# ---- block 1 ----
Figure 1. Clock wiring as the flow saved it (block 1).
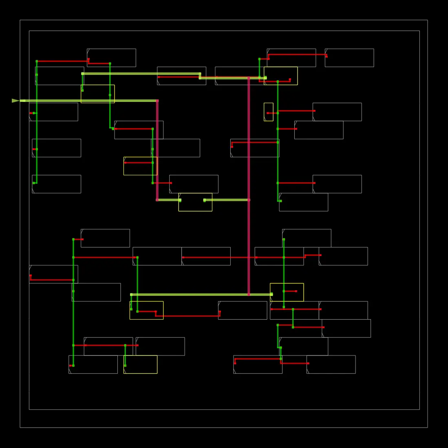

File: src/rtl/uart_cmd_pkg.sv
// Shared types and constants for the UART command path (interpreter and ack
// transmitter): FSM states, ack frame framing bytes, command byte codes.
package uart_cmd_pkg;

    typedef enum logic [2:0] {
        ST_IDLE    = 3'd0,
        ST_CAPTURE = 3'd1,
        ST_DRAIN   = 3'd2,
        ST_SEND    = 3'd3,
        ST_DONE    = 3'd4
    } cmd_state_t;

    localparam int         ACK_FRAME_LEN = 7;
    localparam logic [2:0] ACK_LAST_IDX  = 3'(ACK_FRAME_LEN - 1);
    localparam logic [7:0] ACK_SOF       = 8'h21;
    localparam logic [7:0] ACK_EOF       = 8'h0D;

    localparam logic [7:0] CMD_MGU  = 8'h4D;
    localparam logic [7:0] CMD_GNU  = 8'h47;
    localparam logic [7:0] CMD_BOTH = 8'h42;

    // Byte idx of the ack frame: SOF, tag, mgu hi/lo, gnu hi/lo, EOF.
    function automatic logic [7:0] ack_frame_byte(
        input logic [2:0]  idx,
        input logic [7:0]  tag,
        input logic [15:0] mgu,
        input logic [15:0] gnu
    );
        case (idx)
            3'd0:    return ACK_SOF;
            3'd1:    return tag;
            3'd2:    return mgu[15:8];
            3'd3:    return mgu[7:0];
            3'd4:    return gnu[15:8];
            3'd5:    return gnu[7:0];
            default: return ACK_EOF;
        endcase
    endfunction

endpackage

File: src/rtl/uart_tx_byte.sv
// Single-byte 8N1 UART serialiser. o_done is high during the final cycle of
// the stop bit so a new i_start in that cycle continues with no idle gap.
module uart_tx_byte #(
    parameter int CLKS_PER_BIT = 434
) (
    input  logic       clk,
    input  logic       rst_n,
    input  logic       i_start,
    input  logic [7:0] i_byte,
    output logic       o_tx,
    output logic       o_busy,
    output logic       o_done
);

    localparam logic [15:0] CNT_LAST = 16'(CLKS_PER_BIT - 1);
    localparam logic [3:0]  STOP_BIT = 4'd9;

    logic        busy_q;
    logic        tx_q;
    logic [7:0]  data_q;
    logic [3:0]  bit_q;
    logic [15:0] cnt_q;
    logic        bit_end;
    logic        last_cycle;

    assign bit_end    = busy_q && (cnt_q == CNT_LAST);
    assign last_cycle = bit_end && (bit_q == STOP_BIT);

    always_ff @(posedge clk) begin
        if (!rst_n) begin
            busy_q <= 1'b0;
            tx_q   <= 1'b1;
            data_q <= 8'h00;
            bit_q  <= 4'd0;
            cnt_q  <= 16'd0;
        end else if (i_start && (!busy_q || last_cycle)) begin
            busy_q <= 1'b1;
            tx_q   <= 1'b0;
            data_q <= i_byte;
            bit_q  <= 4'd0;
            cnt_q  <= 16'd0;
        end else if (bit_end) begin
            cnt_q <= 16'd0;
            if (bit_q == STOP_BIT) begin
                busy_q <= 1'b0;
                tx_q   <= 1'b1;
            end else begin
                // bit_q 0 is the start bit, so the next data bit is data_q[bit_q]
                bit_q <= bit_q + 4'd1;
                tx_q  <= (bit_q == 4'd8) ? 1'b1 : data_q[bit_q[2:0]];
            end
        end else if (busy_q) begin
            cnt_q <= cnt_q + 16'd1;
        end
    end

    assign o_tx   = tx_q;
    assign o_busy = busy_q;
    assign o_done = last_cycle;

endmodule

File: src/rtl/uart_cmd_ack.sv
// Latches interpreter commands, retires them with cmd_clear and, when
// UART_CMD_ACK_TX_EN is defined, sends a 7-byte 8N1 acknowledge frame.
module uart_cmd_ack
    import uart_cmd_pkg::*;
#(
    parameter int         CLKS_PER_BIT = 434,
    parameter logic [7:0] ACK_TAG      = 8'h4B
) (
    input  logic        clk,
    input  logic        rst_n,
    input  logic [15:0] mgu_cmd,
    input  logic [15:0] gnu_cmd,
    input  logic        cmd_set,
    output logic        cmd_clear,
    output logic [15:0] mgu_out,
    output logic [15:0] gnu_out,
    output logic        cmd_strobe,
    output logic        oTx,
    output logic        tx_busy
);

    cmd_state_t  state_q, state_d;
    logic [15:0] mgu_out_q, gnu_out_q;
    logic        capture_pulse_q;
    logic        capture;

    assign capture = (state_q == ST_IDLE) && cmd_set;

`ifdef UART_CMD_ACK_TX_EN
    logic [2:0]  byte_idx_q;
    logic [2:0]  byte_idx_d;
    logic [15:0] snap_mgu_q, snap_gnu_q;
    logic        tx_start;
    logic        tx_done;
    logic [7:0]  tx_byte;

    // First byte launches on the DRAIN exit edge; later bytes chain off o_done.
    assign tx_start   = ((state_q == ST_DRAIN) && !cmd_set) ||
                        ((state_q == ST_SEND) && tx_done && (byte_idx_q != ACK_LAST_IDX));
    assign byte_idx_d = (state_q == ST_DRAIN) ? 3'd0 : byte_idx_q + 3'd1;
    assign tx_byte    = ack_frame_byte(byte_idx_d, ACK_TAG, snap_mgu_q, snap_gnu_q);

    always_ff @(posedge clk) begin
        if (!rst_n) begin
            byte_idx_q <= 3'd0;
            snap_mgu_q <= 16'h0000;
            snap_gnu_q <= 16'h0000;
        end else begin
            if (capture) begin
                snap_mgu_q <= mgu_cmd;
                snap_gnu_q <= gnu_cmd;
            end
            if (tx_start) begin
                byte_idx_q <= byte_idx_d;
            end
        end
    end

    // The serialiser is busy exactly while the FSM is in SEND.
    uart_tx_byte #(
        .CLKS_PER_BIT(CLKS_PER_BIT)
    ) u_tx (
        .clk    (clk),
        .rst_n  (rst_n),
        .i_start(tx_start),
        .i_byte (tx_byte),
        .o_tx   (oTx),
        .o_busy (tx_busy),
        .o_done (tx_done)
    );
`else
    assign oTx     = 1'b1;
    assign tx_busy = 1'b0;
`endif

    always_comb begin
        state_d = state_q;
        case (state_q)
            ST_IDLE:    if (cmd_set) state_d = ST_CAPTURE;
            ST_CAPTURE: state_d = ST_DRAIN;
`ifdef UART_CMD_ACK_TX_EN
            ST_DRAIN:   if (!cmd_set) state_d = ST_SEND;
            ST_SEND:    if (tx_done && (byte_idx_q == ACK_LAST_IDX)) state_d = ST_DONE;
            ST_DONE:    state_d = ST_IDLE;
`else
            ST_DRAIN:   if (!cmd_set) state_d = ST_IDLE;
`endif
            default:    state_d = ST_IDLE;
        endcase
    end

    always_ff @(posedge clk) begin
        if (!rst_n) begin
            state_q         <= ST_IDLE;
            mgu_out_q       <= 16'h0000;
            gnu_out_q       <= 16'h0000;
            capture_pulse_q <= 1'b0;
        end else begin
            state_q         <= state_d;
            capture_pulse_q <= (state_q == ST_CAPTURE);
            if (capture) begin
                mgu_out_q <= mgu_cmd;
                gnu_out_q <= gnu_cmd;
            end
        end
    end

    assign mgu_out    = mgu_out_q;
    assign gnu_out    = gnu_out_q;
    assign cmd_strobe = capture_pulse_q;
    assign cmd_clear  = capture_pulse_q;

endmodule

File: config.mk
export PLATFORM = sky130hd
export DESIGN_NAME = uart_cmd_ack
export DESIGN_NICKNAME = d
export VERILOG_FILES = /design/src/rtl/uart_cmd_pkg.sv /design/src/rtl/uart_tx_byte.sv /design/src/rtl/uart_cmd_ack.sv
export SDC_FILE = /design/constraint.sdc
export NUM_CORES = 1
export LEC_CHECK = 0
export ABC_CLOCK_PERIOD_IN_PS = 1350
export CAP_MARGIN = 25
export CORE_UTILIZATION = 41
export CTS_BUF_LIST = sky130_fd_sc_hd__clkbuf_8
export DETAILED_ROUTE_END_ITERATION = 12
export PLACE_DENSITY = 0.87
export SYNTH_ARGS = -nofsm -noshare
export SYNTH_HDL_FRONTEND = slang
export SYNTH_HIERARCHICAL = 1
export SYNTH_SLANG_ARGS = --single-unit
File: constraint.sdc
create_clock -name clk -period 1.35 [get_ports clk]
set_input_delay 0.2025 -clock clk [delete_from_list [all_inputs] [get_ports clk]]
set_output_delay 0.2025 -clock clk [all_outputs]
set_load 0.05 [all_outputs]
# ---- block 2 ----
$ cat src/rtl/fir_mac_sequencer.sv
`default_nettype none
// ============================================================================
//  Module      : fir_mac_sequencer
//  Description : Sequencer for a single-multiplier FIR datapath. On each
//                sample_tick the new sample is written into a circular
//                history buffer. TAPS coefficient/sample pairs are then
//                walked through one MAC, and the sum is presented with a
//                one-cycle out_valid pulse.
//  Revision    : 1.0  initial release
// ----------------------------------------------------------------------------
//  Ports
//    clk          system clock, all logic on the rising edge
//    rst          synchronous active-high reset
//    sample_tick  one-cycle strobe: sample_in holds a new sample
//    sample_in    signed input sample
//    coef_addr    coefficient ROM address (tap index k)
//    coef_rd      coefficient ROM read enable, high only while running
//    coef_data    signed ROM data, valid one cycle after coef_rd/coef_addr
//    filter_out   signed filter result, held until the next result
//    out_valid    one-cycle pulse when filter_out updates
//    busy         high whenever a computation is in progress
//    overrun      sticky flag: a tick arrived while busy (cleared by rst)
// ============================================================================
module fir_mac_sequencer #(
    parameter int TAPS   = 8,
    parameter int ADDR_W = 3,
    parameter int DATA_W = 8,
    parameter int COEF_W = 8,
    parameter int ACC_W  = 20
) (
    input  logic                     clk,
    input  logic                     rst,
    input  logic                     sample_tick,
    input  logic signed [DATA_W-1:0] sample_in,
    output logic        [ADDR_W-1:0] coef_addr,
    output logic                     coef_rd,
    input  logic signed [COEF_W-1:0] coef_data,
    output logic signed [ACC_W-1:0]  filter_out,
    output logic                     out_valid,
    output logic                     busy,
    output logic                     overrun
);

    localparam int                PROD_W   = DATA_W + COEF_W;
    localparam logic [ADDR_W-1:0] c_last_k = ADDR_W'(TAPS - 1);
    localparam logic [ADDR_W-1:0] c_one    = ADDR_W'(1);

    typedef enum logic [1:0] {
        ST_IDLE  = 2'd0,
        ST_RUN   = 2'd1,
        ST_DRAIN = 2'd2
    } state_t;

    state_t                     state_q,      state_d;
    logic        [ADDR_W-1:0]   wr_ptr_q,     wr_ptr_d;
    logic        [ADDR_W-1:0]   k_q,          k_d;
    logic signed [ACC_W-1:0]    acc_q,        acc_d;
    logic signed [DATA_W-1:0]   samp_q,       samp_d;
    logic signed [DATA_W-1:0]   hist_q [TAPS];
    logic signed [DATA_W-1:0]   hist_d [TAPS];
    logic signed [ACC_W-1:0]    filter_out_q, filter_out_d;
    logic                       out_valid_q,  out_valid_d;
    logic                       overrun_q,    overrun_d;

    logic        [ADDR_W-1:0]   w_hist_idx;
    logic signed [PROD_W-1:0]   w_prod;
    logic signed [ACC_W-1:0]    w_prod_ext;
    logic signed [ACC_W-1:0]    w_mac_sum;

    // Tap k pairs coefficient k with the sample k positions older than the
    // newest one; the pointer arithmetic wraps naturally because TAPS is a
    // power of two.
    assign w_hist_idx = wr_ptr_q - k_q;

    // The sample register and the ROM output both refer to the pair issued in
    // the previous cycle, so they are multiplied together here. Size casts
    // keep the operands signed, giving a sign-extended full-width product.
    assign w_prod     = PROD_W'(samp_q) * PROD_W'(coef_data);
    assign w_prod_ext = ACC_W'(w_prod);
    assign w_mac_sum  = acc_q + w_prod_ext;

    always_comb begin
        state_d      = state_q;
        wr_ptr_d     = wr_ptr_q;
        k_d          = k_q;
        acc_d        = acc_q;
        samp_d       = samp_q;
        hist_d       = hist_q;
        filter_out_d = filter_out_q;
        out_valid_d  = 1'b0;
        overrun_d    = overrun_q;

        // A tick that arrives in any busy state is dropped and flagged.
        if (sample_tick && (state_q != ST_IDLE)) begin
            overrun_d = 1'b1;
        end

        case (state_q)
            ST_IDLE: begin
                if (sample_tick) begin
                    hist_d[wr_ptr_q] = sample_in;
                    acc_d            = '0;
                    k_d              = '0;
                    state_d          = ST_RUN;
                end
            end

            ST_RUN: begin
                samp_d = hist_q[w_hist_idx];
                // The first RUN cycle has no pair in flight yet.
                if (k_q != '0) begin
                    acc_d = w_mac_sum;
                end
                k_d = k_q + c_one;
                if (k_q == c_last_k) begin
                    state_d = ST_DRAIN;
                end
            end

            ST_DRAIN: begin
                // Fold in the last pair directly into the output register.
                filter_out_d = w_mac_sum;
                out_valid_d  = 1'b1;
                wr_ptr_d     = wr_ptr_q + c_one;
                state_d      = ST_IDLE;
            end

            default: begin
                state_d = ST_IDLE;
            end
        endcase
    end

    always_ff @(posedge clk) begin
        if (rst) begin
            state_q      <= ST_IDLE;
            wr_ptr_q     <= '0;
            k_q          <= '0;
            acc_q        <= '0;
            samp_q       <= '0;
            filter_out_q <= '0;
            out_valid_q  <= 1'b0;
            overrun_q    <= 1'b0;
            for (int i = 0; i < TAPS; i++) begin
                hist_q[i] <= '0;
            end
        end else begin
            state_q      <= state_d;
            wr_ptr_q     <= wr_ptr_d;
            k_q          <= k_d;
            acc_q        <= acc_d;
            samp_q       <= samp_d;
            filter_out_q <= filter_out_d;
            out_valid_q  <= out_valid_d;
            overrun_q    <= overrun_d;
            hist_q       <= hist_d;
        end
    end

    assign coef_addr  = k_q;
    assign coef_rd    = (state_q == ST_RUN);
    assign busy       = (state_q != ST_IDLE);
    assign filter_out = filter_out_q;
    assign out_valid  = out_valid_q;
    assign overrun    = overrun_q;

endmodule
`default_nettype wire

$ cat config.mk
export PLATFORM = sky130hd
export DESIGN_NAME = fir_mac_sequencer
export DESIGN_NICKNAME = d
export VERILOG_FILES = /design/src/rtl/fir_mac_sequencer.sv
export SDC_FILE = /design/constraint.sdc
export NUM_CORES = 1
export LEC_CHECK = 0
export ABC_CLOCK_PERIOD_IN_PS = 5700
export CAP_MARGIN = 20
export CORE_ASPECT_RATIO = 1.2
export CORE_MARGIN = 4
export CORE_UTILIZATION = 50
export DETAILED_ROUTE_END_ITERATION = 7
export GPL_ROUTABILITY_DRIVEN = 0
export PLACE_DENSITY = 0.71
export REMOVE_ABC_BUFFERS = 1
export SYNTH_ARGS = -nofsm -noshare
export SYNTH_HDL_FRONTEND = slang
export SYNTH_SLANG_ARGS = --single-unit
$ cat constraint.sdc
create_clock -name clk -period 5.7 [get_ports clk]
set_input_delay 0.855 -clock clk [delete_from_list [all_inputs] [get_ports clk]]
set_output_delay 0.855 -clock clk [all_outputs]
set_load 0.02 [all_outputs]
# ---- block 3 ----
### src/rtl/operand_fetch.sv
// operand_fetch: register-file read stage between decode and the ALU.
// Holds 32 XLEN-bit registers (x0 hard-wired to zero) and captures the two
// source operands plus the destination index of each accepted instruction
// into an output register that drives a valid/ready handshake toward the ALU.
// A writeback in the same cycle as capture is bypassed into the operand. While
// the output is stalled, a writeback to a held source register also refreshes
// the held operand.
//
// Ports:
//   CLK, RSTN           clock, asynchronous active-low reset
//   IN_VALID/IN_READY   upstream handshake (IN_READY is combinational)
//   IN_RS1/RS2/RD_ADDR  decoded register indices
//   WB_EN/ADDR/DATA     register writeback port
//   FLUSH               drop held and incoming instruction
//   OUT_VALID/OUT_READY downstream handshake
//   RS1_VAL, RS2_VAL    registered operand values
//   OUT_RD_ADDR         registered destination index
module operand_fetch #(
    parameter int unsigned XLEN = 32
) (
    input  logic            CLK,
    input  logic            RSTN,
    input  logic            IN_VALID,
    output logic            IN_READY,
    input  logic [4:0]      IN_RS1_ADDR,
    input  logic [4:0]      IN_RS2_ADDR,
    input  logic [4:0]      IN_RD_ADDR,
    input  logic            WB_EN,
    input  logic [4:0]      WB_ADDR,
    input  logic [XLEN-1:0] WB_DATA,
    input  logic            FLUSH,
    output logic            OUT_VALID,
    input  logic            OUT_READY,
    output logic [XLEN-1:0] RS1_VAL,
    output logic [XLEN-1:0] RS2_VAL,
    output logic [4:0]      OUT_RD_ADDR
);

    localparam int unsigned NREGS = 32;
    localparam int unsigned AW    = 5;

    logic [XLEN-1:0] rf_q [NREGS];

    logic            valid_q, valid_d;
    logic [XLEN-1:0] rs1_q, rs1_d;
    logic [XLEN-1:0] rs2_q, rs2_d;
    logic [AW-1:0]   rd_q, rd_d;
    logic [AW-1:0]   rs1a_q, rs1a_d;
    logic [AW-1:0]   rs2a_q, rs2a_d;

    logic            accept;
    logic            wb_live;

    // Operand read with x0 forced to zero and same-cycle writeback bypass.
    function automatic logic [XLEN-1:0] read_op(input logic [AW-1:0] a);
        if (a == AW'(0))
            return XLEN'(0);
        else if (wb_live && (WB_ADDR == a))
            return WB_DATA;
        else
            return rf_q[a];
    endfunction

    assign wb_live  = WB_EN && (WB_ADDR != AW'(0));
    assign IN_READY = !valid_q || OUT_READY;
    assign accept   = IN_VALID && IN_READY && !FLUSH;

    // Next-state for the output register and held source addresses.
    always_comb begin
        valid_d = valid_q;
        rs1_d   = rs1_q;
        rs2_d   = rs2_q;
        rd_d    = rd_q;
        rs1a_d  = rs1a_q;
        rs2a_d  = rs2a_q;

        if (accept) begin
            valid_d = 1'b1;
            rs1_d   = read_op(IN_RS1_ADDR);
            rs2_d   = read_op(IN_RS2_ADDR);
            rd_d    = IN_RD_ADDR;
            rs1a_d  = IN_RS1_ADDR;
            rs2a_d  = IN_RS2_ADDR;
        end else if (valid_q && OUT_READY) begin
            valid_d = 1'b0;
        end else if (valid_q) begin
            // Stalled: keep held operands coherent with the register file.
            if (wb_live && (WB_ADDR == rs1a_q))
                rs1_d = WB_DATA;
            if (wb_live && (WB_ADDR == rs2a_q))
                rs2_d = WB_DATA;
        end

        if (FLUSH)
            valid_d = 1'b0;
    end

    // Output/handshake state.
    always_ff @(posedge CLK or negedge RSTN) begin
        if (!RSTN) begin
            valid_q <= 1'b0;
            rs1_q   <= '0;
            rs2_q   <= '0;
            rd_q    <= '0;
            rs1a_q  <= '0;
            rs2a_q  <= '0;
        end else begin
            valid_q <= valid_d;
            rs1_q   <= rs1_d;
            rs2_q   <= rs2_d;
            rd_q    <= rd_d;
            rs1a_q  <= rs1a_d;
            rs2a_q  <= rs2a_d;
        end
    end

    // Register file; writes are independent of flush and handshake.
    always_ff @(posedge CLK or negedge RSTN) begin
        if (!RSTN) begin
            for (int i = 0; i < NREGS; i++)
                rf_q[i] <= '0;
        end else if (wb_live) begin
            rf_q[WB_ADDR] <= WB_DATA;
        end
    end

    assign OUT_VALID   = valid_q;
    assign RS1_VAL     = rs1_q;
    assign RS2_VAL     = rs2_q;
    assign OUT_RD_ADDR = rd_q;

endmodule

### config.mk
export PLATFORM = sky130hd
export DESIGN_NAME = operand_fetch
export DESIGN_NICKNAME = d
export VERILOG_FILES = /design/src/rtl/operand_fetch.sv
export SDC_FILE = /design/constraint.sdc
export NUM_CORES = 2
export LEC_CHECK = 0
export CORE_MARGIN = 2
export CORE_UTILIZATION = 45
export DETAILED_ROUTE_END_ITERATION = 8
export HOLD_SLACK_MARGIN = 0.12
export SLEW_MARGIN = 30
export SYNTH_ARGS = -nofsm -noshare
export SYNTH_HDL_FRONTEND = slang
export SYNTH_SLANG_ARGS = --single-unit
### constraint.sdc
create_clock -name CLK -period 2.67 [get_ports CLK]
set_input_delay 0.4005 -clock CLK [delete_from_list [all_inputs] [get_ports CLK]]
set_output_delay 0.4005 -clock CLK [all_outputs]
set_load 0.03 [all_outputs]
# ---- block 4 ----
==> src/rtl/tt_sweep_if.sv <==
// Bus bundle between the sweep controller and its host/board side.
// The slave modport is the controller; the master modport is whoever drives
// start/abort, presents the board outputs and reads the result store.
interface tt_sweep_if;
    // Control handshake
    logic        start;
    logic        abort;
    logic        busy;
    logic        done;
    logic        results_valid;

    // Board drive and board response
    logic [3:0]  row;
    logic [9:0]  f_in;

    // Result store readback and signature
    logic [3:0]  rd_addr;
    logic [9:0]  rd_data;
    logic [15:0] signature;

    modport master (
        output start,
        output abort,
        output f_in,
        output rd_addr,
        input  row,
        input  busy,
        input  done,
        input  results_valid,
        input  rd_data,
        input  signature
    );

    modport slave (
        input  start,
        input  abort,
        input  f_in,
        input  rd_addr,
        output row,
        output busy,
        output done,
        output results_valid,
        output rd_data,
        output signature
    );
endinterface

==> src/rtl/tt_sweep_ctrl.sv <==
// Sweep controller for the 4-input / 10-output function board.
// Drives rows 0..15 in order, lets each settle for SETTLE cycles, captures
// f_in into a 16-entry store and folds every capture into a rotate/XOR
// signature. The store is read through a registered port with one cycle of
// latency and read-before-write behaviour on a same-cycle capture.
// SETTLE must lie in 1..15 so that SETTLE-1 fits the 4-bit wait counter.
module tt_sweep_ctrl #(
    parameter int unsigned SETTLE = 3
) (
    input logic     clk,
    input logic     rst_n,
    tt_sweep_if.slave bus
);

    typedef enum logic [1:0] {
        StIdle,
        StWait,
        StCap
    } state_e;

    localparam logic [3:0] CntLoad = 4'(SETTLE - 1);
    localparam logic [3:0] LastRow = 4'd15;

    state_e      state_q, state_d;
    logic [3:0]  row_q, row_d;
    logic [3:0]  cnt_q, cnt_d;
    logic [15:0] sig_q, sig_d;
    logic        busy_q, busy_d;
    logic        done_q, done_d;
    logic        valid_q, valid_d;

    logic [9:0]  mem_q [16];
    logic        mem_we;
    logic [9:0]  rd_data_q;

    // Next-state, counter, signature and store-write decode
    always_comb begin
        state_d = state_q;
        row_d   = row_q;
        cnt_d   = cnt_q;
        sig_d   = sig_q;
        busy_d  = busy_q;
        valid_d = valid_q;
        done_d  = 1'b0;
        mem_we  = 1'b0;

        if (bus.abort) begin
            // Abort freezes row, signature and store; only the sweep stops.
            state_d = StIdle;
            busy_d  = 1'b0;
        end else begin
            case (state_q)
                StIdle: begin
                    if (bus.start) begin
                        state_d = StWait;
                        row_d   = 4'd0;
                        cnt_d   = CntLoad;
                        sig_d   = 16'd0;
                        busy_d  = 1'b1;
                        valid_d = 1'b0;
                    end
                end

                StWait: begin
                    if (cnt_q == 4'd0) begin
                        state_d = StCap;
                    end else begin
                        cnt_d = cnt_q - 4'd1;
                    end
                end

                StCap: begin
                    mem_we = 1'b1;
                    sig_d  = {sig_q[14:0], sig_q[15]} ^ {6'b0, bus.f_in};
                    if (row_q != LastRow) begin
                        state_d = StWait;
                        row_d   = row_q + 4'd1;
                        cnt_d   = CntLoad;
                    end else begin
                        // Row stays at 15 after the last capture.
                        state_d = StIdle;
                        done_d  = 1'b1;
                        busy_d  = 1'b0;
                        valid_d = 1'b1;
                    end
                end

                default: begin
                    state_d = StIdle;
                end
            endcase
        end
    end

    // Control state registers
    always_ff @(posedge clk) begin
        if (!rst_n) begin
            state_q <= StIdle;
            row_q   <= 4'd0;
            cnt_q   <= 4'd0;
            sig_q   <= 16'd0;
            busy_q  <= 1'b0;
            done_q  <= 1'b0;
            valid_q <= 1'b0;
        end else begin
            state_q <= state_d;
            row_q   <= row_d;
            cnt_q   <= cnt_d;
            sig_q   <= sig_d;
            busy_q  <= busy_d;
            done_q  <= done_d;
            valid_q <= valid_d;
        end
    end

    // Result store; reset clears every entry so a mid-sweep reset leaves no stale data
    always_ff @(posedge clk) begin
        if (!rst_n) begin
            for (int i = 0; i < 16; i++) begin
                mem_q[i] <= 10'd0;
            end
        end else if (mem_we) begin
            mem_q[row_q] <= bus.f_in;
        end
    end

    // Registered readback; sees the pre-write entry on a same-edge capture
    always_ff @(posedge clk) begin
        if (!rst_n) begin
            rd_data_q <= 10'd0;
        end else begin
            rd_data_q <= mem_q[bus.rd_addr];
        end
    end

    assign bus.row           = row_q;
    assign bus.busy          = busy_q;
    assign bus.done          = done_q;
    assign bus.results_valid = valid_q;
    assign bus.signature     = sig_q;
    assign bus.rd_data       = rd_data_q;

endmodule
==> src/flat_wrapper.sv <==
// flat-port wrapper written by rule: the top's interface ports become plain ports
module tt_sweep_ctrl_flat 
#(
    parameter int unsigned SETTLE = 3
)
  (clk, rst_n, bus_start, bus_abort, bus_f_in, bus_rd_addr, bus_row, bus_busy, bus_done, bus_results_valid, bus_rd_data, bus_signature);
  tt_sweep_if bus_i ();
  input logic clk;
  input logic rst_n;
  input wire logic [$bits(bus_i.start)-1:0] bus_start;
  input wire logic [$bits(bus_i.abort)-1:0] bus_abort;
  input wire logic [$bits(bus_i.f_in)-1:0] bus_f_in;
  input wire logic [$bits(bus_i.rd_addr)-1:0] bus_rd_addr;
  output wire logic [$bits(bus_i.row)-1:0] bus_row;
  output wire logic [$bits(bus_i.busy)-1:0] bus_busy;
  output wire logic [$bits(bus_i.done)-1:0] bus_done;
  output wire logic [$bits(bus_i.results_valid)-1:0] bus_results_valid;
  output wire logic [$bits(bus_i.rd_data)-1:0] bus_rd_data;
  output wire logic [$bits(bus_i.signature)-1:0] bus_signature;
  assign bus_i.start = bus_start;
  assign bus_i.abort = bus_abort;
  assign bus_i.f_in = bus_f_in;
  assign bus_i.rd_addr = bus_rd_addr;
  assign bus_row = bus_i.row;
  assign bus_busy = bus_i.busy;
  assign bus_done = bus_i.done;
  assign bus_results_valid = bus_i.results_valid;
  assign bus_rd_data = bus_i.rd_data;
  assign bus_signature = bus_i.signature;
  tt_sweep_ctrl #(.SETTLE(SETTLE)) u_core (.clk(clk), .rst_n(rst_n), .bus(bus_i));
endmodule
==> config.mk <==
export PLATFORM = sky130hd
export DESIGN_NAME = tt_sweep_ctrl_flat
export DESIGN_NICKNAME = d
export VERILOG_FILES = /design/src/rtl/tt_sweep_if.sv /design/src/rtl/tt_sweep_ctrl.sv /design/src/flat_wrapper.sv
export SDC_FILE = /design/constraint.sdc
export NUM_CORES = 1
export LEC_CHECK = 0
export ABC_AREA = 1
export CAP_MARGIN = 20
export CORE_ASPECT_RATIO = 0.7
export CORE_MARGIN = 10
export CORE_UTILIZATION = 45
export CTS_BUF_LIST = sky130_fd_sc_hd__clkbuf_4
export DETAILED_ROUTE_END_ITERATION = 16
export HOLD_SLACK_MARGIN = 0.08
export PLACE_DENSITY = 0.72
export SETUP_SLACK_MARGIN = 0.15
export SLEW_MARGIN = 20
export SYNTH_ARGS = -nofsm -noshare
export SYNTH_HDL_FRONTEND = slang
export SYNTH_SLANG_ARGS = --single-unit
==> constraint.sdc <==
create_clock -name clk -period 4.3 [get_ports clk]
set_input_delay 1.29 -clock clk [delete_from_list [all_inputs] [get_ports clk]]
set_output_delay 1.29 -clock clk [all_outputs]
set_load 0.01 [all_outputs]
Figure 2. Gate-type map (block 1).
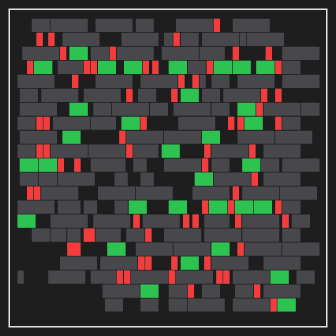
legend:
  red:
    family: NAND gates
    cells: 66
    where: widely spread
  green:
    family: multiplexers
    cells: 32
    where: widely spread

## Picture notes: Figure 1
Sink Count: 35
clock network latency to the later pin of the worst-skew pair: 280 ps
clock buffer instance count of the final layout: 7
Flops: 35
total CTS buffers: 5

==> run notes, block 1 <==
Entry: Yosys synthesis followed by OpenROAD place and route.

Floorplanning:
- The die covers 3780 µm².

Place:
- The run gives the HPWL reported at the end of detailed placement as ~2400 µm.
- RePlAce ended its routability-driven mode at a weighted congestion of roughly 0.65.

GRT:
- The run puts the global route total overflow at 0.
- The run gives the number of antenna violations at the first check in global routing as 0.

Cells and area:
- The run gives the register cell area after layout as 701 µm².
- The library cells used most frequently in the layout, excluding fill and tap cells, are 64 x nand2_1, 35 x dfxtp_1, 35 x buf_12, 33 x clkdlybuf4s50_1, 32 x mux2i_1.

Route:
- The run gives the DRC violation count after routing as 0.
- The run puts the met3 layer wire length in the routed design at about 210 µm.
- After the first detailed-routing iteration, the DRC count stood at 43.

Hold path:
- The run gives the class of the tightest hold or removal check as in -> reg.
- The run gives the worst hold path cell count as 3.

Outcome:
- The flow ran to the end, and the final reports show no timing, DRC or antenna violations.

Worst setup path:
- In the setup report, the worst path falls into the class in -> reg.
- The arrival time of data at the worst endpoint is listed as 1420 ps.
==> block 1: tightest hold or removal path: cells and delay by family <==
family | cells | cell delay, ps
muxes | 1 | 50
buffers and inverters | 1 | 220
and+or+nand+nor | 1 | 110
==> block 1: report_power, final <==
group | internal [mW] | leakage (nW) | switching, mW
clock | 0.457 | 0.0557 | 0.349
sequential | 1.11 | 0.288 | 0.0797
combinational | 0.442 | 0.738 | 0.414
==> block 1: state kept, by name (all words and copies together), names as in the netlist <==
register,count
state_q,2
mgu_out,16
cmd_clear,1
gnu_out,16
==> block 1: cell families after synthesis <==
| family | synth area share [%] |
|---|---|
| AND-OR/OR-AND | 0.518 |
| other | 0.518 |
| flip-flops | 48.3 |
| buffers and inverters | 8.71 |
| AND/OR/NAND/NOR | 19.8 |
| multiplexers | 22.1 |
==> block 1: how the worst min path moves through the flow <==
stage,start,endpoint
floorplan,mgu_cmd[15],mgu_out[15]
global placement,gnu_out[11],gnu_out[11]
detailed placement,gnu_out[9],gnu_out[9]
CTS,rst_n,mgu_out[4]
global route,rst_n,mgu_out[5]
finish,rst_n,mgu_out[0]
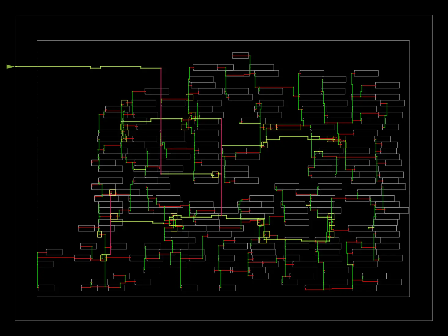
Figure 3: block 4, clock wiring as the flow saved it.
clk pwr: 971 µW
Flops: 199

Figure 4. Sequential cells coloured by netlist name (block 4).
Other sequential cells in the stronger grey, the rest of the logic in the fainter grey.
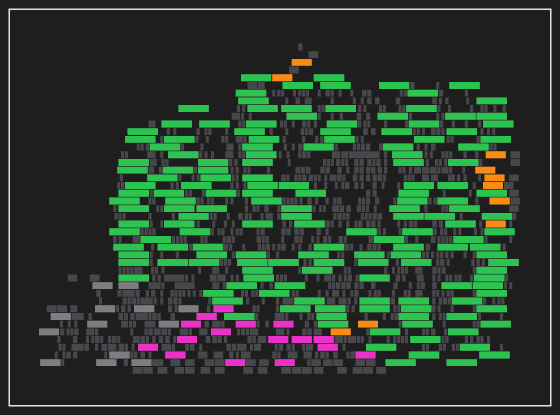
legend:
  orange:
    netlist_name: `u_core.bus.rd_data`
    sequential_cells: 10
  magenta:
    netlist_name: `u_core.bus.signature`
    sequential_cells: 16
    where: bottom middle
  green:
    netlist_name: `u_core.mem_q`
    sequential_cells: 160

==> run notes, block 4 <==
Entry: Yosys synthesis followed by OpenROAD place and route.

Synth:
- The run puts the total number of yosys warnings at 0.
- Of all cell types, the one taking the most synthesized area is edfxtp_1.
- The run puts the post-synthesis share of cell area spent on and, or, nand and nor gates at 27.0%.
- The synthesis report gives the async set-or-reset register share as 0%.

Cells and area:
- The most common logic cell in the final layout is nand2_1.
- Cells with a size suffix above 1 make up 4.93% of the layout.

Timing:
- After routing, the total negative slack on setup checks comes to 0 ps.

Place:
- At the end of routability-driven placement, the weighted congestion stood at 0.886.
- According to the dpl log, the detail-placed design has an HPWL of roughly 16,000 µm.
- Once placement completed, the tool counted placed cells totaling roughly 1,300.

Outcome:
- The flow ran to the end, and the final reports show no timing, DRC or antenna violations.

Route:
- The run puts the first-pass iteration count of the detailed router at 5.
- For this block, the via count after detailed routing is slightly above 7,000.
- After detailed routing, the wire length on met1 is roughly 11,000 µm.
- The script logs the mean routed wire length per placed instance as 17.9 µm.

GRT:
- The global routing report lists met3 layer usage as between 5 and 6%.
- The run puts the number of antenna violations at the first check in global routing at 0.

Worst setup path:
- According to the timing report, the critical path is captured at u_core.mem_q[10][4].
- The run gives the worst-path maximum fanout as 11.
- The run gives the number of cells traversed by the worst register-to-register path as 6.

Power and ir drop:
- The flow reports power dissipated in combinational cells as 334 µW.
- The flow reports that the clock network draws 28.1% of the design power.
- The run gives the sequential power as about 2.2 mW.

CTS:
- The run puts the post-CTS setup buffer count at 0.

Job:
- The run gives the count of warning messages emitted by the tools as 30.
## block 4: cells in the mapped netlist, types with 2 or more instances
cell type	n
clkbuf_1	34
ha_1	6
edfxtp_1	160
nor2_1	175
inv_1	113
xor2_1	3
nor2_8	2
nand2_2	2
o32ai_1	3
nor2_4	3
xnor2_1	6
nand2_1	304
nand3_1	117
buf_2	22
o21ai_0	10
a21oi_1	29
clkinv_1	3
inv_2	2
dfxtp_1	39
buf_1	6
## block 4: cell type report
type                            count  area (µm²)  share of cell area (%)
Inverter                          119         448                    4.44
Sequential cell                   199        5590                    55.4
Timing Repair Buffer               60         571                    5.66
Tap cell                          270         338                    3.35
Clock inverter                     12         114                    1.13
Multi-Input combinational cell    664        2870                    28.5
Clock buffer                       20         150                    1.49
## block 4: flip-flops by register name (all words and copies together), names as in the netlist
signal,count
u_core.mem_q,160
u_core.bus.signature,16
u_core.bus.rd_data,10
u_core.bus.row,4
u_core.cnt_q,4
u_core.state_q,2
u_core.bus.busy,1
u_core.bus.done,1
u_core.bus.results_valid,1
## block 4: worst max-delay path, stage by stage
cell and delay, ps:
clkdlybuf4s50_1 510, nor2_4 200, nand2_2 280, nor2_1 460, nand2_1 370, nand2_1 450
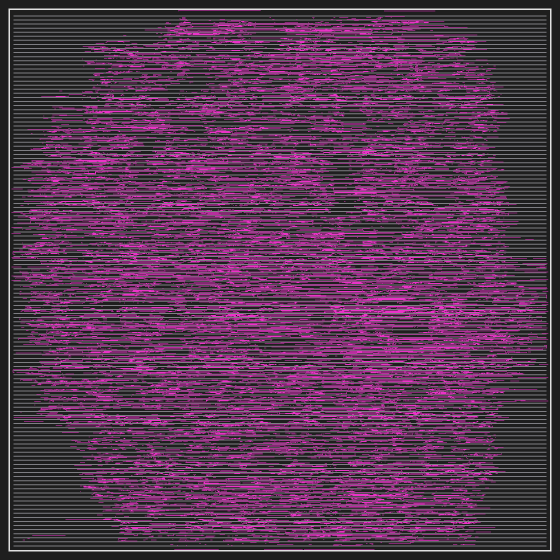
Figure 5: block 3, signal wires on met1.
Supply wires on this layer in grey.
nets with wire on the layer: 3,620
wire length on this layer: 77.7 mm

==> run notes, block 3 <==
Entry: Yosys synthesis followed by OpenROAD place and route.

Outcome:
- The flow ran to the end, and the final reports show no timing, DRC or antenna violations.

Synth:
- The run gives the share of cell area taken by muxes after synthesis as 43.9%.
- The run puts the share of the synthesized netlist area taken by xor and xnor gates at 0.307%.
- The cell-mix breakdown from Yosys lists the compound-gate area share as 2.99%.
- Per the synth stats, the proportion of register bits with asynchronous set or reset is 100%.
- The run puts the number of enable flip-flop cells at 0.

Route:
- The routed design has 186,000 µm of wire.
- In the log, the iteration count for the first detailed-route pass is 5.

CTS:
- The run gives the cell resize tally after clock tree synthesis as 1.
- After clock tree synthesis, the flow added hold-fix buffers numbering 4.

Place:
- After its last routability iteration, the placer logged a weighted congestion of 0.861.
- The run gives the post-placement worst setup slack as -461 ps.

Cells and area:
- The run puts the clock network area share at under 10%.
- The run puts the logic area at 27,800 µm².

GRT:
- The run gives the wire length of the first global-routing pass as 275,000 µm.

Worst setup path:
- The run gives the critical path endpoint as RS2_VAL[22].
- The script reports the combined buffer and inverter count of the critical path as 1.
- The run gives the worst-path maximum fanout as 2.
- The run gives the arrival time at the worst endpoint as 2160 ps.
- The run gives the kind of capture point of the worst setup path as a primary output.

Timing:
- The run gives the maximum frequency from static timing analysis as approximately 0.39 GHz.
- Setup repair after global routing left no endpoint under its margin.
- The clock period could shrink to 2560 ps.
- The end-of-flow timing check tallies setup violations at 0.
- The run gives the headroom to the max-slew limit as 39.4%.

Power and ir drop:
- The run puts the sequential group share of total power at 43.9%.

Job:
- The run puts the count of warning messages emitted by the tools at 29.
==> block 3: stage by stage <==
step | power (mW) | utilization, % | instances | area (µm²) | setup TNS [ps]
CTS | 51.8 | 54.2 | 5513 | 68100 | 0
global placement | 33.2 | 50.8 | 5281 | 63800 | -7300
detailed placement | 33.8 | 50.8 | 5281 | 63800 | -7240
floorplan | 29.6 | - | 3539 | 57100 | 0
global route | 53.6 | 54.2 | 5513 | 68100 | 0
finish | 51.6 | 54.2 | 5513 | 68100 | 0
==> block 3: cells in the mapped netlist, drive strengths merged (2+ instances only) <==
library cell and instances:
a21oi 11, mux4 610, xnor2 15, nor2b 9
and2 2, dfrtp 1104, nand2b 2, nor4 5
o22ai 27, nor3 2, o21ai 3, a2111oi 10
o31ai 4, a221o 64, nand3 5, o311ai 2
nor2 23, nor3b 4, o31a 2, mux2 992
o22a 10, nand2 69, a22oi 40, or3 2
buf 162, xor2 5, a22o 27, mux2i 15
nand3b 4, clkbuf 243, clkinv 53, inv 4
==> block 3: per-layer routing <==
| metal | routed length, µm | vias up |
|---|---|---|
| met2 | 86600 | 1696 |
| li1 | - | 14300 |
| met5 | 24 | - |
| met3 | 14900 | 349 |
| met4 | 6670 | 4 |
| met1 | 77700 | 20100 |
Figure 6. Clock wiring as the flow saved it (block 2).
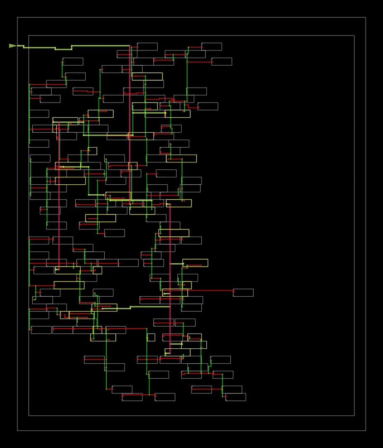
clock network latency to the later pin of the worst-skew pair: 410 ps
total CTS buffers: 17
largest clock skew in the final design: 10.8 ps
clock buffer instance count of the final layout: 19

==> run notes, block 2 <==
Entry: Yosys synthesis followed by OpenROAD place and route.

Worst setup path:
- The run puts the peak per-stage delay on the critical path at 600 ps.
- Looking at the reg2reg group, the worst path ends at filter_out[19].
- The run gives the top cell family by delay on the critical path as adder cells.

Timing:
- The run puts the slew at the pin with the worst max-slew slack at 964 ps.
- The run puts the final worst slack at 297 ps.

Hold path:
- Per the hold report, the tightest min-delay path originates at filter_out[1].

Synth:
- The run puts the total number of yosys warnings at 0.

CTS:
- Looking at the clock tree report, the maximum root-to-sink buffer count equals 2.

Power and ir drop:
- The run gives the portion of total power attributed to combinational logic as between 30% and 40%.
- The run puts the ratio of total power to cell area at 336 nW/µm².

Outcome:
- The run finished with clean final reports.

Floorplanning:
- The run puts the starting density of the core at roughly half.
- The run puts the number of placement rows at 51.

Cells and area:
- The run puts the area of all placed cells without fillers at 10,100 µm².

GRT:
- The run gives the via count of the first global-routing pass as 6,227.
## block 2: layout by cell type, fill, tap and decap left out, types with 4 or more instances in the layout
master | Yosys | final
dfxtp_1 | 122 | 122
nor2_1 | 112 | 112
o21bai_1 | 4 | 4
xor2_1 | 6 | 6
clkbuf_16 | 0 | 17
a21o_1 | 6 | 6
o21a_1 | 5 | 5
mux2i_1 | 72 | 72
nand2b_1 | 5 | 5
mux4_1 | 14 | 14
o21ai_0 | 14 | 14
and3_1 | 5 | 5
nand2_1 | 67 | 67
nand3b_1 | 5 | 5
and2_1 | 32 | 32
a211oi_1 | 18 | 17
inv_1 | 96 | 96
fa_1 | 89 | 89
nor2b_1 | 5 | 4
clkdlybuf4s50_1 | 0 | 44
a21oi_1 | 26 | 26
clkinv_4 | 0 | 5
bufinv_16 | 0 | 6
xnor2_1 | 13 | 13
a22oi_1 | 11 | 11
buf_4 | 0 | 47
ha_1 | 51 | 51
## block 2: layout make-up
type / instances / area, µm²
well taps: 212 / 265
repair buffers: 94 / 845
inverters: 98 / 368
multi-input cells: 593 / 5500
fillers: 1405 / 6360
flip-flops and latches: 122 / 2440
clock buffers: 19 / 443
clock inverters: 13 / 240

==> notes/layouts.md <==
Pictures saved along the way, in no particular order.

Supply network.
Pins as bars on the die edge.
Plate I
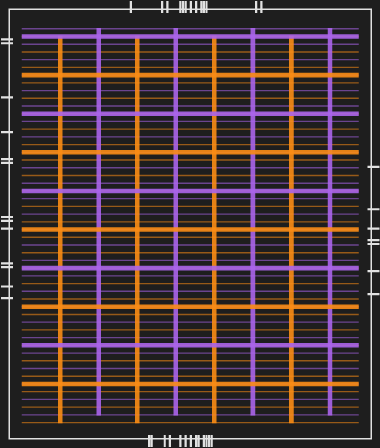
Plate II
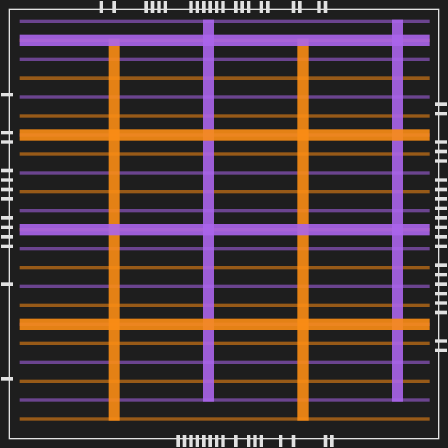
Plate III
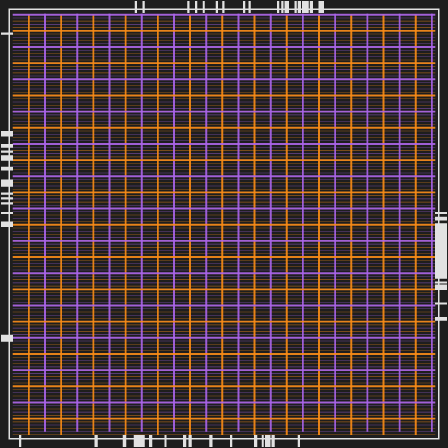
Plate IV
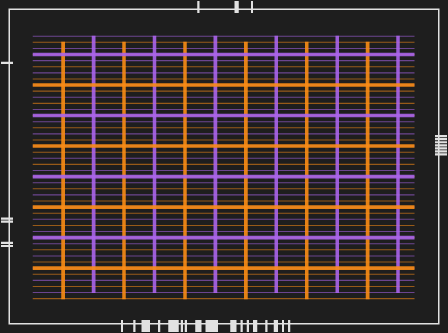
- Plate III = block 3
- Plate IV = block 4
- Plate II = block 1
- Plate I = block 2
The one with the smallest die is Plate II.

Key to Plate IV:
legend:
  orange:
    net: VSS
  purple:
    net: VDD
met4 straps: 12
met1 rails: 44
rows: 43
signal pins: 51
met5 straps: 8


# ---- block 5 ----
## src/rtl/frame_wr_pkg.sv

```systemverilog
`default_nettype none
// ============================================================================
//  Module      : frame_wr_pkg
//  Description : Shared types and constants for the SDRAM frame write
//                scheduler (FSM state encoding, bank layout, burst length).
//  Revision    : 1.0 - initial release
// ============================================================================
package frame_wr_pkg;

    // Scheduler states; explicit 3-bit encoding
    typedef enum logic [2:0] {
        ST_IDLE   = 3'd0,
        ST_LOAD   = 3'd1,
        ST_ARMED  = 3'd2,
        ST_STREAM = 3'd3,
        ST_DONE   = 3'd4
    } state_t;

    // Default bank layout (WR1 side) and WR2 offset, in SDRAM words
    localparam int unsigned c_BANK_A_BASE = 32'h000000;
    localparam int unsigned c_BANK_B_BASE = 32'h100000;
    localparam int unsigned c_PORT2_OFS   = 32'h200000;
    localparam int unsigned c_BURST_LEN   = 128;

    // Start of frame: first valid pixel of row 0, column 0
    function automatic logic is_sof(input logic        dval,
                                    input logic [11:0] x,
                                    input logic [15:0] y);
        return dval && (x == 12'd0) && (y == 16'd0);
    endfunction

endpackage : frame_wr_pkg
`default_nettype wire

```

## src/rtl/sdram_wr_port.sv

```systemverilog
`default_nettype none
// ============================================================================
//  Module      : sdram_wr_port
//  Description : Output register stage for one SDRAM write-FIFO side: data,
//                write strobe, FIFO LOAD and the frame base/max addresses.
//  Revision    : 1.0 - initial release
// ============================================================================
module sdram_wr_port #(
    parameter int unsigned       ADDR_W    = 23,
    parameter int unsigned       BURST_LEN = 128,
    parameter logic [ADDR_W-1:0] RST_ADDR  = '0,
    parameter logic [ADDR_W-1:0] RST_MAX   = '0
) (
    input  logic              clk,
    input  logic              rst,
    input  logic [15:0]       i_data,
    input  logic              i_wr,
    input  logic              i_load,
    input  logic              i_addr_ld,
    input  logic [ADDR_W-1:0] i_addr,
    input  logic [ADDR_W-1:0] i_max_addr,
    output logic [15:0]       o_data,
    output logic              o_wr,
    output logic [7:0]        o_length,
    output logic              o_load,
    output logic [ADDR_W-1:0] o_addr,
    output logic [ADDR_W-1:0] o_max_addr
);

    logic [15:0]       r_data;
    logic              r_wr;
    logic              r_load;
    logic [ADDR_W-1:0] r_addr;
    logic [ADDR_W-1:0] r_max_addr;

    // Register data/strobes every cycle; addresses only while being armed
    always_ff @(posedge clk) begin
        if (rst) begin
            r_data     <= '0;
            r_wr       <= 1'b0;
            r_load     <= 1'b0;
            r_addr     <= RST_ADDR;
            r_max_addr <= RST_MAX;
        end else begin
            r_data <= i_data;
            r_wr   <= i_wr;
            r_load <= i_load;
            if (i_addr_ld) begin
                r_addr     <= i_addr;
                r_max_addr <= i_max_addr;
            end
        end
    end

    assign o_data     = r_data;
    assign o_wr       = r_wr;
    assign o_load     = r_load;
    assign o_addr     = r_addr;
    assign o_max_addr = r_max_addr;
    assign o_length   = 8'(BURST_LEN);

endmodule : sdram_wr_port
`default_nettype wire

```

## src/rtl/frame_wr_sched.sv

```systemverilog
`default_nettype none
// ============================================================================
//  Module      : frame_wr_sched
//  Description : Frame-gated write scheduler feeding the two SDRAM write
//                FIFOs with ping-pong bank swapping after each whole frame.
//  Revision    : 1.0 - initial release
// ============================================================================
module frame_wr_sched
    import frame_wr_pkg::*;
#(
    parameter int unsigned ADDR_W      = 23,
    parameter int unsigned FRAME_WORDS = 307200,
    parameter int unsigned BANK_A_BASE = c_BANK_A_BASE,
    parameter int unsigned BANK_B_BASE = c_BANK_B_BASE,
    parameter int unsigned PORT2_OFS   = c_PORT2_OFS,
    parameter int unsigned LOAD_CYC    = 4,
    parameter int unsigned BURST_LEN   = c_BURST_LEN
) (
    input  logic              clk,
    input  logic              rst,
    input  logic              iEN,
    input  logic [15:0]       iDATA_HI,
    input  logic [15:0]       iDATA_LO,
    input  logic              iDVAL,
    input  logic [11:0]       iX_Cont,
    input  logic [15:0]       iY_Cont,
    output logic [15:0]       WR1_DATA,
    output logic              WR1,
    output logic [ADDR_W-1:0] WR1_ADDR,
    output logic [ADDR_W-1:0] WR1_MAX_ADDR,
    output logic [7:0]        WR1_LENGTH,
    output logic              WR1_LOAD,
    output logic [15:0]       WR2_DATA,
    output logic              WR2,
    output logic [ADDR_W-1:0] WR2_ADDR,
    output logic [ADDR_W-1:0] WR2_MAX_ADDR,
    output logic [7:0]        WR2_LENGTH,
    output logic              WR2_LOAD,
    output logic              oRD_BANK,
    output logic              oFRAME_DONE,
    output logic              oSHORT,
    output logic              oBUSY
);

    localparam int unsigned CNT_W = $clog2(FRAME_WORDS + 1);
    localparam int unsigned LT_W  = (LOAD_CYC > 1) ? $clog2(LOAD_CYC) : 1;

    localparam logic [CNT_W-1:0]  c_FRAME_LAST = CNT_W'(FRAME_WORDS);
    localparam logic [CNT_W-1:0]  c_CNT_ONE    = CNT_W'(1);
    localparam logic [LT_W-1:0]   c_LOAD_LAST  = LT_W'(LOAD_CYC - 1);
    localparam logic [ADDR_W-1:0] c_BASE_A     = ADDR_W'(BANK_A_BASE);
    localparam logic [ADDR_W-1:0] c_BASE_B     = ADDR_W'(BANK_B_BASE);
    localparam logic [ADDR_W-1:0] c_OFS2       = ADDR_W'(PORT2_OFS);
    localparam logic [ADDR_W-1:0] c_FWORDS     = ADDR_W'(FRAME_WORDS);

    state_t            r_state;
    logic              r_wr_bank;
    logic              r_rd_bank;
    logic              r_short;
    logic [CNT_W-1:0]  r_cnt;
    logic [LT_W-1:0]   r_load_cnt;

    logic              w_sof;
    logic              w_wr;
    logic              w_load;
    logic [CNT_W-1:0]  w_cnt_inc;
    logic [ADDR_W-1:0] w_base1;
    logic [ADDR_W-1:0] w_base2;

    // Write/LOAD requests and next addresses decoded from the current state
    always_comb begin
        w_sof     = is_sof(iDVAL, iX_Cont, iY_Cont);
        w_cnt_inc = r_cnt + 1'b1;
        w_wr      = ((r_state == ST_ARMED)  && iEN   && w_sof) ||
                    ((r_state == ST_STREAM) && iDVAL && !w_sof);
        w_load    = (r_state == ST_LOAD);
        w_base1   = r_wr_bank ? c_BASE_B : c_BASE_A;
        w_base2   = w_base1 + c_OFS2;
    end

    // Frame sequencer: arm FIFOs, gate whole frames, swap banks on completion
    always_ff @(posedge clk) begin
        if (rst) begin
            r_state    <= ST_IDLE;
            r_wr_bank  <= 1'b0;
            r_rd_bank  <= 1'b0;
            r_short    <= 1'b0;
            r_cnt      <= '0;
            r_load_cnt <= '0;
        end else begin
            case (r_state)
                ST_IDLE: begin
                    if (iEN) begin
                        r_load_cnt <= '0;
                        r_state    <= ST_LOAD;
                    end
                end
                ST_LOAD: begin
                    if (r_load_cnt == c_LOAD_LAST) begin
                        r_state <= ST_ARMED;
                    end else begin
                        r_load_cnt <= r_load_cnt + 1'b1;
                    end
                end
                ST_ARMED: begin
                    if (!iEN) begin
                        r_state <= ST_IDLE;
                    end else if (w_sof) begin
                        r_cnt   <= c_CNT_ONE;
                        r_state <= (c_CNT_ONE == c_FRAME_LAST) ? ST_DONE : ST_STREAM;
                    end
                end
                ST_STREAM: begin
                    if (iDVAL) begin
                        if (w_sof) begin
                            // Early start of frame: abandon this bank fill and re-arm
                            r_short    <= 1'b1;
                            r_cnt      <= '0;
                            r_load_cnt <= '0;
                            r_state    <= ST_LOAD;
                        end else begin
                            r_cnt <= w_cnt_inc;
                            if (w_cnt_inc == c_FRAME_LAST) begin
                                r_state <= ST_DONE;
                            end
                        end
                    end
                end
                ST_DONE: begin
                    r_rd_bank  <= r_wr_bank;
                    r_wr_bank  <= ~r_wr_bank;
                    r_cnt      <= '0;
                    r_load_cnt <= '0;
                    r_state    <= iEN ? ST_LOAD : ST_IDLE;
                end
                default: r_state <= ST_IDLE;
            endcase
        end
    end

    assign oRD_BANK    = r_rd_bank;
    assign oSHORT      = r_short;
    assign oBUSY       = (r_state != ST_IDLE);
    assign oFRAME_DONE = (r_state == ST_DONE);

    sdram_wr_port #(
        .ADDR_W    (ADDR_W),
        .BURST_LEN (BURST_LEN),
        .RST_ADDR  (c_BASE_A),
        .RST_MAX   (c_BASE_A + c_FWORDS)
    ) u_port1 (
        .clk        (clk),
        .rst        (rst),
        .i_data     (iDATA_HI),
        .i_wr       (w_wr),
        .i_load     (w_load),
        .i_addr_ld  (w_load),
        .i_addr     (w_base1),
        .i_max_addr (w_base1 + c_FWORDS),
        .o_data     (WR1_DATA),
        .o_wr       (WR1),
        .o_length   (WR1_LENGTH),
        .o_load     (WR1_LOAD),
        .o_addr     (WR1_ADDR),
        .o_max_addr (WR1_MAX_ADDR)
    );

    sdram_wr_port #(
        .ADDR_W    (ADDR_W),
        .BURST_LEN (BURST_LEN),
        .RST_ADDR  (c_BASE_A + c_OFS2),
        .RST_MAX   (c_BASE_A + c_OFS2 + c_FWORDS)
    ) u_port2 (
        .clk        (clk),
        .rst        (rst),
        .i_data     (iDATA_LO),
        .i_wr       (w_wr),
        .i_load     (w_load),
        .i_addr_ld  (w_load),
        .i_addr     (w_base2),
        .i_max_addr (w_base2 + c_FWORDS),
        .o_data     (WR2_DATA),
        .o_wr       (WR2),
        .o_length   (WR2_LENGTH),
        .o_load     (WR2_LOAD),
        .o_addr     (WR2_ADDR),
        .o_max_addr (WR2_MAX_ADDR)
    );

endmodule : frame_wr_sched
`default_nettype wire

```

## config.mk

```make
export PLATFORM = sky130hd
export DESIGN_NAME = frame_wr_sched
export DESIGN_NICKNAME = d
export VERILOG_FILES = /design/src/rtl/frame_wr_pkg.sv /design/src/rtl/sdram_wr_port.sv /design/src/rtl/frame_wr_sched.sv
export SDC_FILE = /design/constraint.sdc
export NUM_CORES = 1
export LEC_CHECK = 0
export CAP_MARGIN = 20
export CORE_ASPECT_RATIO = 0.9
export CORE_UTILIZATION = 48
export DETAILED_ROUTE_END_ITERATION = 10
export GPL_TIMING_DRIVEN = 0
export PLACE_DENSITY = 0.87
export SLEW_MARGIN = 15
export SYNTH_ARGS = -nofsm -noshare
export SYNTH_HDL_FRONTEND = slang
export SYNTH_HIERARCHICAL = 1
export SYNTH_SLANG_ARGS = --single-unit
```

## constraint.sdc

```tcl
create_clock -name clk -period 2.9 [get_ports clk]
set_input_delay 0.58 -clock clk [delete_from_list [all_inputs] [get_ports clk]]
set_output_delay 0.58 -clock clk [all_outputs]
set_load 0.03 [all_outputs]
```

# ---- block 6 ----
`src/rtl/fetch_pc_if.sv`:
```
// Fetch-stage bus between control/decode, instruction memory and the PC unit.
// The unit owns Address/PC/status (slave side). The control side drives the redirect inputs and Instruction.
interface fetch_pc_if #(
    parameter int REGSIZE = 32,
    parameter int BITSIZE = 32
);
    logic               Stall;
    logic               BranchTaken;
    logic               JumpReg;
    logic [BITSIZE-1:0] ImmOffset;
    logic [BITSIZE-1:0] JumpBase;
    logic [BITSIZE-1:0] Instruction;
    logic [REGSIZE-1:0] Address;
    logic [BITSIZE-1:0] PC;
    logic [BITSIZE-1:0] PCPlus4;
    logic               Valid;
    logic               Halted;
    logic               Fault;
    logic [BITSIZE-1:0] FaultPC;
    logic [BITSIZE-1:0] InstrCount;

    modport master (
        output Stall, BranchTaken, JumpReg, ImmOffset, JumpBase, Instruction,
        input  Address, PC, PCPlus4, Valid, Halted, Fault, FaultPC, InstrCount
    );

    modport slave (
        input  Stall, BranchTaken, JumpReg, ImmOffset, JumpBase, Instruction,
        output Address, PC, PCPlus4, Valid, Halted, Fault, FaultPC, InstrCount
    );
endinterface

```
`src/rtl/fetch_pc_unit.sv`:
```
// PC register and fetch sequencer; Address follows PC in the same cycle and Instruction is used combinationally.
// Stall holds the PC with no retire. HALT and FAULT are terminal until rst.
module fetch_pc_unit #(
    parameter int                 REGSIZE   = 32,
    parameter int                 BITSIZE   = 32,
    parameter int                 MEM_WORDS = 32,
    parameter logic [BITSIZE-1:0] RESET_PC  = 32'h0000_0004,
    parameter logic [BITSIZE-1:0] HALT_WORD = 32'h0000_0073
) (
    input  logic       clk,
    input  logic       rst,
    fetch_pc_if.slave  bus
);
    typedef enum logic [1:0] {
        BOOT  = 2'd0,
        RUN   = 2'd1,
        HALT  = 2'd2,
        FAULT = 2'd3
    } state_t;

    localparam logic [BITSIZE-1:0] MEM_LIMIT = BITSIZE'(MEM_WORDS);

    state_t             state_q, state_d;
    logic [BITSIZE-1:0] pc_q, pc_d;
    logic [BITSIZE-1:0] fault_pc_q, fault_pc_d;
    logic [BITSIZE-1:0] instr_count_q, instr_count_d;
    logic [BITSIZE-1:0] next_pc;
    logic               is_halt;
    logic               target_bad;
    logic               valid;

    // jalr beats a taken branch; jalr target has bit 0 forced low
    always_comb begin
        next_pc = pc_q + BITSIZE'(4);
        if (bus.JumpReg) begin
            next_pc = (bus.JumpBase + bus.ImmOffset) & ~BITSIZE'(1);
        end else if (bus.BranchTaken) begin
            next_pc = pc_q + bus.ImmOffset;
        end
    end

    assign is_halt    = (bus.Instruction == HALT_WORD);
    assign target_bad = (next_pc[1:0] != 2'b00) || ((next_pc >> 2) >= MEM_LIMIT);
    assign valid      = (state_q == RUN) && !bus.Stall && !is_halt;

    always_comb begin
        state_d       = state_q;
        pc_d          = pc_q;
        fault_pc_d    = fault_pc_q;
        instr_count_d = instr_count_q;

        if (valid && (instr_count_q != '1)) begin
            instr_count_d = instr_count_q + BITSIZE'(1);
        end

        case (state_q)
            BOOT: state_d = RUN;
            RUN: begin
                if (is_halt) begin
                    state_d = HALT;
                end else if (!bus.Stall) begin
                    if (target_bad) begin
                        state_d    = FAULT;
                        fault_pc_d = next_pc;
                    end else begin
                        pc_d = next_pc;
                    end
                end
            end
            default: ;
        endcase
    end

    always_ff @(posedge clk or posedge rst) begin
        if (rst) begin
            state_q       <= BOOT;
            pc_q          <= RESET_PC;
            fault_pc_q    <= '0;
            instr_count_q <= '0;
        end else begin
            state_q       <= state_d;
            pc_q          <= pc_d;
            fault_pc_q    <= fault_pc_d;
            instr_count_q <= instr_count_d;
        end
    end

    assign bus.Address    = REGSIZE'(pc_q >> 2);
    assign bus.PC         = pc_q;
    assign bus.PCPlus4    = pc_q + BITSIZE'(4);
    assign bus.Valid      = valid;
    assign bus.Halted     = (state_q == HALT);
    assign bus.Fault      = (state_q == FAULT);
    assign bus.FaultPC    = fault_pc_q;
    assign bus.InstrCount = instr_count_q;
endmodule

```
`src/flat_wrapper.sv`:
```
// flat-port wrapper written by rule: the top's interface ports become plain ports
module fetch_pc_unit_flat 
#(
    parameter int                 REGSIZE   = 32,
    parameter int                 BITSIZE   = 32,
    parameter int                 MEM_WORDS = 32,
    parameter logic [BITSIZE-1:0] RESET_PC  = 32'h0000_0004,
    parameter logic [BITSIZE-1:0] HALT_WORD = 32'h0000_0073
)
  (clk, rst, bus_Stall, bus_BranchTaken, bus_JumpReg, bus_ImmOffset, bus_JumpBase, bus_Instruction, bus_Address, bus_PC, bus_PCPlus4, bus_Valid, bus_Halted, bus_Fault, bus_FaultPC, bus_InstrCount);
  fetch_pc_if #(.REGSIZE(REGSIZE), .BITSIZE(BITSIZE)) bus_i ();
  input  logic clk;
  input  logic rst;
  input wire logic [$bits(bus_i.Stall)-1:0] bus_Stall;
  input wire logic [$bits(bus_i.BranchTaken)-1:0] bus_BranchTaken;
  input wire logic [$bits(bus_i.JumpReg)-1:0] bus_JumpReg;
  input wire logic [$bits(bus_i.ImmOffset)-1:0] bus_ImmOffset;
  input wire logic [$bits(bus_i.JumpBase)-1:0] bus_JumpBase;
  input wire logic [$bits(bus_i.Instruction)-1:0] bus_Instruction;
  output wire logic [$bits(bus_i.Address)-1:0] bus_Address;
  output wire logic [$bits(bus_i.PC)-1:0] bus_PC;
  output wire logic [$bits(bus_i.PCPlus4)-1:0] bus_PCPlus4;
  output wire logic [$bits(bus_i.Valid)-1:0] bus_Valid;
  output wire logic [$bits(bus_i.Halted)-1:0] bus_Halted;
  output wire logic [$bits(bus_i.Fault)-1:0] bus_Fault;
  output wire logic [$bits(bus_i.FaultPC)-1:0] bus_FaultPC;
  output wire logic [$bits(bus_i.InstrCount)-1:0] bus_InstrCount;
  assign bus_i.Stall = bus_Stall;
  assign bus_i.BranchTaken = bus_BranchTaken;
  assign bus_i.JumpReg = bus_JumpReg;
  assign bus_i.ImmOffset = bus_ImmOffset;
  assign bus_i.JumpBase = bus_JumpBase;
  assign bus_i.Instruction = bus_Instruction;
  assign bus_Address = bus_i.Address;
  assign bus_PC = bus_i.PC;
  assign bus_PCPlus4 = bus_i.PCPlus4;
  assign bus_Valid = bus_i.Valid;
  assign bus_Halted = bus_i.Halted;
  assign bus_Fault = bus_i.Fault;
  assign bus_FaultPC = bus_i.FaultPC;
  assign bus_InstrCount = bus_i.InstrCount;
  fetch_pc_unit #(.REGSIZE(REGSIZE), .BITSIZE(BITSIZE), .MEM_WORDS(MEM_WORDS), .RESET_PC(RESET_PC), .HALT_WORD(HALT_WORD)) u_core (.clk(clk), .rst(rst), .bus(bus_i));
endmodule
```
`config.mk`:
```
export PLATFORM = sky130hd
export DESIGN_NAME = fetch_pc_unit_flat
export DESIGN_NICKNAME = d
export VERILOG_FILES = /design/src/rtl/fetch_pc_if.sv /design/src/rtl/fetch_pc_unit.sv /design/src/flat_wrapper.sv
export SDC_FILE = /design/constraint.sdc
export NUM_CORES = 1
export LEC_CHECK = 0
export ABC_AREA = 0
export CAP_MARGIN = 40
export CORE_MARGIN = 2
export CORE_UTILIZATION = 45
export DETAILED_ROUTE_END_ITERATION = 12
export PLACE_DENSITY_LB_ADDON = 0.05
export SLEW_MARGIN = 20
export SYNTH_ARGS = -nofsm -noshare
export SYNTH_HDL_FRONTEND = slang
export SYNTH_SLANG_ARGS = --single-unit
```
`constraint.sdc`:
```
create_clock -name clk -period 4.22 [get_ports clk]
set_input_delay 1.055 -clock clk [delete_from_list [all_inputs] [get_ports clk]]
set_output_delay 1.055 -clock clk [all_outputs]
set_load 0.02 [all_outputs]
```
# ---- block 7 ----
===== src/rtl/alu_operand_fetch.sv =====
// Operand-fetch / writeback stage feeding the 6-bit ALU.
// Runs one instruction at a time through IDLE -> READ -> EXEC -> WB and writes the ALU result back.
module alu_operand_fetch #(
    parameter int WIDTH = 6,
    parameter int OPW   = 4,
    parameter int AW    = 2
) (
    input  logic             clk_i,
    input  logic             rst_i,
    input  logic             instr_valid_i,
    output logic             instr_ready_o,
    input  logic [OPW-1:0]   instr_op_i,
    input  logic [AW-1:0]    instr_rd_i,
    input  logic [AW-1:0]    instr_ra_i,
    input  logic [AW-1:0]    instr_rb_i,
    input  logic             ld_en_i,
    input  logic [AW-1:0]    ld_addr_i,
    input  logic [WIDTH-1:0] ld_data_i,
    output logic [OPW-1:0]   alu_op_o,
    output logic [WIDTH-1:0] alu_a_o,
    output logic [WIDTH-1:0] alu_b_o,
    input  logic [WIDTH-1:0] alu_x_i,
    output logic [WIDTH-1:0] result_o,
    output logic             done_o
);

    typedef enum logic [1:0] {
        IDLE,
        READ,
        EXEC,
        WB
    } state_e;

    state_e state_q, state_d;

    logic [OPW-1:0]   op_q;
    logic [AW-1:0]    rd_q;
    logic [AW-1:0]    ra_q;
    logic [AW-1:0]    rb_q;
    logic [WIDTH-1:0] regs_q [2**AW];
    logic [OPW-1:0]   alu_op_q;
    logic [WIDTH-1:0] alu_a_q;
    logic [WIDTH-1:0] alu_b_q;
    logic [WIDTH-1:0] result_q;

    always_ff @(posedge clk_i) begin
        if (rst_i) begin
            state_q <= IDLE;
        end else begin
            state_q <= state_d;
        end
    end

    always_comb begin
        state_d = state_q;
        case (state_q)
            IDLE:    if (instr_valid_i) state_d = READ;
            READ:    state_d = EXEC;
            EXEC:    state_d = WB;
            WB:      state_d = IDLE;
            default: state_d = IDLE;
        endcase
    end

    always_comb begin
        instr_ready_o = (state_q == IDLE) && !rst_i;
        done_o        = (state_q == WB);
    end

    // The writeback is the later assignment, so it overrides a direct load to the same register.
    always_ff @(posedge clk_i) begin
        if (rst_i) begin
            op_q     <= '0;
            rd_q     <= '0;
            ra_q     <= '0;
            rb_q     <= '0;
            regs_q   <= '{default: '0};
            alu_op_q <= '0;
            alu_a_q  <= '0;
            alu_b_q  <= '0;
            result_q <= '0;
        end else begin
            if (state_q == IDLE && instr_valid_i) begin
                op_q <= instr_op_i;
                rd_q <= instr_rd_i;
                ra_q <= instr_ra_i;
                rb_q <= instr_rb_i;
            end
            if (state_q == READ) begin
                alu_op_q <= op_q;
                alu_a_q  <= regs_q[ra_q];
                alu_b_q  <= regs_q[rb_q];
            end
            if (state_q == EXEC) begin
                result_q <= alu_x_i;
            end
            if (ld_en_i) begin
                regs_q[ld_addr_i] <= ld_data_i;
            end
            if (state_q == WB) begin
                regs_q[rd_q] <= result_q;
            end
        end
    end

    assign alu_op_o = alu_op_q;
    assign alu_a_o  = alu_a_q;
    assign alu_b_o  = alu_b_q;
    assign result_o = result_q;

endmodule

===== config.mk =====
export PLATFORM = sky130hd
export DESIGN_NAME = alu_operand_fetch
export DESIGN_NICKNAME = d
export VERILOG_FILES = /design/src/rtl/alu_operand_fetch.sv
export SDC_FILE = /design/constraint.sdc
export NUM_CORES = 1
export LEC_CHECK = 0
export CAP_MARGIN = 10
export CORE_AREA = 2 2 96 70
export DETAILED_ROUTE_END_ITERATION = 8
export DIE_AREA = 0 0 98 72
export PLACE_DENSITY = 0.69
export RECOVER_POWER = 50
export SLEW_MARGIN = 10
export SYNTH_ARGS = -nofsm -noshare
export SYNTH_HDL_FRONTEND = slang
export SYNTH_SLANG_ARGS = --single-unit

===== constraint.sdc =====
create_clock -name clk_i -period 1.7 [get_ports clk_i]
set_clock_uncertainty 0.05 [all_clocks]
set_input_delay 0.17 -clock clk_i [delete_from_list [all_inputs] [get_ports clk_i]]
set_output_delay 0.17 -clock clk_i [all_outputs]
set_load 0.1 [all_outputs]

# ---- block 8 ----
## src/rtl/fire_anim_ctrl.sv

```systemverilog
// fire_anim_ctrl: frame-locked fire sprite sequencer (off, ignite blink, burn, fade blink).
module fire_anim_ctrl #(
  parameter int FRAME_DIV = 8,
  parameter int BLINK_DIV = 4,
  parameter int IGNITE_FRAMES = 60,
  parameter int FADE_FRAMES = 45
) (
  input  logic       clk,
  input  logic       rst_n,
  input  logic       vs,
  input  logic       ignite,
  input  logic       extinguish,
  input  logic       pause,
  output logic       animation_state,
  output logic       isplay,
  output logic [1:0] fire_state,
  output logic       burning
);
  typedef enum logic [1:0] {OFF, IGNITE, BURN, FADE} state_t;
  localparam logic [7:0] FRAME_LAST = 8'(FRAME_DIV - 1);
  localparam logic [7:0] BLINK_LAST = 8'(BLINK_DIV - 1);
  localparam logic [7:0] IGNITE_LAST = 8'(IGNITE_FRAMES - 1);
  localparam logic [7:0] FADE_LAST = 8'(FADE_FRAMES - 1);
  state_t state;
  logic vs_q;
  logic [7:0] frame_cnt, blink_cnt, anim_cnt;
  logic tick;
  assign tick = vs & ~vs_q & ~pause;
  assign fire_state = state;
  always_ff @(posedge clk) begin
    if (!rst_n) begin
      state <= OFF;
      vs_q <= 1'b1;
      frame_cnt <= '0;
      blink_cnt <= '0;
      anim_cnt <= '0;
      isplay <= 1'b0;
      animation_state <= 1'b0;
      burning <= 1'b0;
    end else begin
      vs_q <= vs;
      if ((state == OFF || state == FADE) && ignite) begin
        state <= IGNITE;
        isplay <= 1'b1;
        animation_state <= 1'b0;
        frame_cnt <= '0;
        blink_cnt <= '0;
        anim_cnt <= '0;
        burning <= 1'b0;
      end else if ((state == IGNITE || state == BURN) && extinguish) begin
        state <= FADE;
        isplay <= 1'b1;
        frame_cnt <= '0;
        blink_cnt <= '0;
        burning <= 1'b0;
      end else if (state != OFF && tick) begin
        anim_cnt <= (anim_cnt == FRAME_LAST) ? '0 : anim_cnt + 8'd1;
        animation_state <= animation_state ^ (anim_cnt == FRAME_LAST);
        if (state == IGNITE && frame_cnt == IGNITE_LAST) begin
          state <= BURN;
          isplay <= 1'b1;
          frame_cnt <= '0;
          blink_cnt <= '0;
          burning <= 1'b1;
        end else if (state == FADE && frame_cnt == FADE_LAST) begin
          state <= OFF;
          isplay <= 1'b0;
          animation_state <= 1'b0;
          frame_cnt <= '0;
          blink_cnt <= '0;
          anim_cnt <= '0;
        end else if (state != BURN) begin
          frame_cnt <= frame_cnt + 8'd1;
          blink_cnt <= (blink_cnt == BLINK_LAST) ? '0 : blink_cnt + 8'd1;
          isplay <= isplay ^ (blink_cnt == BLINK_LAST);
        end
      end
    end
  end
endmodule
```

## config.mk

```make
export PLATFORM = sky130hd
export DESIGN_NAME = fire_anim_ctrl
export DESIGN_NICKNAME = d
export VERILOG_FILES = /design/src/rtl/fire_anim_ctrl.sv
export SDC_FILE = /design/constraint.sdc
export NUM_CORES = 1
export LEC_CHECK = 0
export CAP_MARGIN = 20
export CORE_MARGIN = 2
export CORE_UTILIZATION = 30
export CTS_CLUSTER_DIAMETER = 120
export DETAILED_ROUTE_END_ITERATION = 12
export GPL_ROUTABILITY_DRIVEN = 0
export PLACE_DENSITY = 0.51
export SYNTH_ARGS = -nofsm -noshare
export SYNTH_HDL_FRONTEND = slang
export SYNTH_SLANG_ARGS = --single-unit
```

## constraint.sdc

```tcl
create_clock -name clk -period 2.5 [get_ports clk]
set_clock_uncertainty 0.2 [all_clocks]
set_input_delay 0.75 -clock clk [delete_from_list [all_inputs] [get_ports clk]]
set_output_delay 0.75 -clock clk [all_outputs]
set_load 0.03 [all_outputs]
```

Figure 7. Gate-type map (block 6).
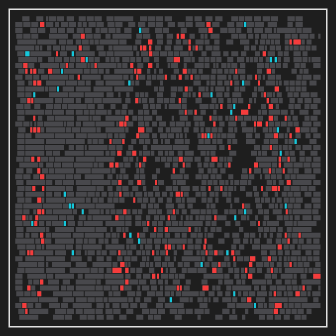
legend:
  cyan:
    family: inverters
    cells: 36
    where: widely spread
  red:
    family: NAND gates
    cells: 196
    where: widely spread

Figure 8. Signal wires on met1 (block 6).
Supply wires on this layer in grey.
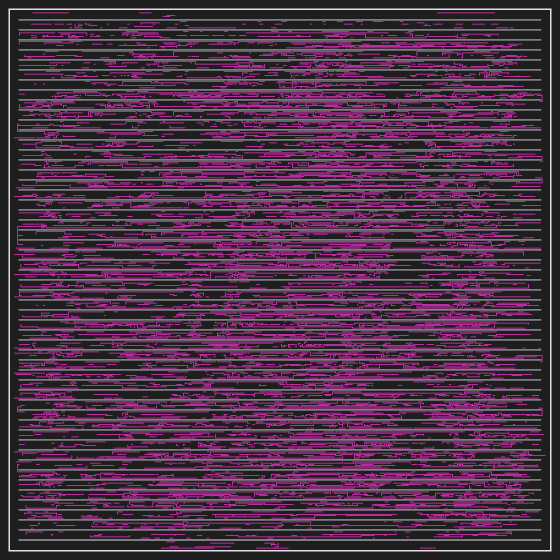
share of all routed wire: 43%
main direction: horizontal
longest straight run: 44.6 µm
nets with wire on the layer: 1,720

==> run notes, block 6 <==
Entry: Yosys synthesis followed by OpenROAD place and route.

Outcome:
- The flow ran to the end, but the final reports show violations.
- The checks that failed: setup timing.

GRT:
- The run puts the pin count of the biggest net entering global routing at between 50 and 60.

Timing:
- In the final report, the number of endpoints failing setup comes to 65.
- The run gives the final worst slack as -713 ps.
- The final timing summary puts the cycle share of the worst path at 117%.

Power and ir drop:
- The run gives the power after layout as between 3 and 4 mW.

Route:
- The run gives the first-pass iteration count of the detailed router as 6.
- Signal nets in the final route climb as high as met4.

Worst setup path:
- The run gives the slowest stage cell on the critical path as or4_1.
- The run gives the arrival time at the worst endpoint as ~5200 ps.

Hold path:
- Looking at hold timing, the worst path starts from u_core.bus.InstrCount[5].

Cells and area:
- The run puts the fill cell total of the finished layout at 1,397.
- The run puts the ratio of cells with drive above 1 in the final layout at 32.0%.
- The run gives the sequential cell count of the final layout as approximately 98.
- The run puts the layout overhead on the synthesized area at 72.3%.

Job:
- The run puts the max-capacitance violation count at 0.

Synth:
- The run puts the share of cell area taken by muxes after synthesis at 5.58%.
- The run gives the post-synthesis share of cell area spent on and, or, nand and nor gates as 22.8%.

CTS:
- After clock tree synthesis, the clock-pin slew on the worst setup and hold paths is approximately 60 ps.
block 6: metrics by stage:
stage | util (%) | hold slack (ps) | cell area [µm²] | std cells
2_1_floorplan | - | 462 | 9270 | 1104
3_3_place_gp | 72.4 | 465 | 14600 | 1926
3_5_place_dp | 72.5 | 473 | 14600 | 1927
4_1_cts | 76.9 | 496 | 15500 | 1966
5_1_grt | 78.7 | 526 | 15800 | 1980
6_report | 78.7 | 494 | 15800 | 1980
block 6: repair_timing:
action | CTS | global route
setup endpoints to repair | 65 | 68
gates cloned | 0 | 0
pin swaps | 31 | 35
hold endpoints to repair | 0 | 0
buffers inserted | 24 | 16
gates resized | 130 | 70
block 6: power by group through the flow:
stage | clock, mW | combinational, mW | sequential [mW]
floorplan | 0 | 0.464 | 1.14
global placement | 0 | 1.21 | 1.07
detailed placement | 0 | 1.22 | 1.07
CTS | 0.734 | 1.30 | 1.05
global route | 0.776 | 1.46 | 1.06
finish | 0.728 | 1.38 | 1.06
block 6: sequential cells by signal, indices dropped and copies added, names as in the netlist:
name,cells
u_core.bus.PC,32
u_core.bus.FaultPC,32
u_core.state_q,2
u_core.bus.InstrCount,32
Figure 9. Sequential cells coloured by netlist name (block 8).
Other sequential cells in the stronger grey, the rest of the logic in the fainter grey.
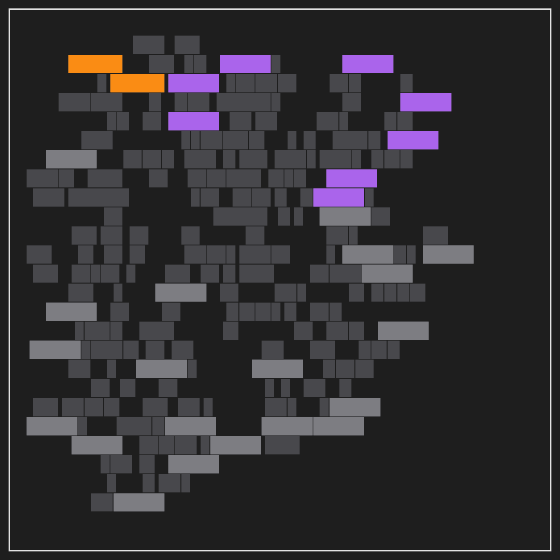
legend:
  purple:
    netlist_name: `frame_cnt`
    sequential_cells: 8
  orange:
    netlist_name: `fire_state`
    sequential_cells: 2

==> run notes, block 8 <==
Entry: Yosys synthesis followed by OpenROAD place and route.

GRT:
- The run puts the pin count of the biggest net entering global routing at 10.

Cells and area:
- The run gives the logic area as 966 µm².
- The run gives the clock network area share as between 4 and 5%.
- Per the layout area report, the register area comes to 603 µm².

Place:
- The run gives the cell total after placement as 277.

Synth:
- The run gives the part of the Yosys area used for sequential elements as 37.5%.
- The synthesis run shows the most used standard cells to be 30 x dfxtp_1, 20 x nor2_1, 13 x a21oi_1, 12 x nand2_1, 11 x nand3_1.
- The top cell type by area accounts for between 30% and 40% of the synthesized area.

Power and ir drop:
- The run gives the power spent charging and discharging nets as between 200 and 300 µW.
- The run gives the leakage power figure as 0.729 nW.

Worst setup path:
- Along the critical path, the tally of buffer and inverter instances is 1.
- The run gives the worst-path maximum fanout as 5.

Route:
- The run gives the DRC violation count after routing as 0.
- The run gives the wire length on met1 as 1860 µm.
- The run gives the via total after detailed routing as roughly 1,400.

Timing:
- The run gives the minimum period implied by the final worst setup slack as approximately 2300 ps.

Outcome:
- The run finished with clean final reports.
[block 8: cell families (layout without fill, tap and decap cells)]
family	Yosys count	in the layout	share of synthesized area [%]
AND/OR/NAND/NOR	80	80	29.3
AND-OR/OR-AND	36	36	15.1
flip-flops	30	30	37.5
XOR/XNOR	14	14	7.66
buffers and inverters	12	46	3.59
adder cells (fa/ha/maj)	8	8	6.25
multiplexers	1	1	0.625
[block 8: flip-flops by register name, summed over array words and instances, names as in the netlist]
| signal | count |
|---|---|
| anim_cnt | 8 |
| animation_state | 1 |
| blink_cnt | 8 |
| burning | 1 |
| fire_state | 2 |
| frame_cnt | 8 |
| isplay | 1 |
| vs_q | 1 |
[block 8: placed cells by master, fill, tap and decap left out, types with 2 or more instances in the layout]
master and count:
a21boi_0 2, a21oi_1 12, a31oi_1 2, a31oi_2 2
and4_1 2, buf_4 22, clkbuf_8 6, clkdlybuf4s50_1 8
dfxtp_1 28, dfxtp_2 2, dlymetal6s2s_1 2, ha_1 8
inv_1 6, nand2_1 12, nand2b_1 2, nand3_1 11
nand4_1 5, nand4b_1 2, nor2_1 20, nor3_1 2
nor3b_1 2, o21ai_0 6, o31ai_1 3, or2_2 2
or3_1 5, or4_1 5, xnor2_1 8, xor2_1 6
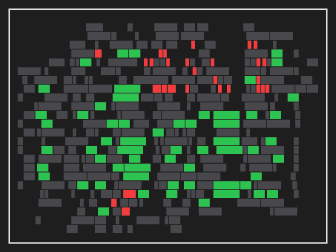
Figure 10: block 7, gate-type map.
legend:
  green:
    family: multiplexers
    cells: 59
  red:
    family: NAND gates
    cells: 28

==> run notes, block 7 <==
Entry: Yosys synthesis followed by OpenROAD place and route.

Worst setup path:
- The run gives the arrival time at the worst endpoint as 1390 ps.
- The run gives the number of cells traversed by the worst register-to-register path as 5.
- The run gives the slowest stage cell on the critical path as dfxtp_1.
- Broken down by cell family, the worst path's largest delay share belongs to flip-flops.

Timing:
- The run puts the final worst slack at 86.0 ps.

Floorplanning:
- The run puts the overall die area at 7060 µm².
- The run puts the vertical extent of the die at 72 µm.

Cells and area:
- Registers take 1160 µm².
- The run gives the final core utilization as 55.4%.

Synth:
- After synthesis, the largest area contributor takes up 43.8% of total cell area.
- By count the netlist is led by 58 x dfxtp_1, 49 x nor2_1, 47 x mux2i_1, 25 x a211oi_1, 21 x nand2_1.

Route:
- The run puts the average routed wire per standard cell at 15.4 µm.

Power and ir drop:
- The run gives the switching part of the total as 38.4%.
- Ranked by power, first place goes to combinational cells.

Outcome:
- The run finished with clean final reports.
## block 7: how the worst max path moves through the flow
stage / startpoint / endpoint / slack [ps]
2_1_floorplan: state_q[0] / instr_ready_o / -10
3_3_place_gp: ld_en_i / regs_q[23] / 20
3_5_place_dp: ld_en_i / regs_q[23] / -60
4_1_cts: state_q[1] / instr_ready_o / 4
5_1_grt: state_q[1] / instr_ready_o / -20
6_report: state_q[1] / instr_ready_o / 90
## block 7: through the flow
step,total power [mW],TNS [ps],hold slack [ps]
global placement,3.66,0,395
global route,4.95,-15.3,279
CTS,4.99,0,242
finish,4.71,0,260
detailed placement,3.69,-143,405
floorplan,3.03,-12.2,256
## block 7: cells by family after synthesis
| logic type | count (synthesis) |
|---|---|
| AOI/OAI and AO/OA | 35 |
| adders and majority gates | 4 |
| buffers and inverters | 22 |
| DFF | 58 |
| muxes | 59 |
| and+or+nand+nor | 81 |
## block 7: registers in the layout, summed over array words and instances (netlist names)
| signal | cells |
|---|---|
| regs_q | 24 |
| op_q | 4 |
| rb_q | 2 |
| result_o | 6 |
| alu_op_o | 4 |
| alu_b_o | 6 |
| rd_q | 2 |
| ra_q | 2 |
| alu_a_o | 6 |
| state_q | 2 |
Figure 11. Signal wires on met1 (block 5).
Supply wires on this layer in grey.
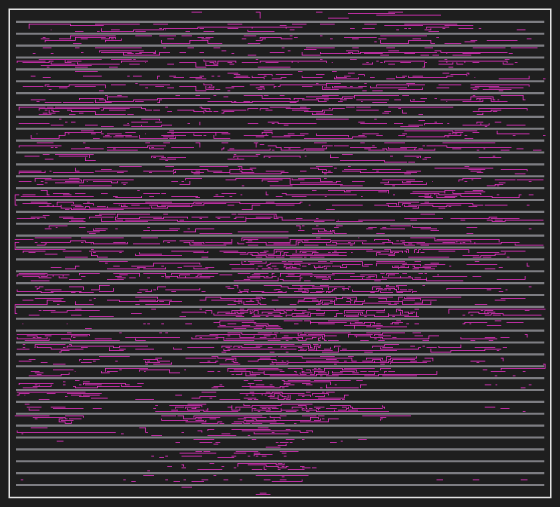
main direction: horizontal
longest straight run: 23.9 µm
wire length on this layer: 6,480 µm
share of all routed wire: 39%

==> run notes, block 5 <==
Entry: Yosys synthesis followed by OpenROAD place and route.

Cells and area:
- Per the area breakdown, the dominant cell category is combinational gates.
- The finished layout reports a core utilization of 74.4%.
- The run puts the layout multi-input combinational cell count at between 500 and 600.

Timing:
- The run puts the minimum period implied by the final worst setup slack at 2770 ps.

Route:
- The run puts the average routed wire per standard cell at between 10 and 15 µm.
- The run gives the met3 layer wire length in the routed design as 1800 µm.

Outcome:
- The flow ran to the end, and the final reports show no timing, DRC or antenna violations.

Worst setup path:
- The run gives the category of the worst setup path launch point as a register.

Power and ir drop:
- The run gives the sequential group share of total power as about 32%.
- Net switching is 34.0% of the power.
- The run gives the leakage power figure as 3.84 nW.

Floorplanning:
- The run gives the starting density of the core as 49.8%.

CTS:
- CTS reports a maximum clock tree buffer depth of 2.

Place:
- In the placement report, post-DP HPWL is listed as 11,900 µm.

GRT:
- The run puts the number of antenna violations at the first check in global routing at 0.
- Global routing consumed, on the met2 layer, 43.1% of the routing resources.
block 5: power groups by stage:
| stage | Sequential (mW) | Combinational [mW] | Clock (mW) |
|---|---|---|---|
| global route | 2.72 | 3.47 | 2.46 |
| detailed placement | 2.72 | 3.24 | 0 |
| finish | 2.68 | 3.28 | 2.33 |
| CTS | 2.68 | 3.29 | 2.38 |
| floorplan | 3.38 | 1.51 | 0 |
| global placement | 2.69 | 3.20 | 0 |
block 5: worst max-delay path: cells and delay by family (launching register included):
kind | cells | cell delay, ps
buffers and inverters | 3 | 1320
flip-flops | 1 | 320
AND/OR/NAND/NOR | 1 | 150
block 5: cell families (layout without fill, tap and decap cells):
| family | after synthesis | in the layout | synth area share, % |
|---|---|---|---|
| other cells | 6 | 104 | 0.352 |
| flops | 155 | 155 | 48.5 |
| fa+ha+maj | 3 | 3 | 0.548 |
| compound gates | 78 | 78 | 8.06 |
| simple gates | 245 | 245 | 21.0 |
| xor+xnor | 5 | 5 | 0.685 |
| buf+inv | 64 | 291 | 7.26 |
| mux | 87 | 87 | 13.6 |

==> layout pictures side by side <==
Supply network.
Pins as bars on the die edge.
(a)
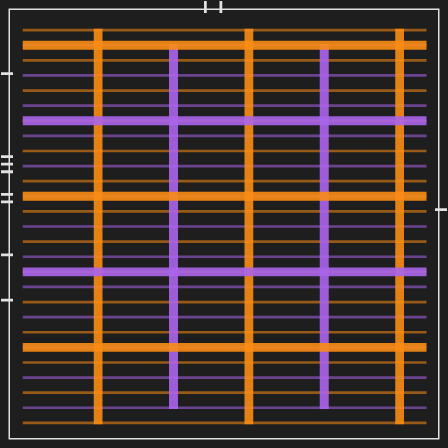
(b)
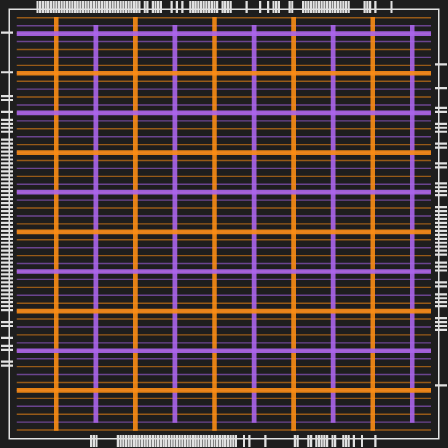
(c)
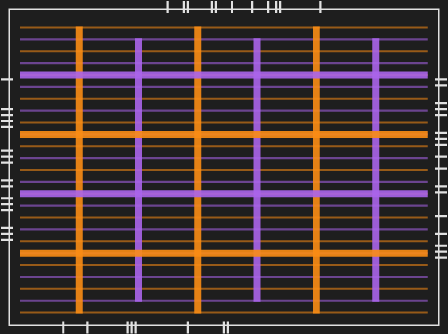
(d)
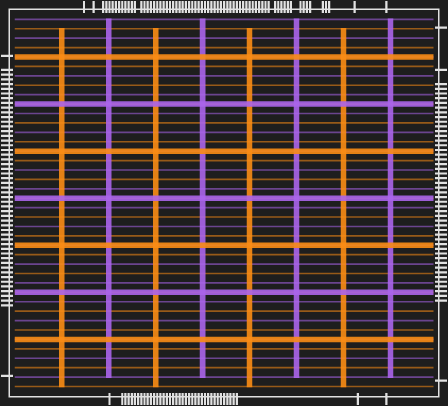
block 5 -> (d)
block 8 -> (a)
block 7 -> (c)
block 6 -> (b)



==> notes/layouts.md <==
Pictures saved along the way, in no particular order.

Gate-type map.
image #1
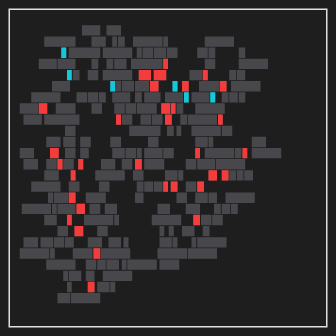
image #2
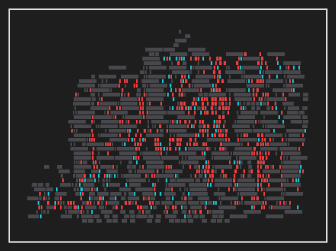
image #3
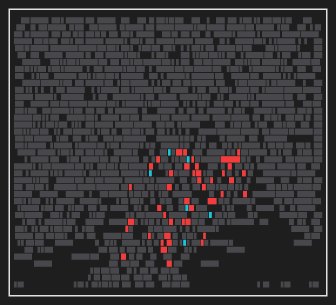
image #4
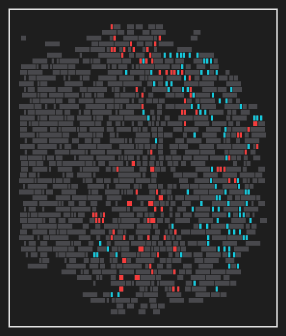
- most cells: image #2
For block 2, see image #4.
For block 8, see image #1.
For block 4, see image #2.
For block 5, see image #3.


==> layout pictures side by side <==
Clock wiring as the flow saved it.
picture 1
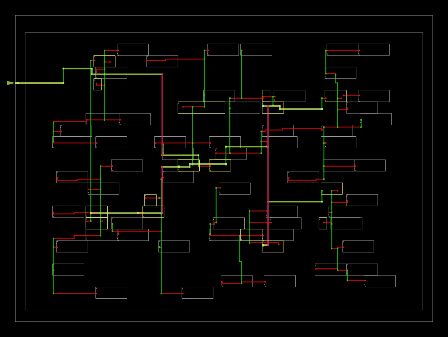
picture 2
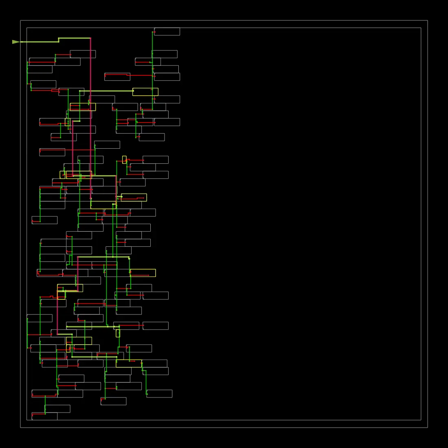
picture 3
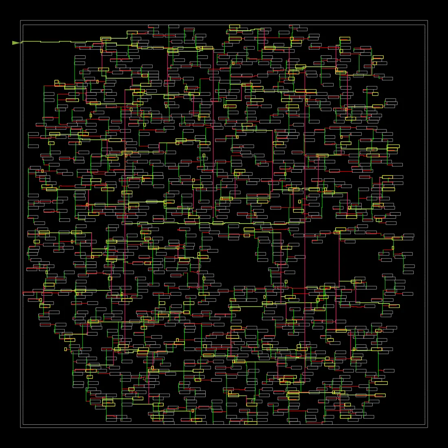
picture 4
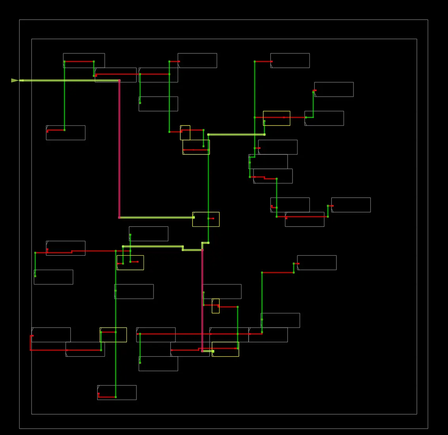
picture 5
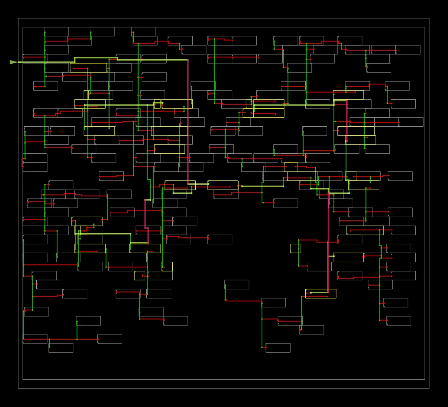
For block 8, see picture 4.
For block 7, see picture 1.
For block 5, see picture 5.
For block 3, see picture 3.
For block 6, see picture 2.
- most clock buffers: picture 3
- fewest sequential cells: picture 4

No activity file was given, so power comes from the tool's default toggle rates.
